# design 1

Fig. 1: design 1, congestion heat map
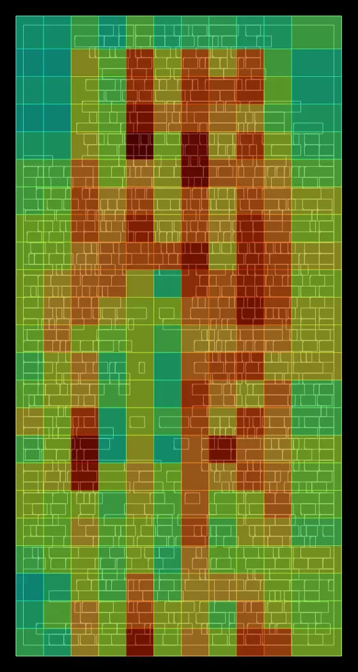

--- config.mk ---
export PLATFORM = sky130hd
export DESIGN_NAME = fetch_cycle
export DESIGN_NICKNAME = d
export VERILOG_FILES = /design/src/rtl/fetch_cycle.sv
export SDC_FILE = /design/constraint.sdc
export NUM_CORES = 1
export LEC_CHECK = 0
export CAP_MARGIN = 40
export CORE_ASPECT_RATIO = 2
export CORE_MARGIN = 1.5
export CORE_UTILIZATION = 45
export DETAILED_ROUTE_END_ITERATION = 12
export PLACE_DENSITY = 0.88
export SYNTH_ARGS = -nofsm -noshare
export SYNTH_HDL_FRONTEND = slang
export SYNTH_SLANG_ARGS = --single-unit
--- constraint.sdc ---
create_clock -name clk -period 3.6 [get_ports clk]
set_clock_uncertainty 0.05 [all_clocks]
set_input_delay 0.72 -clock clk [delete_from_list [all_inputs] [get_ports clk]]
set_output_delay 0.72 -clock clk [all_outputs]
set_load 0.02 [all_outputs]
--- src/rtl/fetch_cycle.sv ---
// fetch_cycle: IF stage with PC register, IF/ID pipeline register and optional bimodal predictor.
// Define BRANCH_PREDICT_EN to enable the 16-entry 2-bit counter predictor; otherwise fetch is PC+4 with redirects.
module fetch_cycle (
   input  logic        clk,
   input  logic        rst,
   input  logic        StallF,
   input  logic        StallD,
   input  logic        FlushD,
   input  logic [31:0] InstrF,
   output logic [31:0] PCF,
   input  logic        MispredictE,
   input  logic [31:0] PCRedirectE,
   input  logic        BranchResolveE,
   input  logic        BranchTakenE,
   input  logic [31:0] PCE,
   output logic [31:0] InstrD,
   output logic [31:0] PCD,
   output logic [31:0] PCPlus4D,
   output logic        PredTakenD
);
   logic [31:0] r_pc, r_instr_d, r_pc_d, r_pc4_d;
   logic        r_pred_d;
   logic [31:0] w_pc4, w_pc_next;
   logic        w_pred;
   logic        w_unused;
   assign w_pc4 = r_pc + 32'd4;
`ifdef BRANCH_PREDICT_EN
   logic [1:0]  r_cnt [16];
   logic [1:0]  w_cnt_old;
   logic [3:0]  w_upd_idx;
   logic        w_is_b, w_is_jal;
   logic [31:0] w_imm, w_target;
   assign w_is_b    = InstrF[6:0] == 7'b1100011;
   assign w_is_jal  = InstrF[6:0] == 7'b1101111;
   assign w_imm     = w_is_jal ? {{12{InstrF[31]}}, InstrF[19:12], InstrF[20], InstrF[30:21], 1'b0}
                               : {{20{InstrF[31]}}, InstrF[7], InstrF[30:25], InstrF[11:8], 1'b0};
   assign w_target  = r_pc + w_imm;
   // lookup reads the registered table, so a same-cycle update is only seen next cycle
   assign w_pred    = w_is_jal | (w_is_b & r_cnt[r_pc[5:2]][1]);
   assign w_upd_idx = PCE[5:2];
   assign w_cnt_old = r_cnt[w_upd_idx];
   assign w_unused  = ^{PCE[31:6], PCE[1:0]};
   always_ff @(posedge clk)
      if (rst) r_cnt <= '{default: 2'b01};
      else if (BranchResolveE)
         r_cnt[w_upd_idx] <= BranchTakenE ? (w_cnt_old == 2'b11 ? 2'b11 : w_cnt_old + 2'd1)
                                          : (w_cnt_old == 2'b00 ? 2'b00 : w_cnt_old - 2'd1);
   assign w_pc_next = MispredictE ? PCRedirectE : StallF ? r_pc : w_pred ? w_target : w_pc4;
`else
   assign w_unused  = ^{BranchResolveE, BranchTakenE, PCE};
   assign w_pred    = 1'b0;
   assign w_pc_next = MispredictE ? PCRedirectE : StallF ? r_pc : w_pc4;
`endif
   always_ff @(posedge clk)
      r_pc <= rst ? 32'h0 : w_pc_next;
   always_ff @(posedge clk)
      if (rst || FlushD) begin
         r_instr_d <= 32'h0000_0013;
         r_pc_d    <= 32'h0;
         r_pc4_d   <= 32'h0;
         r_pred_d  <= 1'b0;
      end else if (!StallD) begin
         r_instr_d <= InstrF;
         r_pc_d    <= r_pc;
         r_pc4_d   <= w_pc4;
         r_pred_d  <= w_pred;
      end
   assign PCF        = r_pc;
   assign InstrD     = r_instr_d;
   assign PCD        = r_pc_d;
   assign PCPlus4D   = r_pc4_d;
   assign PredTakenD = r_pred_d;
endmodule
# design 2

==> src/rtl/misc_mem_pkg.sv <==
// misc_mem_pkg: shared widths and enums for the memory port arbiter
package misc_mem_pkg;
   localparam int ADDR_W = 16;
   localparam int DATA_W = 16;
   typedef enum logic {IDLE, BUSY} state_t;
   typedef enum logic {GNT_IF, GNT_LS} grant_t;
endpackage

==> src/rtl/mem_port_arbiter_rr.sv <==
// rr_arbiter2: two-way round-robin grant, one-hot {ls, if}
module rr_arbiter2
   import misc_mem_pkg::*;
(
   input  logic [1:0] req,
   input  grant_t     last_grant,
   output logic [1:0] gnt
);
   assign gnt[0] = req[0] & (~req[1] | (last_grant == GNT_LS));
   assign gnt[1] = req[1] & (~req[0] | (last_grant == GNT_IF));
endmodule

==> src/rtl/mem_port_arbiter.sv <==
// mem_port_arbiter: arbitrates fetch and load/store onto the single-port Memory
module mem_port_arbiter #(
   parameter int ADDR_W       = misc_mem_pkg::ADDR_W,
   parameter int DATA_W       = misc_mem_pkg::DATA_W,
   parameter int READ_LATENCY = 1
) (
   input  logic              clk,
   input  logic              rst_n,
   input  logic              if_req_valid,
   input  logic [ADDR_W-1:0] if_req_addr,
   output logic              if_req_ready,
   output logic              if_resp_valid,
   output logic [DATA_W-1:0] if_resp_data,
   input  logic              ls_req_valid,
   input  logic              ls_req_we,
   input  logic [ADDR_W-1:0] ls_req_addr,
   input  logic [DATA_W-1:0] ls_req_wdata,
   output logic              ls_req_ready,
   output logic              ls_resp_valid,
   output logic [DATA_W-1:0] ls_resp_data,
   output logic [ADDR_W-1:0] mem_addr,
   output logic [DATA_W-1:0] mem_data,
   output logic              mem_w,
   output logic              mem_r,
   input  logic [DATA_W-1:0] mem_q
);
   import misc_mem_pkg::*;
   // cnt holds remaining BUSY edges minus one, so latency 4 still fits in 2 bits
   localparam logic [1:0] CNT_INIT = 2'(READ_LATENCY - 1);
   state_t     state, state_n;
   grant_t     last_grant, owner;
   logic [1:0] cnt, gnt;
   logic       idle, accept, store;

   rr_arbiter2 u_arb (.req({ls_req_valid, if_req_valid}), .last_grant(last_grant), .gnt(gnt));

   always_comb begin
      idle         = rst_n && (state == IDLE);
      if_req_ready = idle & gnt[0];
      ls_req_ready = idle & gnt[1];
      accept       = if_req_ready | ls_req_ready;
      store        = ls_req_ready & ls_req_we;
      mem_r        = accept & ~store;
      mem_w        = store;
      mem_addr     = if_req_ready ? if_req_addr : (ls_req_ready ? ls_req_addr : '0);
      mem_data     = store ? ls_req_wdata : '0;
      state_n      = (state == IDLE) ? (mem_r ? BUSY : IDLE) : ((cnt == 2'd0) ? IDLE : BUSY);
   end

   always_ff @(posedge clk or negedge rst_n)
      if (!rst_n) state <= IDLE;
      else        state <= state_n;

   always_ff @(posedge clk or negedge rst_n) begin
      if (!rst_n) begin
         cnt           <= 2'd0;
         last_grant    <= GNT_IF;
         owner         <= GNT_IF;
         if_resp_valid <= 1'b0;
         if_resp_data  <= '0;
         ls_resp_valid <= 1'b0;
         ls_resp_data  <= '0;
      end else begin
         if_resp_valid <= 1'b0;
         ls_resp_valid <= store;
         if (accept) last_grant <= ls_req_ready ? GNT_LS : GNT_IF;
         if (store) ls_resp_data <= '0;
         if (mem_r) begin
            cnt   <= CNT_INIT;
            owner <= ls_req_ready ? GNT_LS : GNT_IF;
         end else if (state == BUSY) begin
            if (cnt != 2'd0) cnt <= cnt - 2'd1;
            else if (owner == GNT_IF) begin
               if_resp_valid <= 1'b1;
               if_resp_data  <= mem_q;
            end else begin
               ls_resp_valid <= 1'b1;
               ls_resp_data  <= mem_q;
            end
         end
      end
   end

   a_if_hold: assert property (@(posedge clk) disable iff (!rst_n)
      if_req_valid && !if_req_ready |=> if_req_valid && $stable(if_req_addr));
   a_ls_hold: assert property (@(posedge clk) disable iff (!rst_n)
      ls_req_valid && !ls_req_ready |=> ls_req_valid && $stable({ls_req_we, ls_req_addr, ls_req_wdata}));
endmodule
==> config.mk <==
export PLATFORM = sky130hd
export DESIGN_NAME = mem_port_arbiter
export DESIGN_NICKNAME = d
export VERILOG_FILES = /design/src/rtl/misc_mem_pkg.sv /design/src/rtl/mem_port_arbiter_rr.sv /design/src/rtl/mem_port_arbiter.sv
export SDC_FILE = /design/constraint.sdc
export NUM_CORES = 1
export LEC_CHECK = 0
export ABC_AREA = 1
export CORE_MARGIN = 5
export CORE_UTILIZATION = 32
export DETAILED_ROUTE_END_ITERATION = 10
export HOLD_SLACK_MARGIN = 0.03
export PLACE_DENSITY = 0.77
export SYNTH_ARGS = -nofsm -noshare
export SYNTH_HDL_FRONTEND = slang
export SYNTH_HIERARCHICAL = 1
export SYNTH_SLANG_ARGS = --single-unit
==> constraint.sdc <==
create_clock -name clk -period 1.3 [get_ports clk]
set_input_delay 0.26 -clock clk [delete_from_list [all_inputs] [get_ports clk]]
set_output_delay 0.26 -clock clk [all_outputs]
set_load 0.02 [all_outputs]
# design 3

$ cat src/rtl/alu_rr_sched_pkg.sv
`default_nettype none
// ============================================================================
// Module : alu_pkg
// Purpose: Shared opcode constants and scheduler state encoding for the
//          round-robin ALU scheduler.
// Ports  : none (package)
// Rev    : 1.0  initial release
// ============================================================================
package alu_pkg;

    localparam logic [1:0] OP_ADD = 2'b00;
    localparam logic [1:0] OP_SUB = 2'b01;
    localparam logic [1:0] OP_AND = 2'b10;
    localparam logic [1:0] OP_OR  = 2'b11;

    typedef enum logic [1:0] {
        S_IDLE = 2'd0,
        S_EXEC = 2'd1,
        S_RESP = 2'd2
    } state_e;

endpackage
`default_nettype wire

$ cat src/rtl/alu_rr_sched_if.sv
`default_nettype none
// ============================================================================
// Module : alu_rr_sched_if
// Purpose: Request/response bus between NREQ clients and the shared ALU
//          scheduler.
// Ports  : (interface signals)
//   req_valid/req_ready  per-requester handshake, NREQ bits
//   req_a/req_b/req_op   2-bit fields packed per requester
//   rsp_valid/rsp_ready  response handshake
//   rsp_y, rsp_id        3-bit result and owning requester index
//   busy                 scheduler not idle
//   master modport: client side; slave modport: scheduler side
// Rev    : 1.0  initial release
// ============================================================================
interface alu_rr_sched_if #(
    parameter int NREQ = 4,
    parameter int IDW  = 2
);
    logic [NREQ-1:0]   req_valid;
    logic [NREQ-1:0]   req_ready;
    logic [2*NREQ-1:0] req_a;
    logic [2*NREQ-1:0] req_b;
    logic [2*NREQ-1:0] req_op;
    logic              rsp_valid;
    logic              rsp_ready;
    logic [2:0]        rsp_y;
    logic [IDW-1:0]    rsp_id;
    logic              busy;

    modport master (
        output req_valid, req_a, req_b, req_op, rsp_ready,
        input  req_ready, rsp_valid, rsp_y, rsp_id, busy
    );

    modport slave (
        input  req_valid, req_a, req_b, req_op, rsp_ready,
        output req_ready, rsp_valid, rsp_y, rsp_id, busy
    );
endinterface
`default_nettype wire

$ cat src/rtl/alu_rr_sched_alu.sv
`default_nettype none
// ============================================================================
// Module : ALU_2bit
// Purpose: 2-bit ALU with a 3-bit result (add/sub/and/or).
// Ports  :
//   a_i, b_i  in  2  operands
//   op_i      in  2  opcode
//   y_o       out 3  result; add carry in bit 2, sub wraps mod 8
// Rev    : 1.0  initial release
// ============================================================================
module ALU_2bit
    import alu_pkg::*;
(
    input  wire logic [1:0] a_i,
    input  wire logic [1:0] b_i,
    input  wire logic [1:0] op_i,
    output logic      [2:0] y_o
);
    logic [2:0] w_a;
    logic [2:0] w_b;

    assign w_a = {1'b0, a_i};
    assign w_b = {1'b0, b_i};

    always_comb begin
        y_o = 3'b000;
        case (op_i)
            OP_ADD:  y_o = w_a + w_b;
            OP_SUB:  y_o = w_a - w_b;
            OP_AND:  y_o = w_a & w_b;
            default: y_o = w_a | w_b;
        endcase
    end
endmodule
`default_nettype wire

$ cat src/rtl/alu_rr_sched_rr_pick.sv
`default_nettype none
// ============================================================================
// Module : rr_pick
// Purpose: Combinational round-robin picker. Searches ptr+1, ptr+2, ...
//          modulo NREQ and returns the first valid requester.
// Ports  :
//   valid_i  in  NREQ  request vector
//   ptr_i    in  IDW   last granted index
//   grant_o  out NREQ  one-hot grant (zero when nothing valid)
//   idx_o    out IDW   winner index
//   any_o    out 1     at least one requester valid
// Rev    : 1.0  initial release
// ============================================================================
module rr_pick #(
    parameter int NREQ = 4,
    parameter int IDW  = 2
) (
    input  wire logic [NREQ-1:0] valid_i,
    input  wire logic [IDW-1:0]  ptr_i,
    output logic      [NREQ-1:0] grant_o,
    output logic      [IDW-1:0]  idx_o,
    output logic                 any_o
);
    logic [IDW-1:0] w_cand;

    // Scan from the farthest candidate to the nearest so the nearest valid
    // one after ptr overwrites the others and ends up as the winner.
    always_comb begin
        grant_o = '0;
        idx_o   = '0;
        any_o   = 1'b0;
        w_cand  = '0;
        for (int k = NREQ; k >= 1; k--) begin
            w_cand = IDW'((int'(ptr_i) + k) % NREQ);
            if (valid_i[w_cand]) begin
                any_o           = 1'b1;
                idx_o           = w_cand;
                grant_o         = '0;
                grant_o[w_cand] = 1'b1;
            end
        end
    end
endmodule
`default_nettype wire

$ cat src/rtl/alu_rr_sched.sv
`default_nettype none
// ============================================================================
// Module : alu_rr_sched
// Purpose: Round-robin scheduler sharing one ALU_2bit between NREQ
//          requesters. One op in flight; result returned on a common
//          response bus tagged with the requester id.
// Ports  :
//   clk  in  1  clock, rising edge
//   rst  in  1  asynchronous active-high reset
//   bus  slave modport of alu_rr_sched_if (requests, response, busy)
// Rev    : 1.0  initial release
// ============================================================================
module alu_rr_sched
    import alu_pkg::*;
#(
    parameter int NREQ = 4,
    parameter int IDW  = 2
) (
    input  wire logic clk,
    input  wire logic rst,
    alu_rr_sched_if.slave bus
);
    state_e         state_q, state_d;
    // ptr doubles as the captured requester id: it is set to the winner
    // on every accept and not touched again until the next accept.
    logic [IDW-1:0] ptr_q, ptr_d;
    logic [1:0]     a_q, a_d;
    logic [1:0]     b_q, b_d;
    logic [1:0]     op_q, op_d;
    logic           rsp_valid_q, rsp_valid_d;
    logic [2:0]     rsp_y_q, rsp_y_d;
    logic [IDW-1:0] rsp_id_q, rsp_id_d;

    logic [NREQ-1:0] w_grant;
    logic [IDW-1:0]  w_win;
    logic            w_any;
    logic [2:0]      w_alu_y;

    rr_pick #(.NREQ(NREQ), .IDW(IDW)) u_pick (
        .valid_i (bus.req_valid),
        .ptr_i   (ptr_q),
        .grant_o (w_grant),
        .idx_o   (w_win),
        .any_o   (w_any)
    );

    ALU_2bit u_alu (
        .a_i  (a_q),
        .b_i  (b_q),
        .op_i (op_q),
        .y_o  (w_alu_y)
    );

    always_ff @(posedge clk or posedge rst) begin
        if (rst) begin
            state_q     <= S_IDLE;
            ptr_q       <= IDW'(NREQ - 1);
            a_q         <= '0;
            b_q         <= '0;
            op_q        <= '0;
            rsp_valid_q <= 1'b0;
            rsp_y_q     <= '0;
            rsp_id_q    <= '0;
        end else begin
            state_q     <= state_d;
            ptr_q       <= ptr_d;
            a_q         <= a_d;
            b_q         <= b_d;
            op_q        <= op_d;
            rsp_valid_q <= rsp_valid_d;
            rsp_y_q     <= rsp_y_d;
            rsp_id_q    <= rsp_id_d;
        end
    end

    always_comb begin
        state_d     = state_q;
        ptr_d       = ptr_q;
        a_d         = a_q;
        b_d         = b_q;
        op_d        = op_q;
        rsp_valid_d = rsp_valid_q;
        rsp_y_d     = rsp_y_q;
        rsp_id_d    = rsp_id_q;
        case (state_q)
            S_IDLE: begin
                if (w_any) begin
                    a_d     = bus.req_a [{w_win, 1'b0} +: 2];
                    b_d     = bus.req_b [{w_win, 1'b0} +: 2];
                    op_d    = bus.req_op[{w_win, 1'b0} +: 2];
                    ptr_d   = w_win;
                    state_d = S_EXEC;
                end
            end
            S_EXEC: begin
                rsp_y_d     = w_alu_y;
                rsp_id_d    = ptr_q;
                rsp_valid_d = 1'b1;
                state_d     = S_RESP;
            end
            S_RESP: begin
                if (bus.rsp_ready) begin
                    rsp_valid_d = 1'b0;
                    state_d     = S_IDLE;
                end
            end
            default: state_d = S_IDLE;
        endcase
    end

    // Grant is only offered while idle; the handshake completes combinationally.
    assign bus.req_ready = (state_q == S_IDLE) ? w_grant : '0;
    assign bus.rsp_valid = rsp_valid_q;
    assign bus.rsp_y     = rsp_y_q;
    assign bus.rsp_id    = rsp_id_q;
    assign bus.busy      = (state_q != S_IDLE);
endmodule
`default_nettype wire
$ cat src/flat_wrapper.sv
// flat-port wrapper written by rule: the top's interface ports become plain ports
module alu_rr_sched_flat import alu_pkg::*;
#(
    parameter int NREQ = 4,
    parameter int IDW  = 2
)
  (clk, rst, bus_req_valid, bus_req_a, bus_req_b, bus_req_op, bus_rsp_ready, bus_req_ready, bus_rsp_valid, bus_rsp_y, bus_rsp_id, bus_busy);
  alu_rr_sched_if #(.NREQ(NREQ), .IDW(IDW)) bus_i ();
  input  wire logic clk;
  input  wire logic rst;
  input wire logic [$bits(bus_i.req_valid)-1:0] bus_req_valid;
  input wire logic [$bits(bus_i.req_a)-1:0] bus_req_a;
  input wire logic [$bits(bus_i.req_b)-1:0] bus_req_b;
  input wire logic [$bits(bus_i.req_op)-1:0] bus_req_op;
  input wire logic [$bits(bus_i.rsp_ready)-1:0] bus_rsp_ready;
  output wire logic [$bits(bus_i.req_ready)-1:0] bus_req_ready;
  output wire logic [$bits(bus_i.rsp_valid)-1:0] bus_rsp_valid;
  output wire logic [$bits(bus_i.rsp_y)-1:0] bus_rsp_y;
  output wire logic [$bits(bus_i.rsp_id)-1:0] bus_rsp_id;
  output wire logic [$bits(bus_i.busy)-1:0] bus_busy;
  assign bus_i.req_valid = bus_req_valid;
  assign bus_i.req_a = bus_req_a;
  assign bus_i.req_b = bus_req_b;
  assign bus_i.req_op = bus_req_op;
  assign bus_i.rsp_ready = bus_rsp_ready;
  assign bus_req_ready = bus_i.req_ready;
  assign bus_rsp_valid = bus_i.rsp_valid;
  assign bus_rsp_y = bus_i.rsp_y;
  assign bus_rsp_id = bus_i.rsp_id;
  assign bus_busy = bus_i.busy;
  alu_rr_sched #(.NREQ(NREQ), .IDW(IDW)) u_core (.clk(clk), .rst(rst), .bus(bus_i));
endmodule
$ cat config.mk
export PLATFORM = sky130hd
export DESIGN_NAME = alu_rr_sched_flat
export DESIGN_NICKNAME = d
export VERILOG_FILES = /design/src/rtl/alu_rr_sched_pkg.sv /design/src/rtl/alu_rr_sched_if.sv /design/src/rtl/alu_rr_sched_alu.sv /design/src/rtl/alu_rr_sched_rr_pick.sv /design/src/rtl/alu_rr_sched.sv /design/src/flat_wrapper.sv
export SDC_FILE = /design/constraint.sdc
export NUM_CORES = 1
export LEC_CHECK = 0
export CORE_UTILIZATION = 54
export CTS_BUF_LIST = sky130_fd_sc_hd__clkbuf_8
export DETAILED_ROUTE_END_ITERATION = 10
export PLACE_DENSITY = 0.93
export SLEW_MARGIN = 5
export SYNTH_ARGS = -nofsm -noshare
export SYNTH_HDL_FRONTEND = slang
export SYNTH_HIERARCHICAL = 1
export SYNTH_SLANG_ARGS = --single-unit
export TNS_END_PERCENT = 50
$ cat constraint.sdc
create_clock -name clk -period 7.3 [get_ports clk]
set_input_delay 2.19 -clock clk [delete_from_list [all_inputs] [get_ports clk]]
set_output_delay 2.19 -clock clk [all_outputs]
set_load 0.02 [all_outputs]
# design 4

File: config.mk
export PLATFORM = sky130hd
export DESIGN_NAME = multi_pulse_stretch
export DESIGN_NICKNAME = d
export VERILOG_FILES = /design/src/rtl/multi_pulse_stretch.sv
export SDC_FILE = /design/constraint.sdc
export NUM_CORES = 1
export LEC_CHECK = 0
export ABC_AREA = 1
export CAP_MARGIN = 20
export CORE_UTILIZATION = 60
export CTS_BUF_LIST = sky130_fd_sc_hd__clkbuf_4 sky130_fd_sc_hd__clkbuf_8
export CTS_CLUSTER_DIAMETER = 60
export DETAILED_ROUTE_END_ITERATION = 6
export GPL_ROUTABILITY_DRIVEN = 0
export PLACE_DENSITY = 0.95
export SLEW_MARGIN = 40
export SYNTH_ARGS = -nofsm -noshare
export SYNTH_HDL_FRONTEND = slang
export SYNTH_SLANG_ARGS = --single-unit
File: constraint.sdc
create_clock -name clk -period 3.1 [get_ports clk]
set_clock_uncertainty 0.05 [all_clocks]
set_input_delay 0.31 -clock clk [delete_from_list [all_inputs] [get_ports clk]]
set_output_delay 0.31 -clock clk [all_outputs]
set_load 0.01 [all_outputs]
File: src/rtl/multi_pulse_stretch.sv
// Multi-channel edge detector and pulse stretcher. Each detected edge becomes a
// STRETCH-cycle high pulse followed by a low gap cycle, with a saturating per-channel event queue.
module multi_pulse_stretch #(
  parameter int unsigned CH      = 4,
  parameter int unsigned MODE    = 0,
  parameter int unsigned STRETCH = 4,
  parameter int unsigned QW      = 2
) (
  input  logic             clk,
  input  logic             rst_n,
  input  logic [CH-1:0]    data_in,
  input  logic [CH-1:0]    clr,
  output logic [CH-1:0]    dataout,
  output logic [CH*QW-1:0] pend,
  output logic [CH-1:0]    ovf
);

  localparam int unsigned SW = (STRETCH > 1) ? $clog2(STRETCH) : 1;
  localparam logic [SW-1:0] ScLoad = SW'(STRETCH - 1);
  localparam logic [QW-1:0] QMax = '1;

  typedef enum logic [1:0] {
    StIdle,
    StHigh,
    StGap
  } state_e;

  logic [CH-1:0] prev_q;
  logic [CH-1:0] rise;
  logic [CH-1:0] fall;
  logic [CH-1:0] ev;

  always_ff @(posedge clk or negedge rst_n) begin
    if (!rst_n) begin
      prev_q <= '0;
    end else begin
      prev_q <= data_in;
    end
  end

  assign rise = data_in & ~prev_q;
  assign fall = ~data_in & prev_q;

  always_comb begin
    if (MODE == 0) begin
      ev = rise;
    end else if (MODE == 1) begin
      ev = fall;
    end else begin
      ev = rise | fall;
    end
  end

  for (genvar i = 0; i < CH; i++) begin : g_ch
    state_e        state_q, state_d;
    logic [SW-1:0] sc_q, sc_d;
    logic [QW-1:0] q_q, q_d;
    logic          out_q;
    logic          ovf_q, ovf_d;
    logic          inc;
    logic          dec;
    logic          drop;

    always_comb begin
      state_d = state_q;
      sc_d    = sc_q;
      inc     = 1'b0;
      dec     = 1'b0;
      unique case (state_q)
        StIdle: begin
          if (ev[i]) begin
            state_d = StHigh;
            sc_d    = ScLoad;
          end
        end
        StHigh: begin
          inc = ev[i];
          if (sc_q != '0) begin
            sc_d = sc_q - SW'(1);
          end else begin
            state_d = StGap;
          end
        end
        StGap: begin
          // With an empty queue a gap-cycle event is served directly, not queued.
          dec = (q_q != '0);
          inc = ev[i] && (q_q != '0);
          if ((q_q != '0) || ev[i]) begin
            state_d = StHigh;
            sc_d    = ScLoad;
          end else begin
            state_d = StIdle;
          end
        end
        default: state_d = StIdle;
      endcase
    end

    always_comb begin
      q_d  = q_q;
      drop = 1'b0;
      if (inc && !dec) begin
        if (q_q == QMax) begin
          drop = 1'b1;
        end else begin
          q_d = q_q + QW'(1);
        end
      end else if (dec && !inc) begin
        q_d = q_q - QW'(1);
      end
      // A new drop beats a coincident clear.
      ovf_d = ovf_q;
      if (drop) begin
        ovf_d = 1'b1;
      end else if (clr[i]) begin
        ovf_d = 1'b0;
      end
    end

    always_ff @(posedge clk or negedge rst_n) begin
      if (!rst_n) begin
        state_q <= StIdle;
        sc_q    <= '0;
        q_q     <= '0;
        out_q   <= 1'b0;
        ovf_q   <= 1'b0;
      end else begin
        state_q <= state_d;
        sc_q    <= sc_d;
        q_q     <= q_d;
        out_q   <= (state_d == StHigh);
        ovf_q   <= ovf_d;
      end
    end

    assign dataout[i]          = out_q;
    assign pend[i*QW +: QW]    = q_q;
    assign ovf[i]              = ovf_q;
  end

endmodule
# design 5

===== src/rtl/serial_mod_pkg.sv =====
// Shared types and constants for the serial modulus checker.
// Build option: define SERIAL_MOD_LSB_EN to enable LSB-first bit order.
package serial_mod_pkg;

  typedef enum logic [0:0] {
    IDLE = 1'b0,
    RUN  = 1'b1
  } state_e;

  localparam logic ORDER_MSB = 1'b0;
  localparam logic ORDER_LSB = 1'b1;

endpackage


===== src/rtl/serial_mod_step.sv =====
// One modular accumulation step: r' from (r, din, w, mode) for a fixed DIVISOR.
// Sums stay RW+1 bits wide and are folded back by one conditional subtract,
// which is enough because both step forms stay below 2*DIVISOR.
module serial_mod_step
  import serial_mod_pkg::*;
#(
  parameter int DIVISOR = 5,
  localparam int RW = $clog2(DIVISOR)
) (
  input  logic [RW-1:0] r_i,
  input  logic          din_i,
  input  logic [RW-1:0] w_i,
  input  logic          mode_i,
  output logic [RW-1:0] r_o
);

  localparam logic [RW:0] DIV_EXT = (RW+1)'(DIVISOR);

  logic [RW:0] sum;

  // Form 2r+din (MSB-first) or r+din*w (LSB-first), then reduce once.
  always_comb begin
    sum = '0;
    if (mode_i == ORDER_LSB) begin
      sum = {1'b0, r_i} + (din_i ? {1'b0, w_i} : '0);
    end else begin
      sum = {r_i, din_i};
    end
    if (sum >= DIV_EXT) begin
      r_o = RW'(sum - DIV_EXT);
    end else begin
      r_o = RW'(sum);
    end
  end

endmodule


===== config.mk =====
export PLATFORM = sky130hd
export DESIGN_NAME = serial_mod_step
export DESIGN_NICKNAME = d
export VERILOG_FILES = /design/src/rtl/serial_mod_pkg.sv /design/src/rtl/serial_mod_step.sv
export SDC_FILE = /design/constraint.sdc
export NUM_CORES = 1
export LEC_CHECK = 0
export CORE_AREA = 4 4 41 43
export DETAILED_ROUTE_END_ITERATION = 12
export DIE_AREA = 0 0 45 47
export GPL_ROUTABILITY_DRIVEN = 0
export GPL_TIMING_DRIVEN = 0
export PLACE_DENSITY_LB_ADDON = 0.1
export RECOVER_POWER = 25
export SETUP_SLACK_MARGIN = 0.2
export SLEW_MARGIN = 40
export SYNTH_ARGS = -nofsm -noshare
export SYNTH_HDL_FRONTEND = slang
export SYNTH_SLANG_ARGS = --single-unit

===== constraint.sdc =====
create_clock -name vclk -period 5
set_clock_uncertainty 0.05 [all_clocks]
set_input_delay 1 -clock vclk [all_inputs]
set_output_delay 1 -clock vclk [all_outputs]
set_load 0.02 [all_outputs]

Fig. 2: design 5, metal 1
Supply wires on this layer in grey.
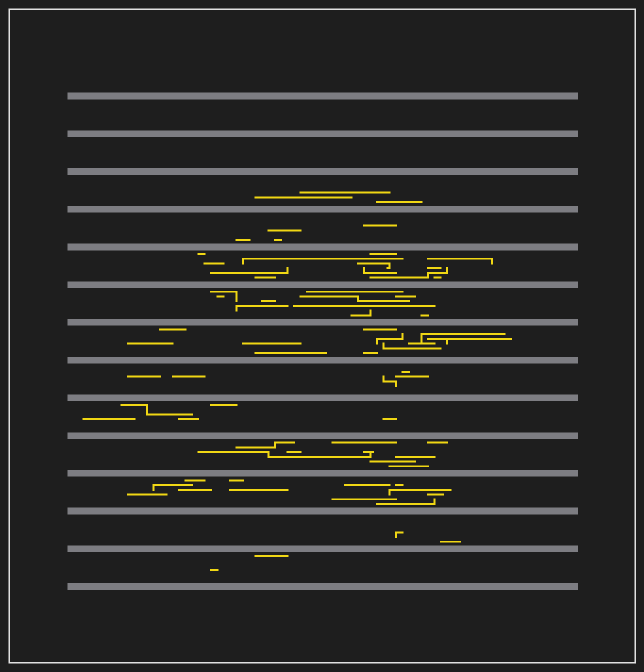
nets with wire on the layer: 45
share of all routed wire: 45%
main direction: horizontal
longest straight run: 11.5 um
final wirelength: 523 um
via count: 231
GR Util met1: 8.68%

Fig. 3: design 5, nets reached from selected ports
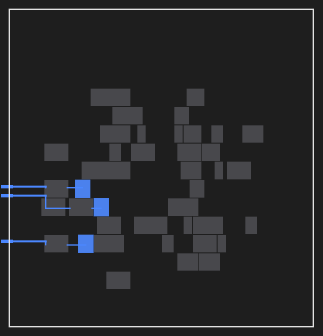
| colour | port | direction | edge | end cells | buffers | wire |
|---|---|---|---|---|---|---|
| blue | `w_i` | input | left | 3 | 3 | 27.2 um |
Port Buffers: 10
I/O pins: 11

==> impl_metrics.toml, design 5 <==
# implementation run metrics
[sta]
slew_headroom_pct = 85.2
period_used_pct = 92.6
drv_slew = 0

[routing]
wirelength_met1_um = 233
topRoutingLayerUsed = "met3"
via_per_inst = 4.20
final_antenna_net_count = 0

[power_and_ir_drop]
ir_drop_uv = 42.0
power.clock.fraction_pct = 0

[die]
die_h_um = 47
dieArea_um2 = 2120

[yosys]
synth_adder_area_share_pct = 32.5
syn-mean-instance-area_um2 = 8.47
synth_cell_type_count = 19
ys_sh_simple_pct = 25.6
synth_top_area_share_pct = 24.6

[run_status]
status = "finished, final reports clean"

[setup_path]
critical_path_arrival_ps = 3580

[min_path]
min_path_type = "in2out"

[grt]
antenna_found_initial = 0

[placed_design]
place_inst = 55
[design 5: stage by stage]
step                       power, W  cell area (um2)  setup TNS [ps]  hold slack [ps]
final                     0.0000483              369               0             2520
after global routing      0.0000551              369               0             2570
after CTS                 0.0000498              373               0             2530
after detailed placement  0.0000524              373           -31.3             2740
after global placement    0.0000514              373               0             2740
after floorplan           0.0000316              254               0             2250
[design 5: layout make-up]
| class | count | area (um2) |
|---|---|---|
| fillers | 159 | 932 |
| multi-input cells | 27 | 245 |
| repair buffers | 10 | 92.6 |
| well taps | 15 | 18.8 |
| inverters | 2 | 7.51 |
| plain buffers | 1 | 5.00 |
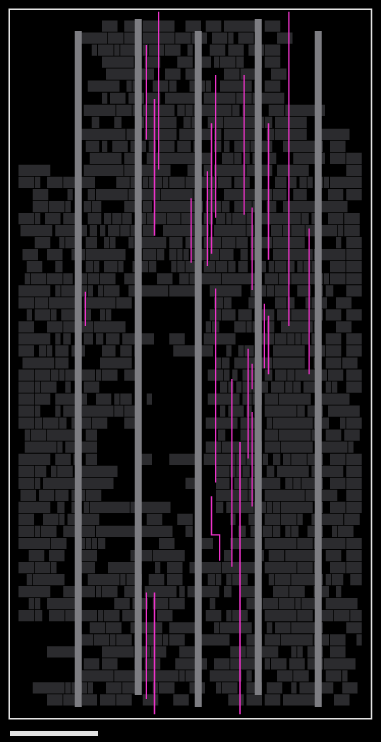
Fig. 4. Signal wires on met4 (design 1).
Bar = 20 um. Supply wires on this layer in grey. Cells faint in the background.
nets with wire on the layer: 21
share of all routed wire: 4.0%
longest straight run: 70.7 um
main direction: vertical
wire length on this layer: 667 um
via count: 5106
final wirelength: 16700 um

## Picture notes: Fig. 1
GR Util met1: 25.8%
WL per Instance: 17.5 um
gr busiest metal: met2

==> impl_metrics.toml, design 1 <==
# implementation run metrics
[power_and_ir_drop]
p_total_w = 0.00375

[routing]
final_antenna_net_count = 0
via_per_inst = 5.35

[sta]
fmax_mhz = 383
setup_viol = 0

[run_status]
status = "finished, final reports clean"

[yosys]
edf_count = 0
synthCells = 626

[setup_path]
r2r-end = "PCPlus4D[29]$_SDFFE_PP0N_"
cp-start-kind = "flop"
crit_end = "PCPlus4D[29]$_SDFFE_PP0N_"
crit_buf_inv = 0

[grt]
grtUsageTotal_pct = 25.6

[placed_design]
placed_area_um2 = 7490

[clock_tree]
path_clk_slew_ps = 60
-- design 1: state kept, by name, summed over array words and instances (netlist names) --
signal / count
InstrD: 32
PCD: 32
PCF: 32
PCPlus4D: 30
-- design 1: area by class of cell --
class | count | area [um2]
inverters | 18 | 67.6
flip-flops and latches | 126 | 2520
well taps | 147 | 184
multi-input cells | 424 | 2660
clock buffers | 18 | 439
clock inverters | 14 | 166
repair buffers | 208 | 2060
fillers | 912 | 3950
Fig. 5: design 4, congestion heat map
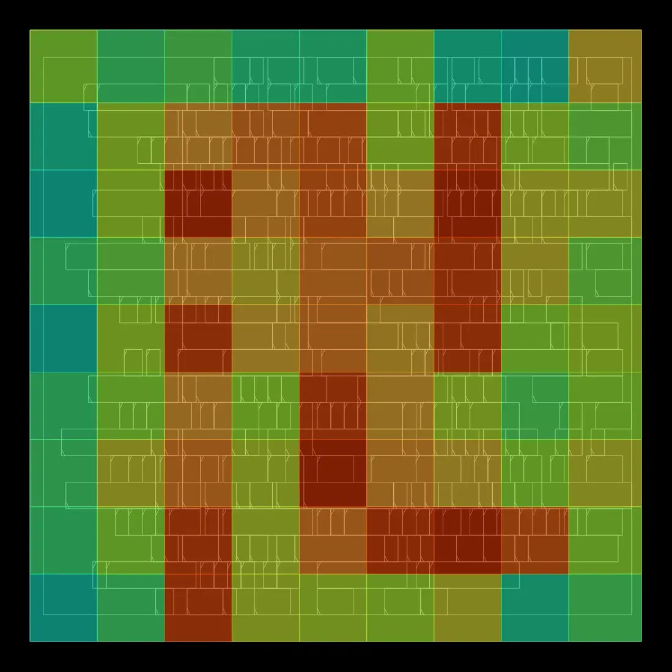
routing usage on met2: 45.1%
met3 Usage GRT: 6.39%
WL per Instance: 11.9 um
overall routing resource usage: 25.3%

==> impl_metrics.toml, design 4 <==
# implementation run metrics
[die]
die_w_um = 62.7

[yosys]
synthMuxAreaShare_pct = 0
synthCells = 292
syn-mean-instance-area_um2 = 7.56
logic_family = "simple AND/OR/NAND/NOR gates"

[finish]
buf_share_pct = 10.0
layout_top_cells = "nand2_1 (78), inv_1 (62), dfrtp_1 (36)"

[setup_path]
crit_end = "pend[0]"
crit_path_max_fanout = 6
crit_buf_inv = 1
slowest_delay_ps = 570
rrSetupSlack_ps = 1540

[routing]
via_per_inst = 5.10
routed_wl_um = 4340
final_antenna_net_count = 0
vias = 1857

[clock_tree]
max-clock-path-buffers = 2

[sta]
period_used_pct = 53.7
worst_slack_ps = 1440
slew_headroom_pct = 70.7
max_slew.worst_pin.slew_ps = 439
rsz0062_at_grt = "no"

[run_status]
status = "finished, final reports clean"

[grt]
grt_max_degree = 37
grt_pass1_vias = 1835

[placed_design]
place_inst = 356

[power_and_ir_drop]
ir_drop_uv = 639
design 4: per-layer routing:
layer / GRT usage, % / vias up / share of wire [%]
met5: 0 / - / 0
met4: 11.3 / 0 / 2.5
met3: 6.39 / 10 / 3.7
met2: 45.1 / 49 / 52
met1: 28.3 / 859 / 42
li1: - / 939 / -
design 4: report_power, final:
| group | internal, W | switching, W |
|---|---|---|
| combinational | 0.000493 | 0.000718 |
| clock | 0.000247 | 0.000164 |
| sequential | 0.000648 | 0.000154 |
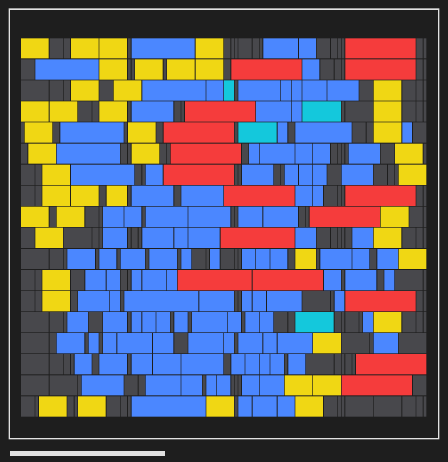
Fig. 6. Cell classes on the final placement (design 3).
Bar = 20 um. Fill, decap, tap and diode cells in grey.
| colour | class | cells |
|---|---|---|
| red | sequential cells | 16 |
| blue | combinational and other logic | 119 |
| cyan | clock drivers and dummy loads | 4 |
| yellow | remaining buffers and delay cells | 43 |
final core utilization: 76.6%
CORE AREA: 2570 um2

==> impl_metrics.toml, design 3 <==
# implementation run metrics
[yosys]
synth_stat.cells = 145
synthCells = 145
aoi_share_pct = 17.1
topCellsByArea = "dfrtp_1 (23%), mux4_2 (8.8%), ha_1 (8.2%)"

[setup_path]
path_depth = 7

[run_status]
status = "finished, final reports clean"

[clock_tree]
cts-root-buf = "clkbuf_8"
cts_tree = "yes"

[sta]
setup-tns-final_ps = 0
rsz0062_at_grt = "no"
drv_slew = 0

[die]
row_count = 18

[run]
warnings = 33

[finish]
drive_above_1_share_pct = 20.3
layout.cells.most_common = "clkdlybuf4s50_1"

[placed_design]
place_congestion = 0.974
dp_slack_ps = 405

[routing]
drc = 0
-- design 3: where the power goes --
group          internal, W  leakage [nW]  switching (W)  total [W]
sequential        0.000142         0.187      0.0000705   0.000212
combinational     0.000359         0.614       0.000293   0.000652
clock            0.0000373        0.0269      0.0000289  0.0000662
total             0.000538         0.827       0.000392   0.000930
-- design 3: cell type report --
cell class	instances	area [um2]
clock buffers	3	41.3
repair buffers	43	425
flip-flops and latches	16	403
inverters	15	56.3
well taps	30	37.5
clock inverters	1	3.75
fillers	181	601
multi-input cells	104	1000
Fig. 7: design 2, congestion heat map
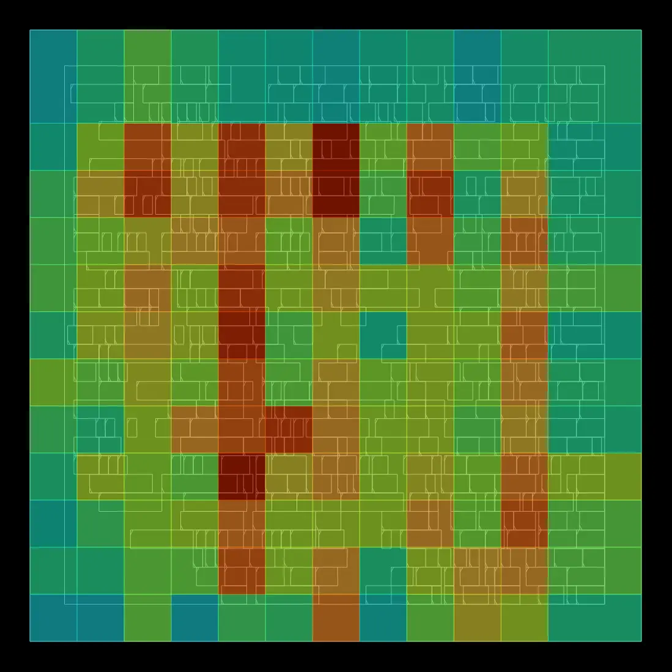
routing usage on met2: 36.4%
GR Util met1: 21.1%
gr busiest metal: met2

Fig. 8: design 2, nets reached from selected ports
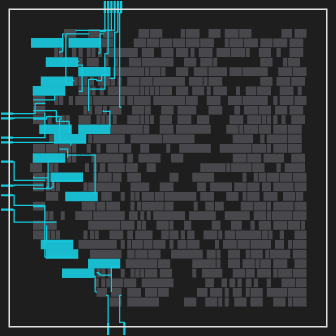
| colour | port | direction | edge | end cells | buffers | wire |
|---|---|---|---|---|---|---|
| cyan | `if_resp_data` | output | 8 left, 6 top, 2 bottom | 16 | 16 | 470 um |
I/O pins: 139
Port Buffers: 138

==> impl_metrics.toml, design 2 <==
# implementation run metrics
[sta]
whs_ps = 194
worst_slack_ps = -569
rsz0062_at_grt = "yes"
setup_viol = 57
period_used_pct = 144

[run_status]
violations = "setup timing"
status = "finished, violations left"

[setup_path]
critical_path_arrival_ps = 1610
crit_path_max_fanout = 9

[power_and_ir_drop]
leakagePower_nw = 2.17
p_per_area_nw_per_um2 = 1350
swShare_pct = 40.0

[routing]
final_antenna_net_count = 0
routed_wl_um = 7900

[finish]
largest_class = "buffers"
final_cells = 518

[yosys]
syn-num-nets = 338

[min_path]
min_path_type = "in2async"

[grt]
antenna_found_initial = 0
-- design 2: cells by family (layout without fill, tap and decap cells) --
group | count (synthesis) | count (layout) | synth area share (%)
AOI/OAI and AO/OA | 18 | 18 | 6.42
buffers and inverters | 43 | 216 | 10.2
and+or+nand+nor | 167 | 167 | 34.6
adders and majority gates | 1 | 1 | 0.618
DFF | 39 | 39 | 48.2
-- design 2: cells in the mapped netlist (all sizes together) --
cell type,n
nor2,18
buf,11
a21boi,1
a21oi,1
nand3,22
dfrtp,39
nand3b,1
ha,1
o21ai,16
nand2,123
nand4,3
inv,32

## Gallery

Cell area per tile.
(a)
The die is cut into 6 by 6 equal tiles; white is low, dark blue is high, 0 to 100% covered.
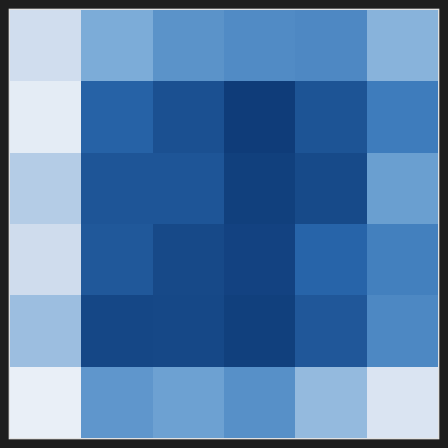
(b)
The die is cut into 11 by 11 equal tiles; white is low, dark blue is high, 0 to 100% covered.
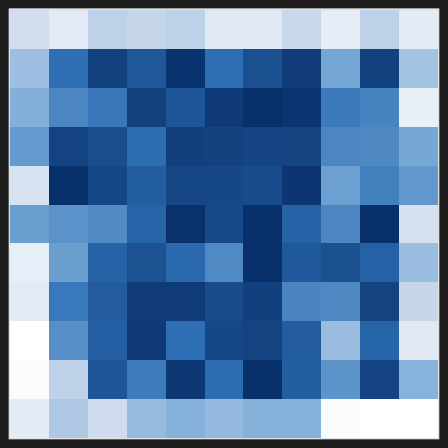
(c)
The die is cut into 9 by 9 equal tiles; white is low, dark blue is high, 0 to 100% covered.
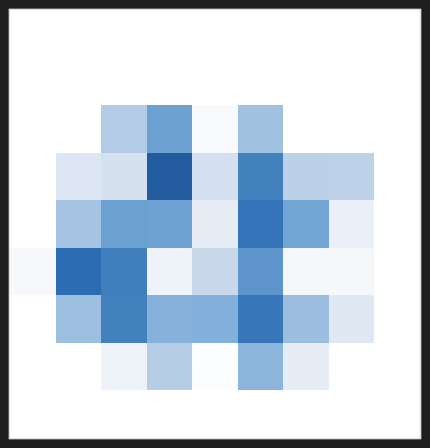
(d)
The die is cut into 8 by 16 equal tiles; white is low, dark blue is high, 0 to 100% covered.
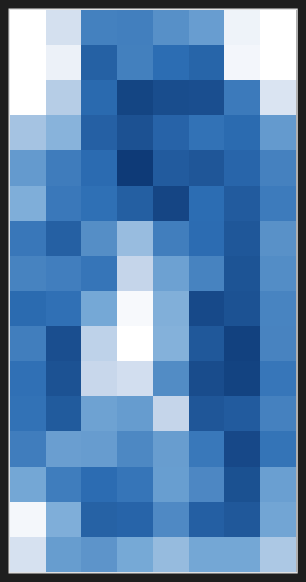
(e)
The die is cut into 9 by 9 equal tiles; white is low, dark blue is high, 0 to 100% covered.
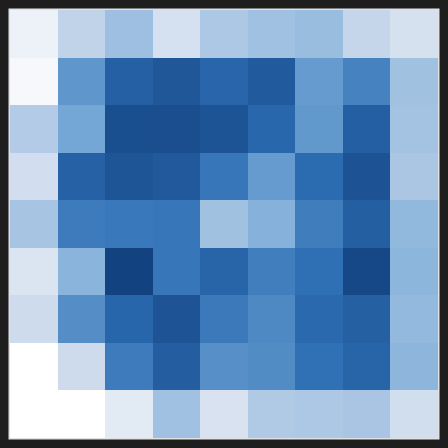
(c) comes from design 5.
(e) comes from design 2.
(d) comes from design 1.
(b) comes from design 3.
(a) comes from design 4.

Key to (b):
fullest tile: 100%
nearly empty tiles: 2.5%
mean over tiles: 63%


# design 6

Fig. 9: design 6, nets reached from selected ports
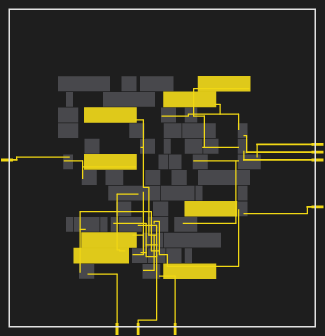

### config.mk
export PLATFORM = sky130hd
export DESIGN_NAME = modport_counter
export DESIGN_NICKNAME = d
export VERILOG_FILES = /design/src/rtl/counter_pkg.sv /design/src/rtl/modport_counter_rst_sync.sv /design/src/rtl/modport_counter.sv
export SDC_FILE = /design/constraint.sdc
export NUM_CORES = 1
export LEC_CHECK = 0
export CORE_AREA = 8 8 45 47
export DETAILED_ROUTE_END_ITERATION = 6
export DIE_AREA = 0 0 53 55
export HOLD_SLACK_MARGIN = 0.1
export PLACE_DENSITY = 0.69
export SYNTH_ARGS = -nofsm -noshare
export SYNTH_HDL_FRONTEND = slang
export SYNTH_SLANG_ARGS = --single-unit
export TNS_END_PERCENT = 1
### constraint.sdc
create_clock -name clk -period 0.8 [get_ports clk]
set_input_delay 0.2 -clock clk [delete_from_list [all_inputs] [get_ports clk]]
set_output_delay 0.2 -clock clk [all_outputs]
set_load 0.02 [all_outputs]
### src/rtl/counter_pkg.sv
// Shared types and helpers for the free-running counter slice.
// Default count width and its modular increment.
package counter_pkg;

    localparam int CNT_W_DEFAULT = 8;

    typedef logic [CNT_W_DEFAULT-1:0] cnt_t;

    function automatic cnt_t cnt_inc(input cnt_t v);
        return v + cnt_t'(1);
    endfunction

endpackage

### src/rtl/modport_counter_rst_sync.sv
// Reset synchroniser: asserts asynchronously, releases after two clk edges.
// Active-low in and out.
module rst_sync (
    input  logic clk,
    input  logic arst_n,
    output logic sync_n
);

    logic meta_n;

    always_ff @(posedge clk or negedge arst_n) begin
        if (!arst_n) begin
            meta_n <= 1'b0;
            sync_n <= 1'b0;
        end else begin
            meta_n <= 1'b1;
            sync_n <= meta_n;
        end
    end

endmodule

### src/rtl/modport_counter.sv
// Free-running binary up-counter with a registered terminal-count flag.
// Reset asserts asynchronously and releases through rst_sync.
module modport_counter
    import counter_pkg::*;
#(
    parameter int          WIDTH     = 8,
    parameter int unsigned RESET_VAL = 0
) (
    input  logic             clk,
    input  logic             rst_h,
    output logic [WIDTH-1:0] out,
    output logic             tc
);

    localparam logic [WIDTH-1:0] RST  = RESET_VAL[WIDTH-1:0];
    localparam logic [WIDTH-1:0] ONES = '1;

    logic             rst_n;
    logic [WIDTH-1:0] nxt;

    rst_sync u_rst_sync (
        .clk    (clk),
        .arst_n (rst_h),
        .sync_n (rst_n)
    );

    generate
        if (WIDTH == CNT_W_DEFAULT) begin : g_pkg_inc
            assign nxt = cnt_inc(out);
        end else begin : g_gen_inc
            assign nxt = out + WIDTH'(1);
        end
    endgenerate

    // tc is a flop fed from the next count so it never glitches.
    always_ff @(posedge clk or negedge rst_n) begin
        if (!rst_n) begin
            out <= RST;
            tc  <= (RST == ONES);
        end else begin
            out <= nxt;
            tc  <= (nxt == ONES);
        end
    end

endmodule

# design 7

==> config.mk <==
export PLATFORM = sky130hd
export DESIGN_NAME = uart_rx_ctrl_flat
export DESIGN_NICKNAME = d
export VERILOG_FILES = /design/src/rtl/uart_rx_pkg.sv /design/src/rtl/uart_rx_ctrl_if.sv /design/src/rtl/edge_bit_counter.sv /design/src/rtl/uart_rx_ctrl.sv /design/src/flat_wrapper.sv
export SDC_FILE = /design/constraint.sdc
export NUM_CORES = 1
export LEC_CHECK = 0
export CORE_MARGIN = 1
export CORE_UTILIZATION = 35
export DETAILED_ROUTE_END_ITERATION = 8
export PLACE_DENSITY = 0.68
export RECOVER_POWER = 100
export REMOVE_ABC_BUFFERS = 1
export SLEW_MARGIN = 5
export SYNTH_ARGS = -nofsm -noshare
export SYNTH_HDL_FRONTEND = slang
export SYNTH_SLANG_ARGS = --single-unit
==> constraint.sdc <==
create_clock -name CLK -period 3.55 [get_ports CLK]
set_clock_uncertainty 0.2 [all_clocks]
set_input_delay 0.71 -clock CLK [delete_from_list [all_inputs] [get_ports CLK]]
set_output_delay 0.71 -clock CLK [all_outputs]
set_load 0.01 [all_outputs]
==> src/rtl/uart_rx_pkg.sv <==
// uart_rx_pkg: shared FSM state encoding and supported oversampling ratios for the UART receiver
package uart_rx_pkg;
  typedef enum logic [2:0] {
    IDLE   = 3'd0,
    START  = 3'd1,
    DATA   = 3'd2,
    PARITY = 3'd3,
    STOP   = 3'd4
  } state_t;
  localparam logic [5:0] P8  = 6'd8;
  localparam logic [5:0] P16 = 6'd16;
  localparam logic [5:0] P32 = 6'd32;
endpackage

==> src/rtl/uart_rx_ctrl_if.sv <==
// uart_rx_ctrl_if: line, checker-flag and enable/pulse signals between the frame controller and the receiver datapath
interface uart_rx_ctrl_if #(
  parameter int PRESCALE_WIDTH = 6,
  parameter int BIT_CNT_WIDTH  = 4
);
  logic                      RX_IN;
  logic                      PAR_EN;
  logic [PRESCALE_WIDTH-1:0] prescale;
  logic                      strt_glitch;
  logic                      par_err;
  logic                      stp_err;
  logic [4:0]                edge_cnt;
  logic [BIT_CNT_WIDTH-1:0]  bit_cnt;
  logic                      data_samp_en;
  logic                      strt_chk_en;
  logic                      deser_en;
  logic                      par_chk_en;
  logic                      stp_chk_en;
  logic                      data_valid;
  logic                      parity_error;
  logic                      framing_error;
  logic                      busy;
  modport master (
    input  RX_IN, PAR_EN, prescale, strt_glitch, par_err, stp_err,
    output edge_cnt, bit_cnt, data_samp_en, strt_chk_en, deser_en, par_chk_en,
           stp_chk_en, data_valid, parity_error, framing_error, busy
  );
  modport slave (
    output RX_IN, PAR_EN, prescale, strt_glitch, par_err, stp_err,
    input  edge_cnt, bit_cnt, data_samp_en, strt_chk_en, deser_en, par_chk_en,
           stp_chk_en, data_valid, parity_error, framing_error, busy
  );
endinterface

==> src/rtl/edge_bit_counter.sv <==
// edge_bit_counter: oversample edge counter wrapping at P-1 and frame bit counter, with a bit-end strobe
module edge_bit_counter #(
  parameter int BIT_CNT_WIDTH = 4
) (
  input  logic                     CLK,
  input  logic                     RST,
  input  logic                     i_active,
  input  logic                     i_clr,
  input  logic [5:0]               i_p,
  output logic [4:0]               o_edge_cnt,
  output logic [BIT_CNT_WIDTH-1:0] o_bit_cnt,
  output logic                     o_bit_end
);
  logic [4:0]               r_edge_cnt;
  logic [BIT_CNT_WIDTH-1:0] r_bit_cnt;
  assign o_edge_cnt = r_edge_cnt;
  assign o_bit_cnt  = r_bit_cnt;
  assign o_bit_end  = i_active && ({1'b0, r_edge_cnt} == i_p - 6'd1);
  always_ff @(posedge CLK or negedge RST) begin
    if (!RST) begin
      r_edge_cnt <= '0;
      r_bit_cnt  <= '0;
    end else if (!i_active || i_clr) begin
      r_edge_cnt <= '0;
      r_bit_cnt  <= '0;
    end else if (o_bit_end) begin
      r_edge_cnt <= '0;
      r_bit_cnt  <= r_bit_cnt + 1'b1;
    end else begin
      r_edge_cnt <= r_edge_cnt + 5'd1;
    end
  end
endmodule

==> src/rtl/uart_rx_ctrl.sv <==
// uart_rx_ctrl: UART receive frame sequencer; enables the datapath checkers bit by bit and pulses the frame result
module uart_rx_ctrl
  import uart_rx_pkg::*;
#(
  parameter int PRESCALE_WIDTH = 6,
  parameter int DATA_WIDTH     = 8,
  parameter int BIT_CNT_WIDTH  = 4
) (
  input  logic           CLK,
  input  logic           RST,
  uart_rx_ctrl_if.master bus
);
  state_t                   r_state, w_next;
  logic [5:0]               r_p, w_p;
  logic                     r_par_sticky, r_data_valid, r_parity_error, r_framing_error;
  logic                     w_bit_end, w_stop_end;
  logic [4:0]               w_edge_cnt;
  logic [BIT_CNT_WIDTH-1:0] w_bit_cnt;
  assign w_p = (bus.prescale == PRESCALE_WIDTH'(P16)) ? P16 :
               (bus.prescale == PRESCALE_WIDTH'(P32)) ? P32 : P8;
  // clearing on the transition into IDLE lets the counters read 0 in the first IDLE cycle
  edge_bit_counter #(.BIT_CNT_WIDTH(BIT_CNT_WIDTH)) u_cnt (
    .CLK        (CLK),
    .RST        (RST),
    .i_active   (r_state != IDLE),
    .i_clr      (w_next == IDLE),
    .i_p        (r_p),
    .o_edge_cnt (w_edge_cnt),
    .o_bit_cnt  (w_bit_cnt),
    .o_bit_end  (w_bit_end)
  );
  assign w_stop_end = (r_state == STOP) && w_bit_end;
  always_comb begin
    w_next = r_state;
    case (r_state)
      IDLE:    w_next = bus.RX_IN ? IDLE : START;
      START:   w_next = !w_bit_end ? START : bus.strt_glitch ? IDLE : DATA;
      DATA:    w_next = !(w_bit_end && w_bit_cnt == BIT_CNT_WIDTH'(DATA_WIDTH)) ? DATA :
                        bus.PAR_EN ? PARITY : STOP;
      PARITY:  w_next = w_bit_end ? STOP : PARITY;
      STOP:    w_next = w_bit_end ? IDLE : STOP;
      default: w_next = IDLE;
    endcase
  end
  assign bus.edge_cnt      = w_edge_cnt;
  assign bus.bit_cnt       = w_bit_cnt;
  assign bus.busy          = r_state != IDLE;
  assign bus.data_samp_en  = r_state != IDLE;
  assign bus.strt_chk_en   = r_state == START;
  assign bus.deser_en      = r_state == DATA;
  assign bus.par_chk_en    = r_state == PARITY;
  assign bus.stp_chk_en    = r_state == STOP;
  assign bus.data_valid    = r_data_valid;
  assign bus.parity_error  = r_parity_error;
  assign bus.framing_error = r_framing_error;
  always_ff @(posedge CLK or negedge RST) begin
    if (!RST) begin
      r_state         <= IDLE;
      r_p             <= '0;
      r_par_sticky    <= 1'b0;
      r_data_valid    <= 1'b0;
      r_parity_error  <= 1'b0;
      r_framing_error <= 1'b0;
    end else begin
      r_state         <= w_next;
      r_p             <= (r_state == IDLE && w_next == START) ? w_p : r_p;
      r_par_sticky    <= (r_state == PARITY && w_bit_end) ? bus.par_err :
                         w_stop_end ? 1'b0 : r_par_sticky;
      r_data_valid    <= w_stop_end && !bus.stp_err && !r_par_sticky;
      r_parity_error  <= w_stop_end && r_par_sticky;
      r_framing_error <= w_stop_end && bus.stp_err;
    end
  end
endmodule

==> src/flat_wrapper.sv <==
// flat-port wrapper written by rule: the top's interface ports become plain ports
module uart_rx_ctrl_flat import uart_rx_pkg::*;
#(
  parameter int PRESCALE_WIDTH = 6,
  parameter int DATA_WIDTH     = 8,
  parameter int BIT_CNT_WIDTH  = 4
)
  (CLK, RST, bus_RX_IN, bus_PAR_EN, bus_prescale, bus_strt_glitch, bus_par_err, bus_stp_err, bus_edge_cnt, bus_bit_cnt, bus_data_samp_en, bus_strt_chk_en, bus_deser_en, bus_par_chk_en, bus_stp_chk_en, bus_data_valid, bus_parity_error, bus_framing_error, bus_busy);
  uart_rx_ctrl_if #(.PRESCALE_WIDTH(PRESCALE_WIDTH), .BIT_CNT_WIDTH(BIT_CNT_WIDTH)) bus_i ();
  input  logic CLK;
  input  logic RST;
  input wire logic [$bits(bus_i.RX_IN)-1:0] bus_RX_IN;
  input wire logic [$bits(bus_i.PAR_EN)-1:0] bus_PAR_EN;
  input wire logic [$bits(bus_i.prescale)-1:0] bus_prescale;
  input wire logic [$bits(bus_i.strt_glitch)-1:0] bus_strt_glitch;
  input wire logic [$bits(bus_i.par_err)-1:0] bus_par_err;
  input wire logic [$bits(bus_i.stp_err)-1:0] bus_stp_err;
  output wire logic [$bits(bus_i.edge_cnt)-1:0] bus_edge_cnt;
  output wire logic [$bits(bus_i.bit_cnt)-1:0] bus_bit_cnt;
  output wire logic [$bits(bus_i.data_samp_en)-1:0] bus_data_samp_en;
  output wire logic [$bits(bus_i.strt_chk_en)-1:0] bus_strt_chk_en;
  output wire logic [$bits(bus_i.deser_en)-1:0] bus_deser_en;
  output wire logic [$bits(bus_i.par_chk_en)-1:0] bus_par_chk_en;
  output wire logic [$bits(bus_i.stp_chk_en)-1:0] bus_stp_chk_en;
  output wire logic [$bits(bus_i.data_valid)-1:0] bus_data_valid;
  output wire logic [$bits(bus_i.parity_error)-1:0] bus_parity_error;
  output wire logic [$bits(bus_i.framing_error)-1:0] bus_framing_error;
  output wire logic [$bits(bus_i.busy)-1:0] bus_busy;
  assign bus_i.RX_IN = bus_RX_IN;
  assign bus_i.PAR_EN = bus_PAR_EN;
  assign bus_i.prescale = bus_prescale;
  assign bus_i.strt_glitch = bus_strt_glitch;
  assign bus_i.par_err = bus_par_err;
  assign bus_i.stp_err = bus_stp_err;
  assign bus_edge_cnt = bus_i.edge_cnt;
  assign bus_bit_cnt = bus_i.bit_cnt;
  assign bus_data_samp_en = bus_i.data_samp_en;
  assign bus_strt_chk_en = bus_i.strt_chk_en;
  assign bus_deser_en = bus_i.deser_en;
  assign bus_par_chk_en = bus_i.par_chk_en;
  assign bus_stp_chk_en = bus_i.stp_chk_en;
  assign bus_data_valid = bus_i.data_valid;
  assign bus_parity_error = bus_i.parity_error;
  assign bus_framing_error = bus_i.framing_error;
  assign bus_busy = bus_i.busy;
  uart_rx_ctrl #(.PRESCALE_WIDTH(PRESCALE_WIDTH), .DATA_WIDTH(DATA_WIDTH), .BIT_CNT_WIDTH(BIT_CNT_WIDTH)) u_core (.CLK(CLK), .RST(RST), .bus(bus_i));
endmodule
Fig. 10: design 6, cell classes on the final placement
Bar = 20 um. Fill, decap, tap and diode cells in grey.
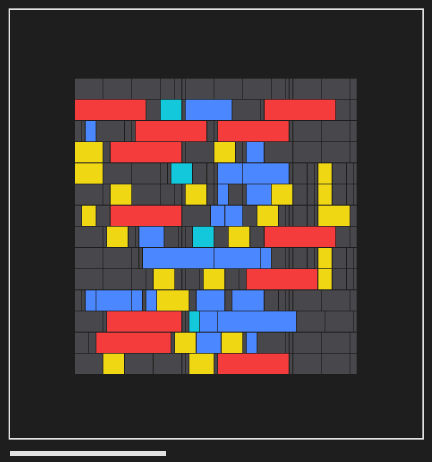
| colour | class | cells |
|---|---|---|
| red | sequential cells | 11 |
| yellow | remaining buffers and delay cells | 22 |
| cyan | clock drivers and dummy loads | 4 |
| blue | combinational and other logic | 23 |
final core utilization: 51.4%
post-route cell area: 711 um2

## Picture notes: Fig. 9
| colour | port | direction | edge | end cells | buffers | wire |
|---|---|---|---|---|---|---|
| yellow | `out` | output | 4 right, 3 bottom, 1 left | 8 | 10 | 345 um |
Port Buffers: 10
I/O pins: 11

==> impl_metrics.toml, design 6 <==
# implementation run metrics
[clock_tree]
cts_tree = "yes"
cts_sinks = 11
cts-root-buf = "clkbuf_4"

[finish]
seq_cell_count = 11

[sta]
worst_slack_ps = -593
fmax_mhz = 718
finalHoldViolations = 0
setup_viol = 17

[yosys]
edf_count = 0
synthArstFlopShare_pct = 100
synth_adder_area_share_pct = 5.70
common_cells = "dfrtp_1 (11), xnor2_1 (4), inv_1 (3), nand2_1 (3)"

[power_and_ir_drop]
leakagePower_nw = 0.348
power.clock.fraction_pct = 39.0

[grt]
gr-usage-met3_pct = 4.01

[setup_path]
r2r-end = "tc$_DFF_PN0_"
crit_end = "tc$_DFF_PN0_"
cp-start-kind = "flop"

[min_path]
min_path_type = "reg2async"

[placed_design]
place_inst = 71
place_congestion = 0.708

[routing]
wl_per_cell_um = 12.7
routed_wl_um = 964

[die]
row_count = 14

[run_status]
status = "finished, violations left"
violations = "setup timing"
==> design 6: through the flow <==
step / TNS [ps] / total power [W] / setup slack [ps]
2_1_floorplan: -2410 / 0.000579 / -671
3_3_place_gp: -6030 / 0.000588 / -537
3_5_place_dp: -6280 / 0.000589 / -590
4_1_cts: -5280 / 0.000966 / -605
5_1_grt: -5980 / 0.00102 / -659
6_report: -5090 / 0.000951 / -593
==> design 6: repair_timing <==
item | in CTS | in global routing
pin swaps | 3 | 0
endpoints found under the hold margin | 2 | 0
hold buffers | 1 | 0
gates resized | 38 | 1
setup endpoints to repair | 17 | 17
Fig. 11: design 7, congestion heat map
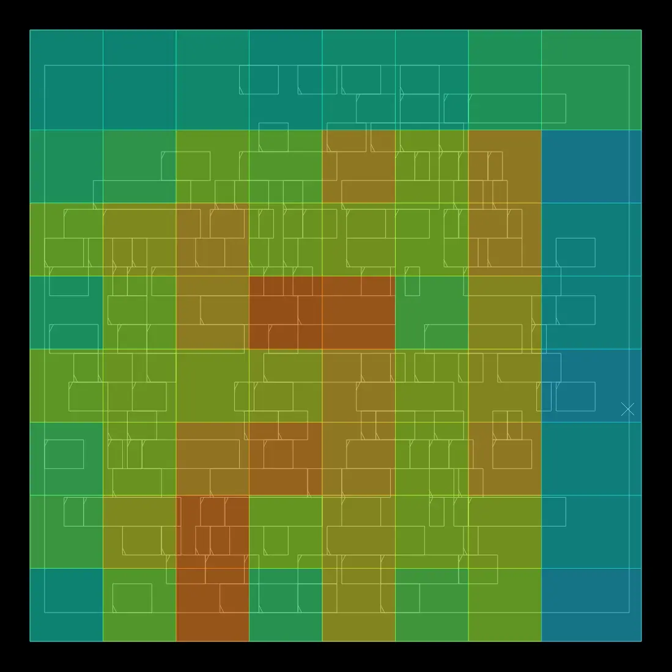
WL per Instance: 14.0 um
final core utilization: 49.4%
overall routing resource usage: 16.1%
met3 Usage GRT: 1.79%

Fig. 12: design 7, cell classes on the final placement
Bar = 20 um. Fill, decap, tap and diode cells in grey.
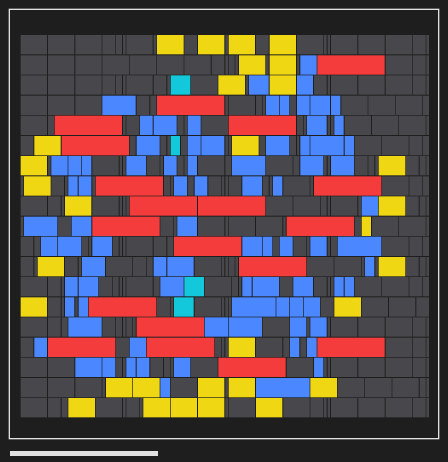
| colour | class | cells |
|---|---|---|
| yellow | remaining buffers and delay cells | 31 |
| cyan | clock drivers and dummy loads | 4 |
| red | sequential cells | 19 |
| blue | combinational and other logic | 83 |
Row Count: 19
post-route cell area: 1410 um2
sequential cell area share: 33.7%
CORE AREA: 2850 um2

==> impl_metrics.toml, design 7 <==
# implementation run metrics
[run_status]
status = "finished, violations left"
violations = "DRC"

[yosys]
synth-main-ff-cell = "dfrtp_1"
logic_family = "simple AND/OR/NAND/NOR gates"
synth_area_leader_cell = "dfrtp_1"
synth_cell_type_count = 38

[die]
die_w_um = 57.7

[grt]
antenna_found_initial = 0
grt-busiest-layer = "met2"
met2_usage_pct = 26.7
grt_pass1_wl_um = 4130

[routing]
wirelength_met1_um = 1100
drc = 1
wl_met3_um = 73
detail_route.first_pass.iterations = 5

[placed_design]
hpwl_um = 1770

[clock_tree]
cts_buffers = 3
cts_sinks = 19

[min_path]
min_from = "u_core.r_par_sticky$_DFFE_PN0P_"

[sta]
slew_headroom_pct = 41.8
==> design 7: stage by stage <==
| step | total power, W | setup WS (ps) | area [um2] | util, % | std cells |
|---|---|---|---|---|---|
| 2_1_floorplan | 0.000630 | 1340 | 1060 | - | 102 |
| 3_3_place_gp | 0.000817 | 1030 | 1410 | 49.5 | 164 |
| 3_5_place_dp | 0.000827 | 972 | 1410 | 49.5 | 164 |
| 4_1_cts | 0.000946 | 829 | 1440 | 50.4 | 168 |
| 5_1_grt | 0.000975 | 409 | 1410 | 49.4 | 168 |
| 6_report | 0.000899 | 592 | 1410 | 49.4 | 168 |

## Gallery

Cell area per tile.
panel A
The die is cut into 12 by 12 equal tiles; white is low, dark blue is high, 0 to 100% covered.
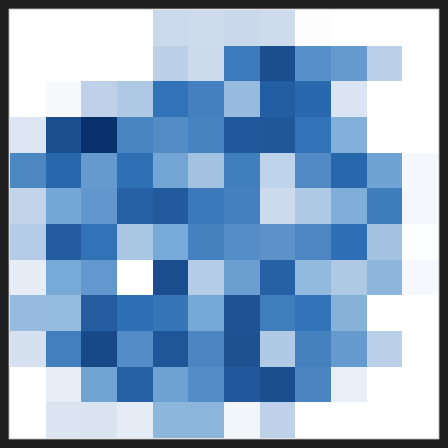
panel B
The die is cut into 11 by 11 equal tiles; white is low, dark blue is high, 0 to 100% covered.
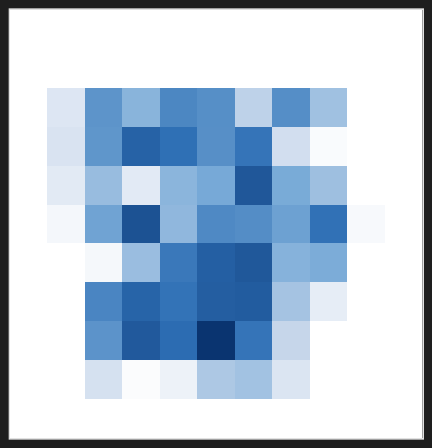
design 6 -> panel B
design 7 -> panel A


# design 8

File: src/rtl/g07_bus_pkg.sv
// g07_bus_pkg: shared FSM encoding, default slave address map and index-width helper.
package g07_bus_pkg;
  typedef enum logic [2:0] {ST_IDLE, ST_GRANT, ST_BUSY, ST_RELEASE, ST_ERR} state_e;
  localparam int DEF_SLV = 8;
  localparam logic [DEF_SLV-1:0][63:0] DEF_BASE = {
    64'h0000_0000_0007_0000, 64'h0000_0000_0006_0000, 64'h0000_0000_0005_0000,
    64'h0000_0000_0004_0000, 64'h0000_0000_0003_0000, 64'h0000_0000_0002_0000,
    64'h0000_0000_FFFF_D325, 64'h0000_0000_FFFE_7637};
  localparam logic [DEF_SLV-1:0][63:0] DEF_LIMIT = {
    64'h0000_0000_0007_FFFF, 64'h0000_0000_0006_FFFF, 64'h0000_0000_0005_FFFF,
    64'h0000_0000_0004_FFFF, 64'h0000_0000_0003_FFFF, 64'h0000_0000_0002_FFFF,
    64'h0000_0000_FFFF_D382, 64'h0000_0000_FFFE_7643};
  function automatic int idx_w(input int n);
    return (n <= 1) ? 1 : $clog2(n);
  endfunction
endpackage

File: src/rtl/g07_arb_picker.sv
// g07_arb_picker: combinational winner select, fixed priority or round-robin after last.
import g07_bus_pkg::*;
module g07_arb_picker #(
  parameter int N    = 7,
  parameter int MODE = 0,
  parameter int W    = idx_w(N)
) (
  input  logic [N-1:0] req,
  input  logic [W-1:0] last,
  output logic         valid,
  output logic [W-1:0] idx
);
  logic [W-1:0] p;
  // scan from the lowest-priority candidate upward so the highest-priority hit is written last
  always_comb begin
    valid = |req;
    idx = '0;
    p = '0;
    for (int k = N; k >= 1; k--) begin
      p = (MODE != 0) ? W'((int'(last) + k) % N) : W'(k - 1);
      if (req[p]) idx = p;
    end
  end
endmodule

File: src/rtl/g07_bus_arbiter_rr.sv
// g07_bus_arbiter_rr: bus arbiter with address decode, slave done handshake,
// per-transaction timeout and decode-miss error pulse.
import g07_bus_pkg::*;
module g07_bus_arbiter_rr #(
  parameter int NUM_MST  = 7,
  parameter int NUM_SLV  = 8,
  parameter int ADDR_W   = 64,
  parameter int ARB_MODE = 0,
  parameter int TIMEOUT  = 255,
  parameter logic [NUM_SLV-1:0][ADDR_W-1:0] SLV_BASE  = DEF_BASE,
  parameter logic [NUM_SLV-1:0][ADDR_W-1:0] SLV_LIMIT = DEF_LIMIT
) (
  input  logic                            sysClk,
  input  logic                            Breset,
  input  logic [NUM_MST-1:0]              m_need,
  input  logic [NUM_MST-1:0][ADDR_W-1:0]  m_addr,
  output logic [NUM_MST-1:0]              m_ack,
  output logic [NUM_MST-1:0]              m_err,
  output logic [NUM_SLV-1:0]              s_en,
  output logic [ADDR_W-1:0]               s_addr,
  input  logic [NUM_SLV-1:0]              s_tdone,
  output logic                            busy
);
  localparam int MW = idx_w(NUM_MST);
  localparam int SW = idx_w(NUM_SLV);
  state_e state_q, state_d;
  logic [MW-1:0] gnt_idx_q, gnt_idx_d, last_q, last_d, pick_idx;
  logic pick_valid;
  logic [SW-1:0] sel_q, sel_d, dec_idx, d;
  logic dec_hit;
  logic [ADDR_W-1:0] addr_q, addr_d, s_addr_q, s_addr_d;
  logic [15:0] cnt_q, cnt_d;
  logic [NUM_MST-1:0] ack_q, ack_d, err_q, err_d;
  logic [NUM_SLV-1:0] en_q, en_d;
  logic busy_q;

  g07_arb_picker #(.N(NUM_MST), .MODE(ARB_MODE), .W(MW)) u_pick (
    .req(m_need), .last(last_q), .valid(pick_valid), .idx(pick_idx)
  );

  // descending scan so the lowest matching region wins on overlap
  always_comb begin
    dec_hit = 1'b0;
    dec_idx = '0;
    d = '0;
    for (int i = NUM_SLV - 1; i >= 0; i--) begin
      d = SW'(i);
      if (addr_q >= SLV_BASE[d] && addr_q <= SLV_LIMIT[d]) begin
        dec_hit = 1'b1;
        dec_idx = d;
      end
    end
  end

  always_comb begin
    state_d = state_q;
    gnt_idx_d = gnt_idx_q;
    last_d = last_q;
    addr_d = addr_q;
    sel_d = sel_q;
    cnt_d = '0;
    ack_d = '0;
    err_d = '0;
    en_d = '0;
    s_addr_d = '0;
    case (state_q)
      ST_IDLE: if (pick_valid) begin
        state_d = ST_GRANT;
        gnt_idx_d = pick_idx;
        last_d = pick_idx;
        addr_d = m_addr[pick_idx];
        ack_d = NUM_MST'(1) << pick_idx;
      end
      ST_GRANT: if (dec_hit) begin
        state_d = ST_BUSY;
        sel_d = dec_idx;
        ack_d = ack_q;
        en_d = NUM_SLV'(1) << dec_idx;
        s_addr_d = addr_q;
      end else begin
        state_d = ST_ERR;
        err_d = NUM_MST'(1) << gnt_idx_q;
      end
      ST_BUSY: if (s_tdone[sel_q]) begin
        state_d = ST_RELEASE;
      end else if (TIMEOUT != 0 && cnt_q == 16'(TIMEOUT - 1)) begin
        state_d = ST_ERR;
        err_d = NUM_MST'(1) << gnt_idx_q;
      end else begin
        cnt_d = cnt_q + 16'd1;
        ack_d = ack_q;
        en_d = en_q;
        s_addr_d = s_addr_q;
      end
      default: state_d = ST_IDLE;
    endcase
  end

  always_ff @(posedge sysClk or negedge Breset) begin
    if (!Breset) begin
      state_q <= ST_IDLE;
      gnt_idx_q <= '0;
      last_q <= MW'(NUM_MST - 1);
      addr_q <= '0;
      sel_q <= '0;
      cnt_q <= '0;
      ack_q <= '0;
      err_q <= '0;
      en_q <= '0;
      s_addr_q <= '0;
      busy_q <= 1'b0;
    end else begin
      state_q <= state_d;
      gnt_idx_q <= gnt_idx_d;
      last_q <= last_d;
      addr_q <= addr_d;
      sel_q <= sel_d;
      cnt_q <= cnt_d;
      ack_q <= ack_d;
      err_q <= err_d;
      en_q <= en_d;
      s_addr_q <= s_addr_d;
      busy_q <= state_d != ST_IDLE;
    end
  end

  assign m_ack = ack_q;
  assign m_err = err_q;
  assign s_en = en_q;
  assign s_addr = s_addr_q;
  assign busy = busy_q;
endmodule

File: config.mk
export PLATFORM = sky130hd
export DESIGN_NAME = g07_bus_arbiter_rr
export DESIGN_NICKNAME = d
export VERILOG_FILES = /design/src/rtl/g07_bus_pkg.sv /design/src/rtl/g07_arb_picker.sv /design/src/rtl/g07_bus_arbiter_rr.sv
export SDC_FILE = /design/constraint.sdc
export NUM_CORES = 1
export LEC_CHECK = 0
export CORE_AREA = 10 10 207 209
export DETAILED_ROUTE_END_ITERATION = 8
export DIE_AREA = 0 0 217 219
export SLEW_MARGIN = 20
export SYNTH_ARGS = -nofsm -noshare
export SYNTH_HDL_FRONTEND = slang
export SYNTH_SLANG_ARGS = --single-unit
File: constraint.sdc
create_clock -name sysClk -period 2.4 [get_ports sysClk]
set_input_delay 0.24 -clock sysClk [delete_from_list [all_inputs] [get_ports sysClk]]
set_output_delay 0.24 -clock sysClk [all_outputs]
set_load 0.01 [all_outputs]
# design 9

### config.mk
export PLATFORM = sky130hd
export DESIGN_NAME = branch_pred_ctlr
export DESIGN_NICKNAME = d
export VERILOG_FILES = /design/src/rtl/branch_pred_ctlr.sv
export SDC_FILE = /design/constraint.sdc
export NUM_CORES = 2
export LEC_CHECK = 0
export CORE_MARGIN = 4
export CORE_UTILIZATION = 45
export CTS_BUF_LIST = sky130_fd_sc_hd__clkbuf_16
export DETAILED_ROUTE_END_ITERATION = 16
export GPL_TIMING_DRIVEN = 0
export PLACE_DENSITY_LB_ADDON = 0.15
export RECOVER_POWER = 50
export SETUP_SLACK_MARGIN = 0.2
export SLEW_MARGIN = 20
export SYNTH_ARGS = -nofsm -noshare
export SYNTH_HDL_FRONTEND = slang
export SYNTH_SLANG_ARGS = --single-unit
export TNS_END_PERCENT = 10
### constraint.sdc
create_clock -name clk -period 15.3 [get_ports clk]
set_input_delay 3.06 -clock clk [delete_from_list [all_inputs] [get_ports clk]]
set_output_delay 3.06 -clock clk [all_outputs]
set_load 0.01 [all_outputs]
### src/rtl/branch_pred_ctlr.sv
// branch_pred_ctlr
//   Branch resolution and prediction controller. It sits between the fetch PC
//   mux and the EX-stage ALU flags.
//   - Fetch side: a direct-mapped BTB with saturating direction counters. It
//     gives a combinational prediction (pred_taken / pred_target) for fetch_pc.
//   - EX side: it resolves the branch outcome from branch_in and the ALU flags
//     (pc_src is combinational and not gated). It compares the outcome with the
//     prediction carried down the pipe, and updates the BTB and the counters.
//   - Mispredict: redirect_valid pulses for one cycle, registered, with
//     redirect_pc. flush stays high for FLUSH_CYCLES cycles. While flushing,
//     the EX stage is ignored.
//   Ports:
//     clk, rst_n                 clock, asynchronous active-low reset
//     fetch_pc                   PC looked up in the BTB
//     pred_taken, pred_target    fetch-side prediction
//     ex_valid, ex_pc            EX instruction qualifier and PC
//     branch_in                  001 BEQ 010 BNE 011 BLT 100 BGE 101 JALR 110 JAL
//     zero_flag, sign_flag       ALU flags
//     ex_target                  computed branch/jump target
//     ex_pred_taken/_target      prediction carried with the EX instruction
//     pc_src                     actual taken
//     redirect_valid/_pc         registered redirect to the correct next PC
//     flush                      squash younger stages
//     branch_cnt, mispred_cnt    saturating performance counters
//   Handshake: there is no backpressure. A transaction is one cycle with
//   ex_valid=1 while the controller is in RUN. redirect_valid is a single-cycle
//   pulse that the fetch unit must accept unconditionally.
module branch_pred_ctlr #(
    parameter int XLEN         = 32,
    parameter int IDX_BITS     = 4,
    parameter int CTR_BITS     = 2,
    parameter int FLUSH_CYCLES = 2,
    parameter int CNT_W        = 32
) (
    input  logic             clk,
    input  logic             rst_n,
    input  logic [XLEN-1:0]  fetch_pc,
    output logic             pred_taken,
    output logic [XLEN-1:0]  pred_target,
    input  logic             ex_valid,
    input  logic [XLEN-1:0]  ex_pc,
    input  logic [2:0]       branch_in,
    input  logic             zero_flag,
    input  logic             sign_flag,
    input  logic [XLEN-1:0]  ex_target,
    input  logic             ex_pred_taken,
    input  logic [XLEN-1:0]  ex_pred_target,
    output logic             pc_src,
    output logic             redirect_valid,
    output logic [XLEN-1:0]  redirect_pc,
    output logic             flush,
    output logic [CNT_W-1:0] branch_cnt,
    output logic [CNT_W-1:0] mispred_cnt
);

    localparam int ENTRIES = 1 << IDX_BITS;
    localparam int TAG_W   = XLEN - IDX_BITS - 2;
    localparam int FCNT_W  = (FLUSH_CYCLES > 1) ? $clog2(FLUSH_CYCLES) : 1;
    localparam logic [FCNT_W-1:0]   FCNT_LOAD = FCNT_W'(FLUSH_CYCLES - 1);
    localparam logic [CTR_BITS-1:0] CTR_WNT   = {1'b0, {(CTR_BITS-1){1'b1}}};
    localparam logic [CTR_BITS-1:0] CTR_WT    = {1'b1, {(CTR_BITS-1){1'b0}}};

    typedef enum logic {RUN, FLUSH} state_t;

    state_t            state;
    logic [FCNT_W-1:0] fcnt;

    logic                btb_valid  [ENTRIES];
    logic [TAG_W-1:0]    btb_tag    [ENTRIES];
    logic [XLEN-1:0]     btb_target [ENTRIES];
    logic [CTR_BITS-1:0] btb_ctr    [ENTRIES];

    // Fetch-side lookup. It sees the contents from before the edge, so an
    // update to the same index becomes visible only in the next cycle.
    logic [IDX_BITS-1:0] f_idx;
    logic [TAG_W-1:0]    f_tag;
    logic                f_hit;
    logic                unused_fetch_lsbs;

    assign f_idx             = fetch_pc[IDX_BITS+1:2];
    assign f_tag             = fetch_pc[XLEN-1:IDX_BITS+2];
    assign f_hit             = btb_valid[f_idx] && (btb_tag[f_idx] == f_tag);
    assign pred_taken        = f_hit && btb_ctr[f_idx][CTR_BITS-1];
    assign pred_target       = f_hit ? btb_target[f_idx] : '0;
    assign unused_fetch_lsbs = ^fetch_pc[1:0];

    // Branch outcome.
    always_comb begin
        pc_src = 1'b0;
        case (branch_in)
            3'b001:         pc_src = zero_flag;
            3'b010:         pc_src = !zero_flag;
            3'b011:         pc_src = sign_flag;
            3'b100:         pc_src = !sign_flag;
            3'b101, 3'b110: pc_src = 1'b1;
            default:        pc_src = 1'b0;
        endcase
    end

    logic                is_br;
    logic                resolve;
    logic                mispredict;
    logic [XLEN-1:0]     correct_pc;
    logic [IDX_BITS-1:0] e_idx;
    logic [TAG_W-1:0]    e_tag;
    logic                e_hit;

    assign is_br      = (branch_in != 3'b000) && (branch_in != 3'b111);
    assign resolve    = ex_valid && (state == RUN);
    // A taken branch that was predicted taken but to the wrong target is also
    // a mispredict. A non-branch that was predicted taken must be undone.
    assign mispredict = resolve && (is_br ? ((pc_src != ex_pred_taken) ||
                                             (pc_src && ex_pred_taken &&
                                              (ex_target != ex_pred_target)))
                                          : ex_pred_taken);
    assign correct_pc = pc_src ? ex_target : (ex_pc + XLEN'(4));
    assign e_idx      = ex_pc[IDX_BITS+1:2];
    assign e_tag      = ex_pc[XLEN-1:IDX_BITS+2];
    assign e_hit      = btb_valid[e_idx] && (btb_tag[e_idx] == e_tag);

    // Control FSM, redirect register and performance counters.
    always_ff @(posedge clk or negedge rst_n) begin
        if (!rst_n) begin
            state          <= RUN;
            fcnt           <= '0;
            flush          <= 1'b0;
            redirect_valid <= 1'b0;
            redirect_pc    <= '0;
            branch_cnt     <= '0;
            mispred_cnt    <= '0;
        end else begin
            redirect_valid <= 1'b0;
            case (state)
                RUN: begin
                    if (mispredict) begin
                        state          <= FLUSH;
                        flush          <= 1'b1;
                        fcnt           <= FCNT_LOAD;
                        redirect_valid <= 1'b1;
                        redirect_pc    <= correct_pc;
                    end
                end
                FLUSH: begin
                    if (fcnt == '0) begin
                        state <= RUN;
                        flush <= 1'b0;
                    end else begin
                        fcnt <= fcnt - FCNT_W'(1);
                    end
                end
                default: begin
                    state <= RUN;
                    flush <= 1'b0;
                end
            endcase
            if (resolve && is_br && (branch_cnt != '1))
                branch_cnt <= branch_cnt + CNT_W'(1);
            if (mispredict && (mispred_cnt != '1))
                mispred_cnt <= mispred_cnt + CNT_W'(1);
        end
    end

    // BTB update for resolved branches.
    always_ff @(posedge clk or negedge rst_n) begin
        if (!rst_n) begin
            for (int i = 0; i < ENTRIES; i++) begin
                btb_valid[i]  <= 1'b0;
                btb_tag[i]    <= '0;
                btb_target[i] <= '0;
                btb_ctr[i]    <= CTR_WNT;
            end
        end else if (resolve && is_br) begin
            if (e_hit) begin
                if (pc_src) begin
                    btb_target[e_idx] <= ex_target;
                    if (btb_ctr[e_idx] != '1)
                        btb_ctr[e_idx] <= btb_ctr[e_idx] + CTR_BITS'(1);
                end else if (btb_ctr[e_idx] != '0) begin
                    btb_ctr[e_idx] <= btb_ctr[e_idx] - CTR_BITS'(1);
                end
            end else if (pc_src) begin
                btb_valid[e_idx]  <= 1'b1;
                btb_tag[e_idx]    <= e_tag;
                btb_target[e_idx] <= ex_target;
                btb_ctr[e_idx]    <= CTR_WT;
            end
        end
    end

endmodule


==> notes/layouts.md <==
Pictures saved along the way, in no particular order.

Congestion heat map.
shot_01.png
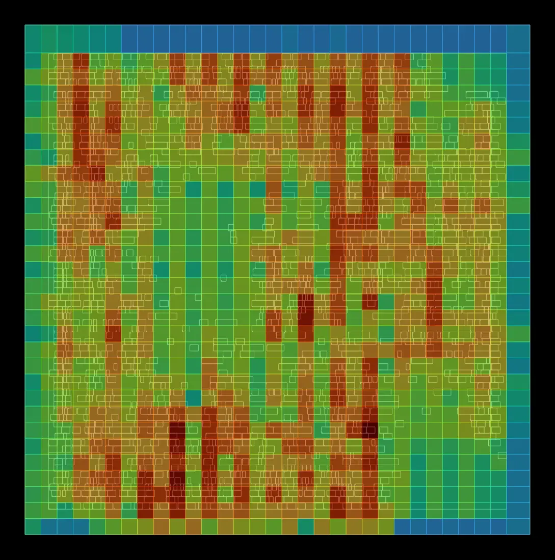
shot_02.png
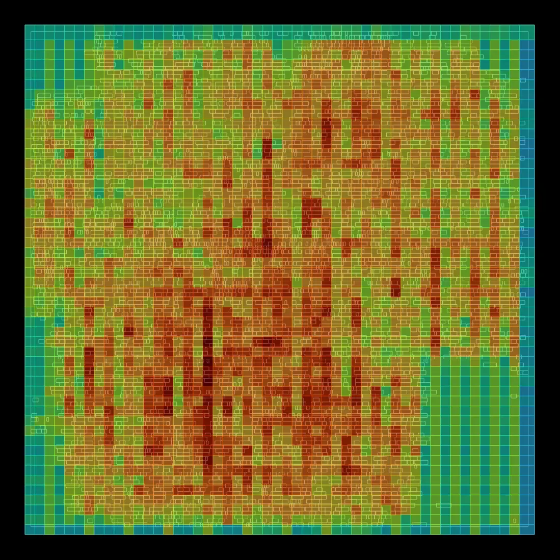
shot_01.png -> design 8
shot_02.png -> design 9
Of these, most wire per cell: shot_02.png

Fig. 13: design 8, signal wires on met4
Bar = 50 um. Supply wires on this layer in grey. Cells faint in the background.
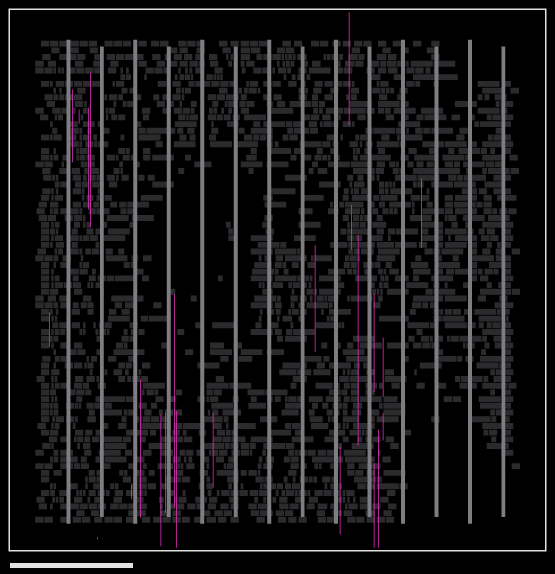
main direction: vertical
longest straight run: 86.4 um
nets with wire on the layer: 21
wire length on this layer: 888 um
final wirelength: 56700 um
via count: 11700

==> impl_metrics.toml, design 8 <==
# implementation run metrics
[clock_tree]
cts_hold_buffers = 1
cts_tree = "yes"
cts_sinks = 176

[die]
die_h_um = 219

[sta]
drv_slew = 0
rsz0062_at_grt = "yes"

[run]
cap_violations = 0
warnings = 29

[yosys]
synthMuxAreaShare_pct = 7.15
common_cells = "nand2_1 (251), dfrtp_1 (176), a21oi_1 (94)"
synth_adder_area_share_pct = 0.245
yosysWarnings = 0

[run_status]
status = "finished, final reports clean"

[power_and_ir_drop]
power.group.top = "combinational cells"

[setup_path]
crit_path_max_fanout = 6
crit_end = "s_addr[5]$_DFFE_PN0P_"
reg2reg_depth = 8

[routing]
final_antenna_net_count = 0
drc = 0

[placed_design]
place_inst = 2255

[finish]
comb_area_share_pct = 30.7
[design 8: layer usage]
layer	track usage [%]	up-vias
met2	38.4	473
met4	5.76	6
li1	-	5481
met3	6.37	53
met1	27.2	5664
met5	0	-
[design 8: worst max-delay path, stage by stage (launching register included)]
cell and delay, ps:
dfrtp_1 390, nand4_1 140, or4_4 590, nor4_4 330, o2111ai_4 180, buf_12 170
o21ai_4 210, clkbuf_16 200, a22o_1 110
Fig. 14: design 9, signal wires on met4
Bar = 100 um. Supply wires on this layer in grey. Cells faint in the background.
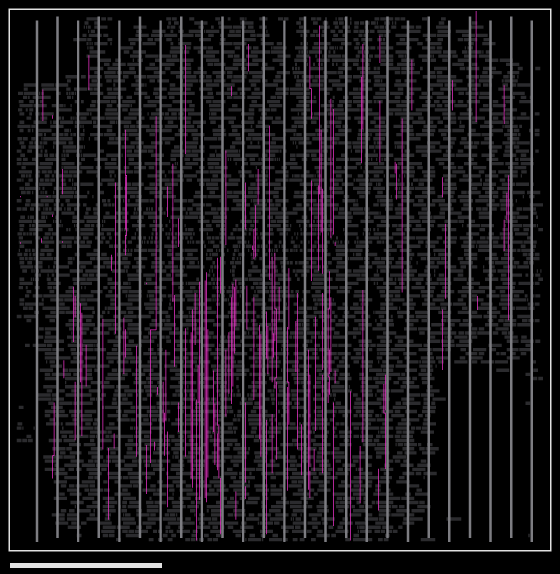
wire length on this layer: 6830 um
nets with wire on the layer: 96
share of all routed wire: 3.8%
longest straight run: 151 um
via count: 35000
final wirelength: 181000 um

==> impl_metrics.toml, design 9 <==
# implementation run metrics
[run_status]
status = "finished, violations left"
violations = "capacitance limit, slew limit"

[grt]
gr-usage-met3_pct = 7.22
grt_overflow_total = 0
grt_pass1_wl_um = 261000
met2_usage_pct = 44.2

[routing]
final_antenna_net_count = 0

[power_and_ir_drop]
leakagePower_nw = 27.6
pg_seq_w = 0.00410

[finish]
layout.cells.most_common = "dfrtp_1"
fillers = 10300
clkbuf_count = 120
layout_top_cells = "dfrtp_1 (1060), mux2_2 (964), mux4_2 (390)"

[yosys]
common_cells = "dfrtp_1 (1060), mux2_2 (964), mux4_2 (390)"
synth_area_um2 = 54300
edf_count = 0
ys_chip_area_um2 = 54300

[run]
cap_violations = 2

[clock_tree]
post_cts_buffers = 0
max-clock-path-buffers = 3
clkLatencyLatePin_ps = 750
cts_sinks = 1076

[setup_path]
end_kind = "primary output"
reg2reg_from = "btb_tag[142]$_DFFE_PN0P_"

[die]
dieArea_um2 = 126000

[sta]
drv_slew = 195
-- design 9: through the flow --
step,area [um2],hold slack [ps]
final,62700,475
after global routing,62700,494
after CTS,62700,485
after detailed placement,58900,471
after global placement,58600,463
after floorplan,54300,446
-- design 9: flip-flops by register name, indices dropped and copies added, names as in the netlist --
name / count
redirect_pc: 32
state: 1
btb_ctr: 32
flush: 1
branch_cnt: 32
btb_tag: 416
fcnt: 1
btb_target: 512
btb_valid: 16
mispred_cnt: 32
redirect_valid: 1

# design 10

Fig. 15: design 10, metal 1
Supply wires on this layer in grey.
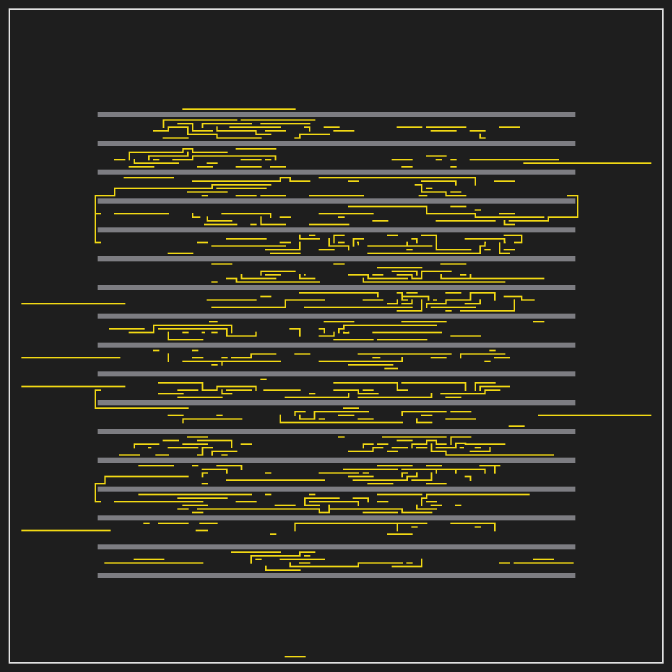

===== config.mk =====
export PLATFORM = sky130hd
export DESIGN_NAME = crc_serial_engine_flat
export DESIGN_NICKNAME = d
export VERILOG_FILES = /design/src/rtl/crc_serial_engine_if.sv /design/src/rtl/crc_serial_engine.sv /design/src/flat_wrapper.sv
export SDC_FILE = /design/constraint.sdc
export NUM_CORES = 1
export LEC_CHECK = 0
export CORE_MARGIN = 8
export CORE_UTILIZATION = 46
export DETAILED_ROUTE_END_ITERATION = 6
export GPL_ROUTABILITY_DRIVEN = 0
export MAX_ROUTING_LAYER = met4
export PLACE_DENSITY = 0.74
export RECOVER_POWER = 25
export SLEW_MARGIN = 20
export SYNTH_ARGS = -nofsm -noshare
export SYNTH_HDL_FRONTEND = slang
export SYNTH_SLANG_ARGS = --single-unit

===== constraint.sdc =====
create_clock -name crcinclk -period 1.35 [get_ports crcinclk]
set_input_delay 0.27 -clock crcinclk [delete_from_list [all_inputs] [get_ports crcinclk]]
set_output_delay 0.27 -clock crcinclk [all_outputs]
set_load 0.05 [all_outputs]

===== src/rtl/crc_serial_engine_if.sv =====
// Bit-stream and shift-out signal bundle for crc_serial_engine.
// Latency: none, wires only.
// Backpressure: none; inputs are valid-qualified, outputs are flagged by bitout_valid/shift_done.
interface crc_serial_engine_if #(
  parameter int WIDTH = 5
);

  // Inputs to the engine
  logic             clear;
  logic             bitin;
  logic             bitin_valid;
  logic             shift_start;

  // Outputs from the engine
  logic [WIDTH-1:0] crc;
  logic             bitout;
  logic             bitout_valid;
  logic             shift_done;
  logic             busy;
  logic             err;
  logic             crc_ok;

  // Producer/consumer side (bit source, backscatter encoder, frame checker)
  modport master (
    output clear,
    output bitin,
    output bitin_valid,
    output shift_start,
    input  crc,
    input  bitout,
    input  bitout_valid,
    input  shift_done,
    input  busy,
    input  err,
    input  crc_ok
  );

  // CRC engine side
  modport slave (
    input  clear,
    input  bitin,
    input  bitin_valid,
    input  shift_start,
    output crc,
    output bitout,
    output bitout_valid,
    output shift_done,
    output busy,
    output err,
    output crc_ok
  );

endinterface


===== src/rtl/crc_serial_engine.sv =====
// Serial CRC generator/checker (CRC-5 Gen2 or CRC-16/CCITT) with MSB-first shift-out; CRC_CHECK_EN builds the residue comparator.
// Latency: crc updates one edge after an accepted bit; bitout_valid rises one edge after shift_start, lasts WIDTH cycles, then shift_done.
// Backpressure: none; bitin_valid/shift_start arriving while busy are dropped and latch the sticky err flag.
module crc_serial_engine #(
  parameter int             WIDTH      = 5,
  parameter logic [WIDTH-1:0] POLY     = 5'b01001,
  parameter logic [WIDTH-1:0] PRESET   = 5'b01001,
  parameter bit             INVERT_OUT = 1'b0,
  parameter logic [WIDTH-1:0] RESIDUE  = 5'b00000
) (
  input  logic                 crcinclk,
  input  logic                 reset,
  crc_serial_engine_if.slave   bus
);

  // Counter only has to reach WIDTH-1 (at most 31).
  localparam int CW = (WIDTH > 2) ? $clog2(WIDTH) : 1;
  localparam logic [CW-1:0] CNT_LAST = CW'(WIDTH - 1);

  typedef enum logic [1:0] {
    IDLE  = 2'd0,
    SHIFT = 2'd1,
    DONE  = 2'd2
  } state_t;

  state_t         state;
  state_t         state_nxt;

  logic [WIDTH-1:0] crc_q;
  logic [WIDTH-1:0] crc_upd;
  logic [WIDTH-1:0] crc_nxt;
  logic [WIDTH-1:0] out_sr;
  logic [WIDTH-1:0] out_sr_nxt;
  logic [CW-1:0]    cnt;
  logic [CW-1:0]    cnt_nxt;
  logic             err_q;
  logic             err_nxt;
  logic             fb;
  logic             req_any;

  // One LFSR step of the current register with the incoming bit.
  always_comb begin
    fb      = bus.bitin ^ crc_q[WIDTH-1];
    crc_upd = {crc_q[WIDTH-2:0], 1'b0} ^ (fb ? POLY : '0);
  end

  assign req_any = bus.bitin_valid | bus.shift_start;

  // Next-state and datapath decisions; clear overrides everything.
  always_comb begin
    state_nxt  = state;
    crc_nxt    = crc_q;
    out_sr_nxt = out_sr;
    cnt_nxt    = cnt;
    err_nxt    = err_q;

    if (bus.clear) begin
      state_nxt  = IDLE;
      crc_nxt    = PRESET;
      out_sr_nxt = '0;
      cnt_nxt    = '0;
      err_nxt    = 1'b0;
    end else begin
      unique case (state)
        IDLE: begin
          if (bus.bitin_valid) begin
            crc_nxt = crc_upd;
          end
          // The snapshot includes a bit accepted on this same edge.
          if (bus.shift_start) begin
            state_nxt  = SHIFT;
            out_sr_nxt = INVERT_OUT ? ~crc_nxt : crc_nxt;
            cnt_nxt    = CNT_LAST;
          end
        end

        SHIFT: begin
          out_sr_nxt = {out_sr[WIDTH-2:0], 1'b0};
          if (cnt == '0) begin
            state_nxt = DONE;
          end else begin
            cnt_nxt = cnt - 1'b1;
          end
          if (req_any) begin
            err_nxt = 1'b1;
          end
        end

        DONE: begin
          state_nxt = IDLE;
          if (req_any) begin
            err_nxt = 1'b1;
          end
        end

        default: begin
          state_nxt = IDLE;
        end
      endcase
    end
  end

  // State register; reset aborts any shift in progress immediately.
  always_ff @(posedge crcinclk or posedge reset) begin
    if (reset) begin
      state <= IDLE;
    end else begin
      state <= state_nxt;
    end
  end

  // CRC register, shift-out register, bit counter and sticky error flag.
  always_ff @(posedge crcinclk or posedge reset) begin
    if (reset) begin
      crc_q  <= PRESET;
      out_sr <= '0;
      cnt    <= '0;
      err_q  <= 1'b0;
    end else begin
      crc_q  <= crc_nxt;
      out_sr <= out_sr_nxt;
      cnt    <= cnt_nxt;
      err_q  <= err_nxt;
    end
  end

  // Status outputs decode only registered state, never the inputs.
  assign bus.crc          = crc_q;
  assign bus.bitout_valid = (state == SHIFT);
  assign bus.bitout       = (state == SHIFT) & out_sr[WIDTH-1];
  assign bus.shift_done   = (state == DONE);
  assign bus.busy         = (state != IDLE);
  assign bus.err          = err_q;

`ifdef CRC_CHECK_EN
  // Good frame (data followed by its own CRC) leaves the register at RESIDUE.
  assign bus.crc_ok = (crc_q == RESIDUE);
`else
  assign bus.crc_ok = 1'b0;
`endif

endmodule


===== src/flat_wrapper.sv =====
// flat-port wrapper written by rule: the top's interface ports become plain ports
module crc_serial_engine_flat 
#(
  parameter int             WIDTH      = 5,
  parameter logic [WIDTH-1:0] POLY     = 5'b01001,
  parameter logic [WIDTH-1:0] PRESET   = 5'b01001,
  parameter bit             INVERT_OUT = 1'b0,
  parameter logic [WIDTH-1:0] RESIDUE  = 5'b00000
)
  (crcinclk, reset, bus_clear, bus_bitin, bus_bitin_valid, bus_shift_start, bus_crc, bus_bitout, bus_bitout_valid, bus_shift_done, bus_busy, bus_err, bus_crc_ok);
  crc_serial_engine_if #(.WIDTH(WIDTH)) bus_i ();
  input  logic crcinclk;
  input  logic reset;
  input wire logic [$bits(bus_i.clear)-1:0] bus_clear;
  input wire logic [$bits(bus_i.bitin)-1:0] bus_bitin;
  input wire logic [$bits(bus_i.bitin_valid)-1:0] bus_bitin_valid;
  input wire logic [$bits(bus_i.shift_start)-1:0] bus_shift_start;
  output wire logic [$bits(bus_i.crc)-1:0] bus_crc;
  output wire logic [$bits(bus_i.bitout)-1:0] bus_bitout;
  output wire logic [$bits(bus_i.bitout_valid)-1:0] bus_bitout_valid;
  output wire logic [$bits(bus_i.shift_done)-1:0] bus_shift_done;
  output wire logic [$bits(bus_i.busy)-1:0] bus_busy;
  output wire logic [$bits(bus_i.err)-1:0] bus_err;
  output wire logic [$bits(bus_i.crc_ok)-1:0] bus_crc_ok;
  assign bus_i.clear = bus_clear;
  assign bus_i.bitin = bus_bitin;
  assign bus_i.bitin_valid = bus_bitin_valid;
  assign bus_i.shift_start = bus_shift_start;
  assign bus_crc = bus_i.crc;
  assign bus_bitout = bus_i.bitout;
  assign bus_bitout_valid = bus_i.bitout_valid;
  assign bus_shift_done = bus_i.shift_done;
  assign bus_busy = bus_i.busy;
  assign bus_err = bus_i.err;
  assign bus_crc_ok = bus_i.crc_ok;
  crc_serial_engine #(.WIDTH(WIDTH), .POLY(POLY), .PRESET(PRESET), .INVERT_OUT(INVERT_OUT), .RESIDUE(RESIDUE)) u_core (.crcinclk(crcinclk), .reset(reset), .bus(bus_i));
endmodule

# design 11

==> src/rtl/ldpc_ber_tester_pkg.sv <==
// Shared constants and types for the BER tester channel blocks: LLR width,
// per-lane seed spreading and xorshift32 shift amounts.
package ldpc_ber_tester_pkg;

  localparam int LLR_WIDTH = 8;

  localparam logic [31:0] LANE_SEED_STEP = 32'h9E3779B9;

  localparam int XS_SHIFT_A = 13;
  localparam int XS_SHIFT_B = 17;
  localparam int XS_SHIFT_C = 5;

  typedef logic signed [LLR_WIDTH-1:0] llr_t;

  // Golden-ratio spreading keeps neighbouring lanes decorrelated from one base seed.
  function automatic logic [31:0] lane_seed(input logic [31:0] base, input int unsigned lane);
    logic [31:0] lane_idx;
    lane_idx = lane[31:0];
    return base ^ (lane_idx * LANE_SEED_STEP);
  endfunction

endpackage

==> src/rtl/ldpc_ber_tester_xorshift32.sv <==
// One xorshift32 generator (13/17/5). Reset loads the seed; the state
// advances once per cycle in which advance is high.
module ldpc_ber_tester_xorshift32
  import ldpc_ber_tester_pkg::*;
(
  input  logic        clk,
  input  logic        resetn,
  input  logic        advance,
  input  logic [31:0] seed,
  output logic [31:0] state
);

  logic [31:0] state_reg;
  logic [31:0] step_a;
  logic [31:0] step_b;
  logic [31:0] state_next;

  assign step_a     = state_reg ^ (state_reg << XS_SHIFT_A);
  assign step_b     = step_a ^ (step_a >> XS_SHIFT_B);
  assign state_next = step_b ^ (step_b << XS_SHIFT_C);

  always_ff @(posedge clk or negedge resetn) begin
    if (!resetn) begin
      state_reg <= seed;
    end else if (advance) begin
      state_reg <= state_next;
    end
  end

  assign state = state_reg;

endmodule

==> src/rtl/ldpc_ber_channel_flip.sv <==
// Seedable bit-error channel on the LLR stream: per-lane saturating negation
// with probability threshold/65536, two-entry skid buffer, flip counter
// (counter present only when LDPC_BER_FLIP_COUNT_EN is defined).
module ldpc_ber_channel_flip #(
  parameter logic [31:0] SEED       = 32'h1D872B41,
  parameter int          DATA_WIDTH = 128,
  parameter int          LLR_WIDTH  = ldpc_ber_tester_pkg::LLR_WIDTH
) (
  input  logic                  data_clk,
  input  logic                  data_resetn,
  input  logic                  en,
  input  logic [15:0]           threshold,
  input  logic                  clear_count,
  input  logic [DATA_WIDTH-1:0] s_axis_tdata,
  input  logic                  s_axis_tvalid,
  output logic                  s_axis_tready,
  input  logic                  s_axis_tlast,
  output logic [DATA_WIDTH-1:0] m_axis_tdata,
  output logic                  m_axis_tvalid,
  input  logic                  m_axis_tready,
  output logic                  m_axis_tlast,
  output logic [63:0]           flip_count
);

  import ldpc_ber_tester_pkg::*;

  localparam int N = DATA_WIDTH / LLR_WIDTH;
  localparam logic [LLR_WIDTH-1:0] MOST_NEG = {1'b1, {(LLR_WIDTH-1){1'b0}}};
  localparam logic [LLR_WIDTH-1:0] MOST_POS = {1'b0, {(LLR_WIDTH-1){1'b1}}};

  logic                  accept;
  logic [N-1:0]          flip_mask;
  logic [DATA_WIDTH-1:0] flip_data;
  logic [N-1:0]          unused_state_hi;

  logic                  out_valid_reg, out_valid_next;
  logic [DATA_WIDTH-1:0] out_data_reg, out_data_next;
  logic                  out_last_reg, out_last_next;
  logic                  skid_valid_reg, skid_valid_next;
  logic [DATA_WIDTH-1:0] skid_data_reg, skid_data_next;
  logic                  skid_last_reg, skid_last_next;
  logic                  ready_reg;

  assign accept = s_axis_tvalid && ready_reg;

  // Generators advance on every accepted beat regardless of en, so the
  // random sequence is a pure function of the beat count.
  for (genvar gi = 0; gi < N; gi++) begin : g_lane
    logic [31:0]          lane_state;
    logic [LLR_WIDTH-1:0] llr_in;
    logic [LLR_WIDTH-1:0] llr_neg;

    ldpc_ber_tester_xorshift32 u_xorshift (
      .clk     (data_clk),
      .resetn  (data_resetn),
      .advance (accept),
      .seed    (lane_seed(SEED, gi)),
      .state   (lane_state)
    );

    assign llr_in  = s_axis_tdata[gi*LLR_WIDTH +: LLR_WIDTH];
    assign llr_neg = (llr_in == MOST_NEG) ? MOST_POS : (~llr_in + 1'b1);

    assign flip_mask[gi] = en && (lane_state[15:0] < threshold);
    assign flip_data[gi*LLR_WIDTH +: LLR_WIDTH] = flip_mask[gi] ? llr_neg : llr_in;
    assign unused_state_hi[gi] = ^lane_state[31:16];
  end

  // Skid buffer: the output register loads whenever it is empty or draining,
  // taking the skid entry first; otherwise an accepted beat parks in skid.
  always_comb begin
    out_valid_next  = out_valid_reg;
    out_data_next   = out_data_reg;
    out_last_next   = out_last_reg;
    skid_valid_next = skid_valid_reg;
    skid_data_next  = skid_data_reg;
    skid_last_next  = skid_last_reg;
    if (!out_valid_reg || m_axis_tready) begin
      if (skid_valid_reg) begin
        out_valid_next  = 1'b1;
        out_data_next   = skid_data_reg;
        out_last_next   = skid_last_reg;
        skid_valid_next = 1'b0;
      end else if (accept) begin
        out_valid_next = 1'b1;
        out_data_next  = flip_data;
        out_last_next  = s_axis_tlast;
      end else begin
        out_valid_next = 1'b0;
      end
    end else if (accept) begin
      skid_valid_next = 1'b1;
      skid_data_next  = flip_data;
      skid_last_next  = s_axis_tlast;
    end
  end

  always_ff @(posedge data_clk or negedge data_resetn) begin
    if (!data_resetn) begin
      out_valid_reg  <= 1'b0;
      out_data_reg   <= '0;
      out_last_reg   <= 1'b0;
      skid_valid_reg <= 1'b0;
      skid_data_reg  <= '0;
      skid_last_reg  <= 1'b0;
      ready_reg      <= 1'b0;
    end else begin
      out_valid_reg  <= out_valid_next;
      out_data_reg   <= out_data_next;
      out_last_reg   <= out_last_next;
      skid_valid_reg <= skid_valid_next;
      skid_data_reg  <= skid_data_next;
      skid_last_reg  <= skid_last_next;
      ready_reg      <= !skid_valid_next;
    end
  end

  assign s_axis_tready = ready_reg;
  assign m_axis_tvalid = out_valid_reg;
  assign m_axis_tdata  = out_data_reg;
  assign m_axis_tlast  = out_last_reg;

`ifdef LDPC_BER_FLIP_COUNT_EN
  logic [63:0] count_reg;
  logic [63:0] flip_pop;

  always_comb begin
    flip_pop = '0;
    for (int i = 0; i < N; i++) begin
      flip_pop = flip_pop + 64'(flip_mask[i]);
    end
  end

  // A clear coinciding with an accepted beat restarts the count at that beat.
  always_ff @(posedge data_clk or negedge data_resetn) begin
    if (!data_resetn) begin
      count_reg <= '0;
    end else if (clear_count) begin
      count_reg <= accept ? flip_pop : 64'd0;
    end else if (accept) begin
      count_reg <= count_reg + flip_pop;
    end
  end

  assign flip_count = count_reg;
`else
  logic unused_clear;
  assign unused_clear = clear_count;
  assign flip_count   = '0;
`endif

endmodule

==> config.mk <==
export PLATFORM = sky130hd
export DESIGN_NAME = ldpc_ber_channel_flip
export DESIGN_NICKNAME = d
export VERILOG_FILES = /design/src/rtl/ldpc_ber_tester_pkg.sv /design/src/rtl/ldpc_ber_tester_xorshift32.sv /design/src/rtl/ldpc_ber_channel_flip.sv
export SDC_FILE = /design/constraint.sdc
export NUM_CORES = 2
export LEC_CHECK = 0
export ABC_AREA = 1
export CORE_UTILIZATION = 30
export CTS_BUF_LIST = sky130_fd_sc_hd__clkbuf_4 sky130_fd_sc_hd__clkbuf_8
export CTS_CLUSTER_SIZE = 25
export DETAILED_ROUTE_END_ITERATION = 10
export PLACE_DENSITY = 0.52
export SLEW_MARGIN = 5
export SYNTH_ARGS = -nofsm -noshare
export SYNTH_HDL_FRONTEND = slang
export SYNTH_SLANG_ARGS = --single-unit
==> constraint.sdc <==
create_clock -name data_clk -period 2.1 [get_ports data_clk]
set_clock_uncertainty 0.05 [all_clocks]
set_input_delay 0.315 -clock data_clk [delete_from_list [all_inputs] [get_ports data_clk]]
set_output_delay 0.315 -clock data_clk [all_outputs]
set_load 0.01 [all_outputs]
Fig. 16: design 10, nets reached from selected ports
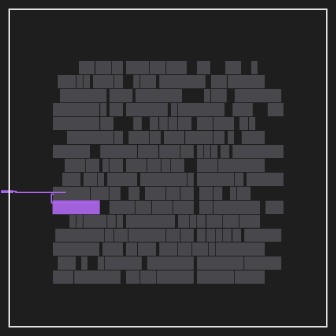
| colour | port | direction | edge | end cells | buffers | wire |
|---|---|---|---|---|---|---|
| purple | `bus_shift_done` | output | left | 1 | 1 | 21.4 um |
Port Buffers: 15
I/O pins: 17

Notes on Fig. 15 above:
main direction: horizontal
wire length on this layer: 1140 um
nets with wire on the layer: 147
final wirelength: 3000 um
GR Util met1: 17.5%
via count: 954

==> impl_metrics.toml, design 10 <==
# implementation run metrics
[run_status]
status = "finished, violations left"
violations = "setup timing"

[yosys]
ys_chip_area_um2 = 955
synth-seq-cells = 16
synth_stat.cells = 105

[run]
cap_violations = 0

[sta]
rsz0062_at_grt = "yes"
finalHoldViolations = 0
worst_slack_ps = -258
setup_viol = 18

[setup_path]
path_class = "reg2out"
end_kind = "primary output"
cp-start-kind = "flop"

[die]
die_w_um = 61.6

[grt]
antenna_found_initial = 0
grt_pass1_wl_um = 4620
## design 10: report_power, final
group | switching, W | leakage [nW] | internal, W | total, W
Sequential | 0.000153 | 0.207 | 0.000655 | 0.000808
Clock | 0.000155 | 0.0138 | 0.000104 | 0.000259
Combinational | 0.00155 | 0.518 | 0.00163 | 0.00317
Total | 0.00186 | 0.739 | 0.00239 | 0.00424
## design 10: sequential cells by signal, indices dropped and copies added (netlist names)
signal	cells
u_core.bus.crc	5
u_core.out_sr	5
u_core.cnt	3
u_core.state	2
u_core.bus.err	1
Fig. 17: design 11, congestion heat map
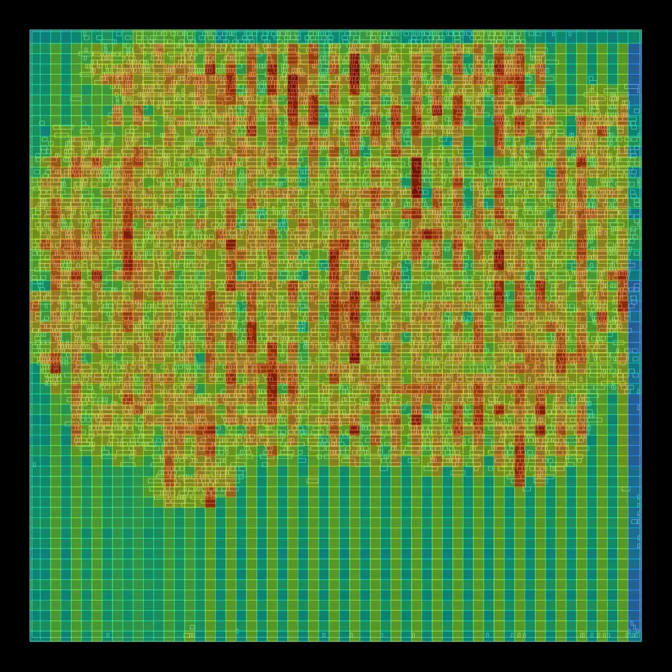
routing usage on met2: 26.1%
overall routing resource usage: 16.2%

==> impl_metrics.toml, design 11 <==
# implementation run metrics
[run_status]
status = "finished, final reports clean"

[yosys]
yosys.area_share.xor_xnor_pct = 18.0
synthArstFlopShare_pct = 100
synthMuxAreaShare_pct = 0
edf_count = 0
syn-mean-instance-area_um2 = 8.16
most_common_cell = "nand2_1"
ys_chip_area_um2 = 49700
logic_family = "simple AND/OR/NAND/NOR gates"

[setup_path]
rrSetupSlack_ps = 100
path_class = "reg2reg"
slowest_delay_ps = 530
path_depth = 12
slowest_stage = "dfstp_2"

[power_and_ir_drop]
power.group.top = "registers"
pg_clk_w = 0.0155
leakagePower_nw = 29.1
seq_power_share_pct = 43.1

[grt]
grt_max_degree = 99
antenna_found_initial = 11
gr-usage-met3_pct = 3.00
grt.met1_usage_pct = 22.0

[die]
floorplan.core_util_pct = 30.2

[routing]
wl_per_cell_um = 15.0
final_antenna_net_count = 0

[placed_design]
port_buffers = 280
hpwl_um = 96700
placed_area_um2 = 57900

[finish]
largest_reg_flops = 512
[design 11: what timing repair did]
action,CTS,global route
gates cloned,0,1
pin swaps,1,38
buffers inserted,0,54
endpoints found under the setup margin,139,212
hold buffers,4,0
endpoints found under the hold margin,653,0
gates resized,143,82
[design 11: layout make-up]
| class | count | area share (%) |
|---|---|---|
| Inverter | 325 | 2.00 |
| Clock buffer | 246 | 4.75 |
| Sequential cell | 773 | 32.0 |
| Timing Repair Buffer | 711 | 11.2 |
| Clock inverter | 14 | 0.140 |
| Multi-Input combinational cell | 4793 | 45.4 |
| Tap cell | 2189 | 4.46 |
| Antenna cell | 5 | 0.0204 |

# design 12

Fig. 18: design 12, metal 1
Supply wires on this layer in grey.
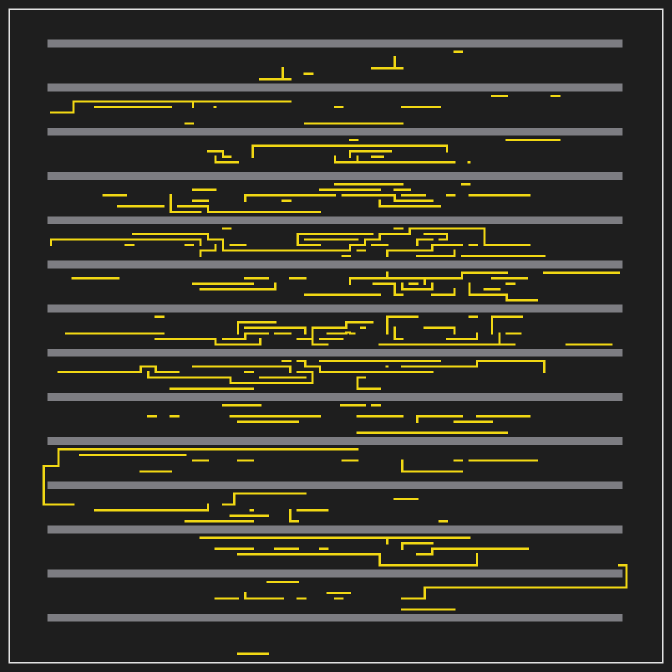
Fig. 19: design 12, nets reached from selected ports
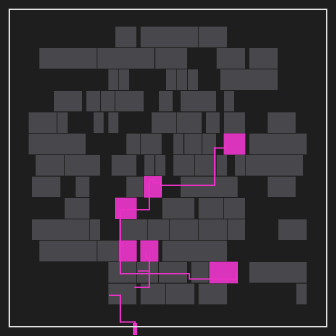
Fig. 20: design 12, cell classes on the final placement
Bar = 10 um. Fill, decap, tap and diode cells in grey.
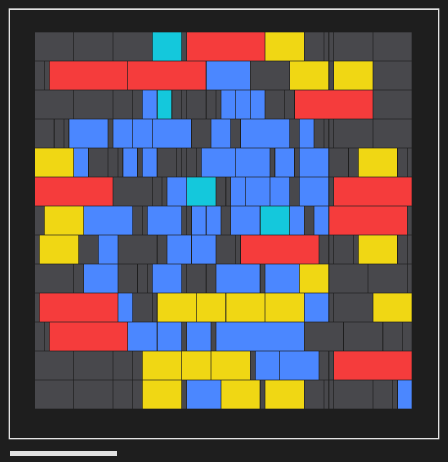
<file path="src/rtl/full_add.sv">
// -----------------------------------------------------------------------------
// full_add -- registered single-bit full adder with a saturating carry counter.
//
// Each cycle with in_valid=1, the block accepts one operation (x + y + z).
// The sum and carry-out are registered, so the result is visible one cycle
// after the accepting edge. out_valid marks each fresh result. carry_cnt
// counts accepted operations whose carry-out is 1. It saturates at all-ones
// and is cleared by clr_cnt.
//
// Optional feature macro: FULL_ADD_SELFCHECK_EN
//   When defined, the block registers an independent arithmetic result
//   {c,s} = x + y + z for every accepted operation. It raises chk_err,
//   which stays high until reset, whenever a valid output disagrees with
//   that result. When the macro is undefined, chk_err is tied to 0 and no
//   checker logic exists.
//
// Parameters
//   CNT_W      width of carry_cnt (2..16), default 8
//
// Ports
//   clk        rising-edge clock
//   rst_n      synchronous, active-low reset
//   x, y, z    addend A, addend B, carry-in
//   in_valid   qualifies x/y/z this cycle
//   clr_cnt    synchronous clear of carry_cnt; wins over an increment
//   SUM, COUT  registered sum / carry-out; held while in_valid=0
//   out_valid  high for one cycle per new result
//   carry_cnt  saturating count of accepted operations with COUT=1
//   chk_err    sticky self-check error (0 when the checker is not built)
// -----------------------------------------------------------------------------
module full_add #(
  parameter int CNT_W = 8
) (
  input  logic             clk,
  input  logic             rst_n,
  input  logic             x,
  input  logic             y,
  input  logic             z,
  input  logic             in_valid,
  input  logic             clr_cnt,
  output logic             SUM,
  output logic             COUT,
  output logic             out_valid,
  output logic [CNT_W-1:0] carry_cnt,
  output logic             chk_err
);

  localparam logic [CNT_W-1:0] CNT_MAX = '1;

  // Increment that sticks at all-ones instead of wrapping.
  function automatic logic [CNT_W-1:0] sat_inc(input logic [CNT_W-1:0] v);
    if (v == CNT_MAX) begin
      return v;
    end
    return v + CNT_W'(1);
  endfunction

  logic sum_p0;
  logic cout_p0;

  always_comb begin
    sum_p0  = x ^ y ^ z;
    cout_p0 = (x & y) | (x & z) | (y & z);
  end

  // ---- stage p0 -> p1: result, valid and carry counter registers ----
  // SUM/COUT are cleared on reset because they are visible outputs that must
  // read 0 after reset. Reset also discards an operation in flight.
  always_ff @(posedge clk) begin
    if (!rst_n) begin
      SUM       <= 1'b0;
      COUT      <= 1'b0;
      out_valid <= 1'b0;
      carry_cnt <= '0;
    end else begin
      if (in_valid) begin
        SUM  <= sum_p0;
        COUT <= cout_p0;
      end
      out_valid <= in_valid;
      if (clr_cnt) begin
        carry_cnt <= '0;
      end else if (in_valid && cout_p0) begin
        carry_cnt <= sat_inc(carry_cnt);
      end
    end
  end

`ifdef FULL_ADD_SELFCHECK_EN
  // The reference is computed as a plain 2-bit addition, so it does not
  // share the gate-level sum/majority expressions used above.
  logic [1:0] ref_p1;

  always_ff @(posedge clk) begin
    if (in_valid) begin
      ref_p1 <= {1'b0, x} + {1'b0, y} + {1'b0, z};
    end
  end

  // ---- stage p1 -> p2: compare the live outputs with the reference ----
  always_ff @(posedge clk) begin
    if (!rst_n) begin
      chk_err <= 1'b0;
    end else if (out_valid && ({COUT, SUM} != ref_p1)) begin
      chk_err <= 1'b1;
    end
  end
`else
  assign chk_err = 1'b0;
`endif

endmodule

</file>
<file path="config.mk">
export PLATFORM = sky130hd
export DESIGN_NAME = full_add
export DESIGN_NICKNAME = d
export VERILOG_FILES = /design/src/rtl/full_add.sv
export SDC_FILE = /design/constraint.sdc
export NUM_CORES = 1
export LEC_CHECK = 0
export CORE_MARGIN = 2
export CORE_UTILIZATION = 41
export CTS_CLUSTER_DIAMETER = 100
export CTS_CLUSTER_SIZE = 14
export DETAILED_ROUTE_END_ITERATION = 12
export PLACE_DENSITY_LB_ADDON = 0.25
export SLEW_MARGIN = 20
export SYNTH_ARGS = -nofsm -noshare
export SYNTH_HDL_FRONTEND = slang
export SYNTH_SLANG_ARGS = --single-unit
</file>
<file path="constraint.sdc">
create_clock -name clk -period 1.9 [get_ports clk]
set_clock_uncertainty 0.05 [all_clocks]
set_input_delay 0.38 -clock clk [delete_from_list [all_inputs] [get_ports clk]]
set_output_delay 0.38 -clock clk [all_outputs]
set_load 0.005 [all_outputs]
</file>
==> impl_metrics.toml <==
# implementation run metrics
[power_and_ir_drop]
power.clock.fraction_pct = 35.7
p_sw_w = 0.000107
p_per_area_nw_per_um2 = 586

[clock_tree]
cts_buffers = 3

[run_status]
violations = "setup timing"
status = "finished, violations left"

[yosys]
yosysWarnings = 0
most_common_cell = "dfxtp_1"
synth-main-ff-cell = "dfxtp_1"

[run]
cap_violations = 0
warnings = 26

[setup_path]
path_depth = 6

[sta]
setup_viol = 1
worst_slack_ps = -5.17

[routing]
drt_iter0_drc = 13
Notes on Fig. 18 above:
longest straight run: 18.4 um
nets with wire on the layer: 80
main direction: horizontal
wire length on this layer: 541 um
share of all routed wire: 45%
final wirelength: 1210 um
GR Util met1: 21.8%
via count: 510

Notes on Fig. 19 above:
| colour | port | direction | edge | end cells | buffers | wire |
|---|---|---|---|---|---|---|
| magenta | `in_valid` | input | bottom | 6 | 2 | 62.0 um |
I/O pins: 19
Port Buffers: 17

Notes on Fig. 20 above:
| colour | class | cells |
|---|---|---|
| yellow | remaining buffers and delay cells | 20 |
| red | sequential cells | 11 |
| blue | combinational and other logic | 48 |
| cyan | clock drivers and dummy loads | 4 |
Row Count: 13
CORE AREA: 1250 um2
final core utilization: 62.5%
post-route cell area: 783 um2

[worst max-delay path by stage]
stage	end	slack, ps
final	carry_cnt[5]$_SDFFE_PP0P_	-5
after global routing	carry_cnt[5]$_SDFFE_PP0P_	-40
after CTS	carry_cnt[5]$_SDFFE_PP0P_	20
after detailed placement	carry_cnt[5]$_SDFFE_PP0P_	-290
after global placement	carry_cnt[5]$_SDFFE_PP0P_	-250
after floorplan	carry_cnt[5]$_SDFFE_PP0P_	300
[layout make-up]
class	count	area, um2
fill	109	469
multi-input combinational	47	322
sequential	11	220
timing repair buffer	20	193
clock buffer	4	26.3
tap	15	18.8
inverter	1	3.75


==> layout pictures side by side <==
Nets reached from selected ports.
image #1
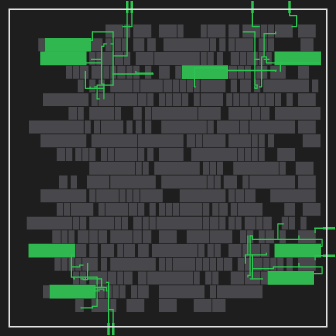
image #2
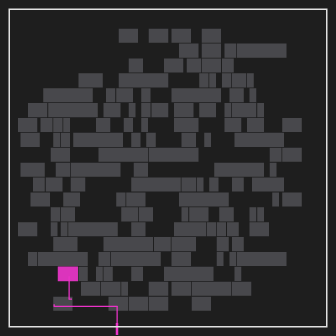
image #3
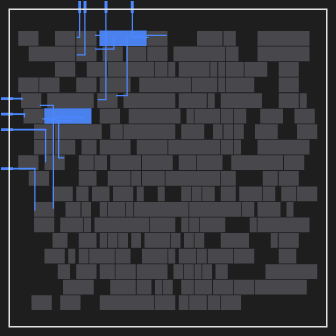
- image #3 = design 3
- image #1 = design 4
- image #2 = design 7


==> gallery <==
Metal 1.
Supply wires on this layer in grey.
Plate I
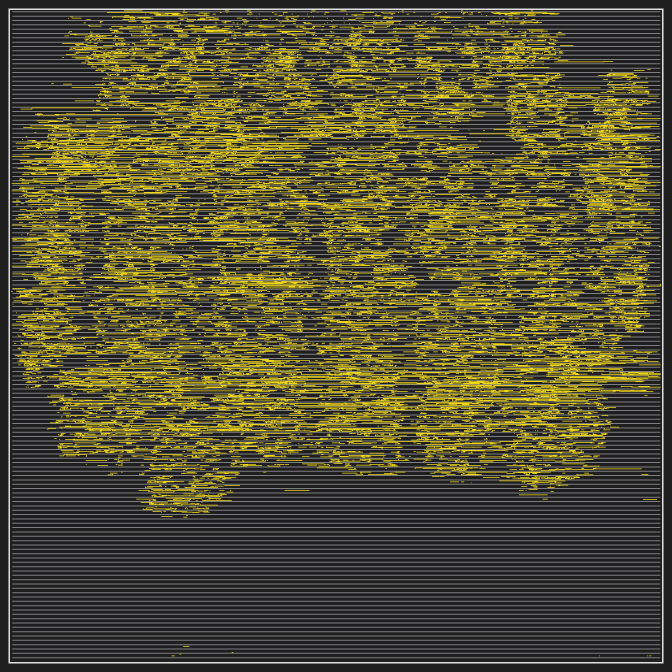
Plate II
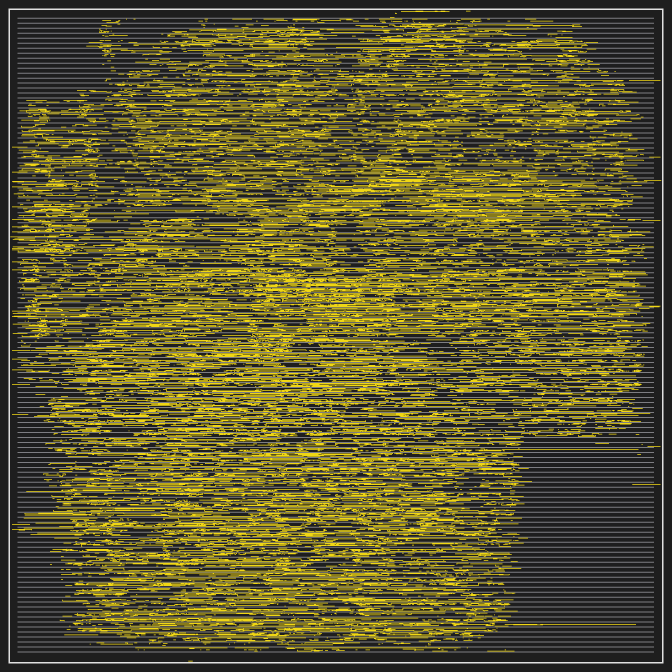
Plate III
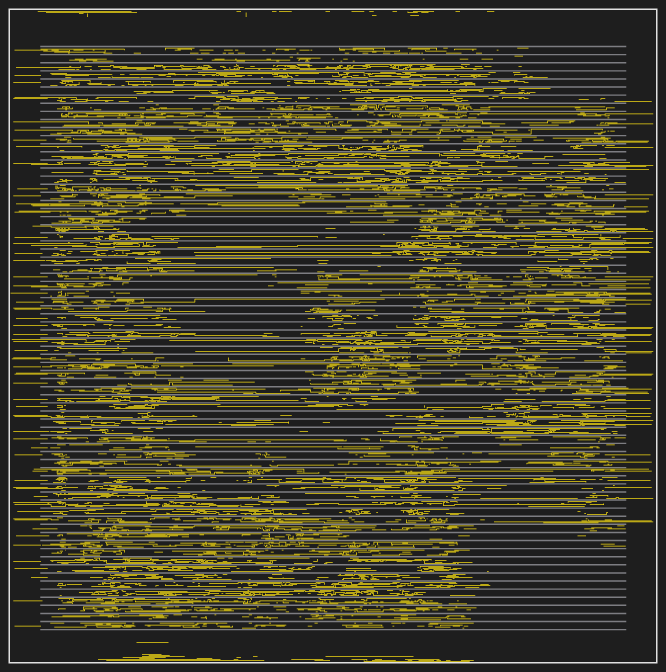
Plate IV
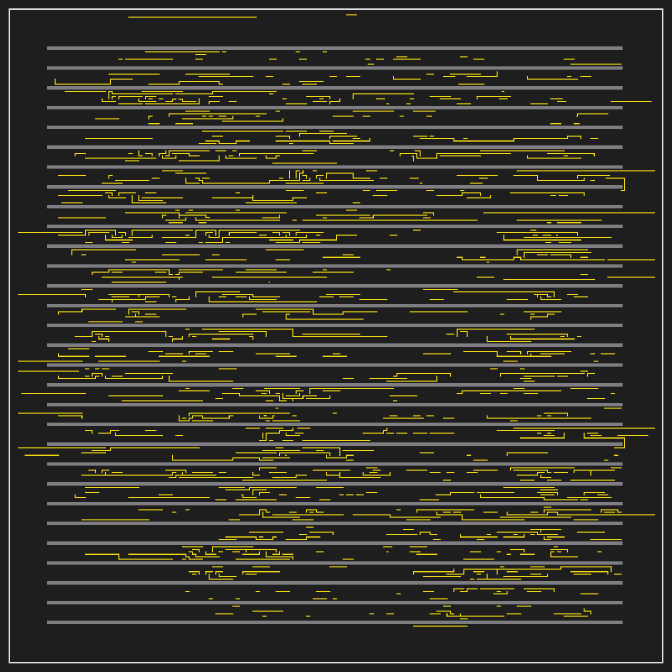
Plate V
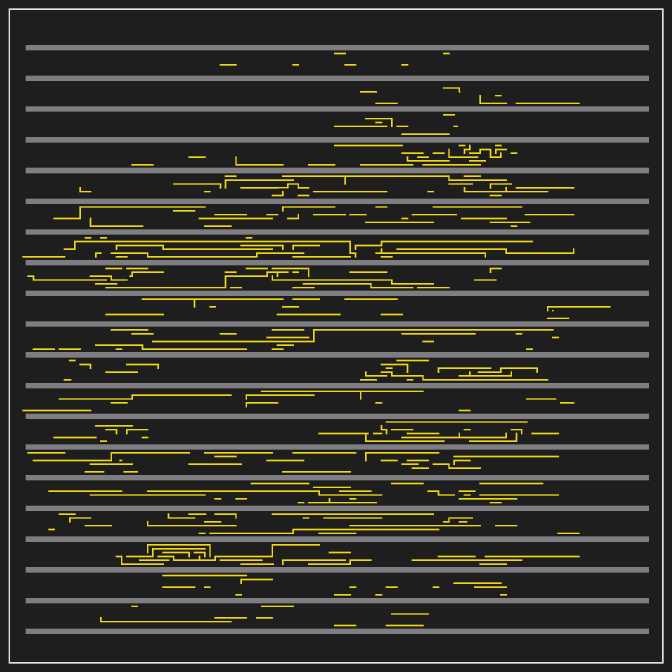
Plate VI
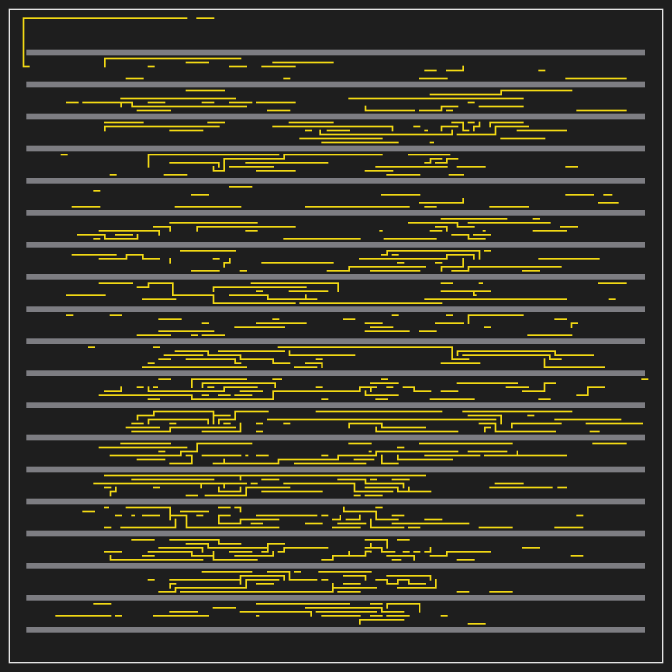
Design 11 is Plate I.
Design 7 is Plate V.
Design 9 is Plate II.
Design 2 is Plate IV.
Design 8 is Plate III.
Design 3 is Plate VI.

No activity file was given, so power comes from the tool's default toggle rates.
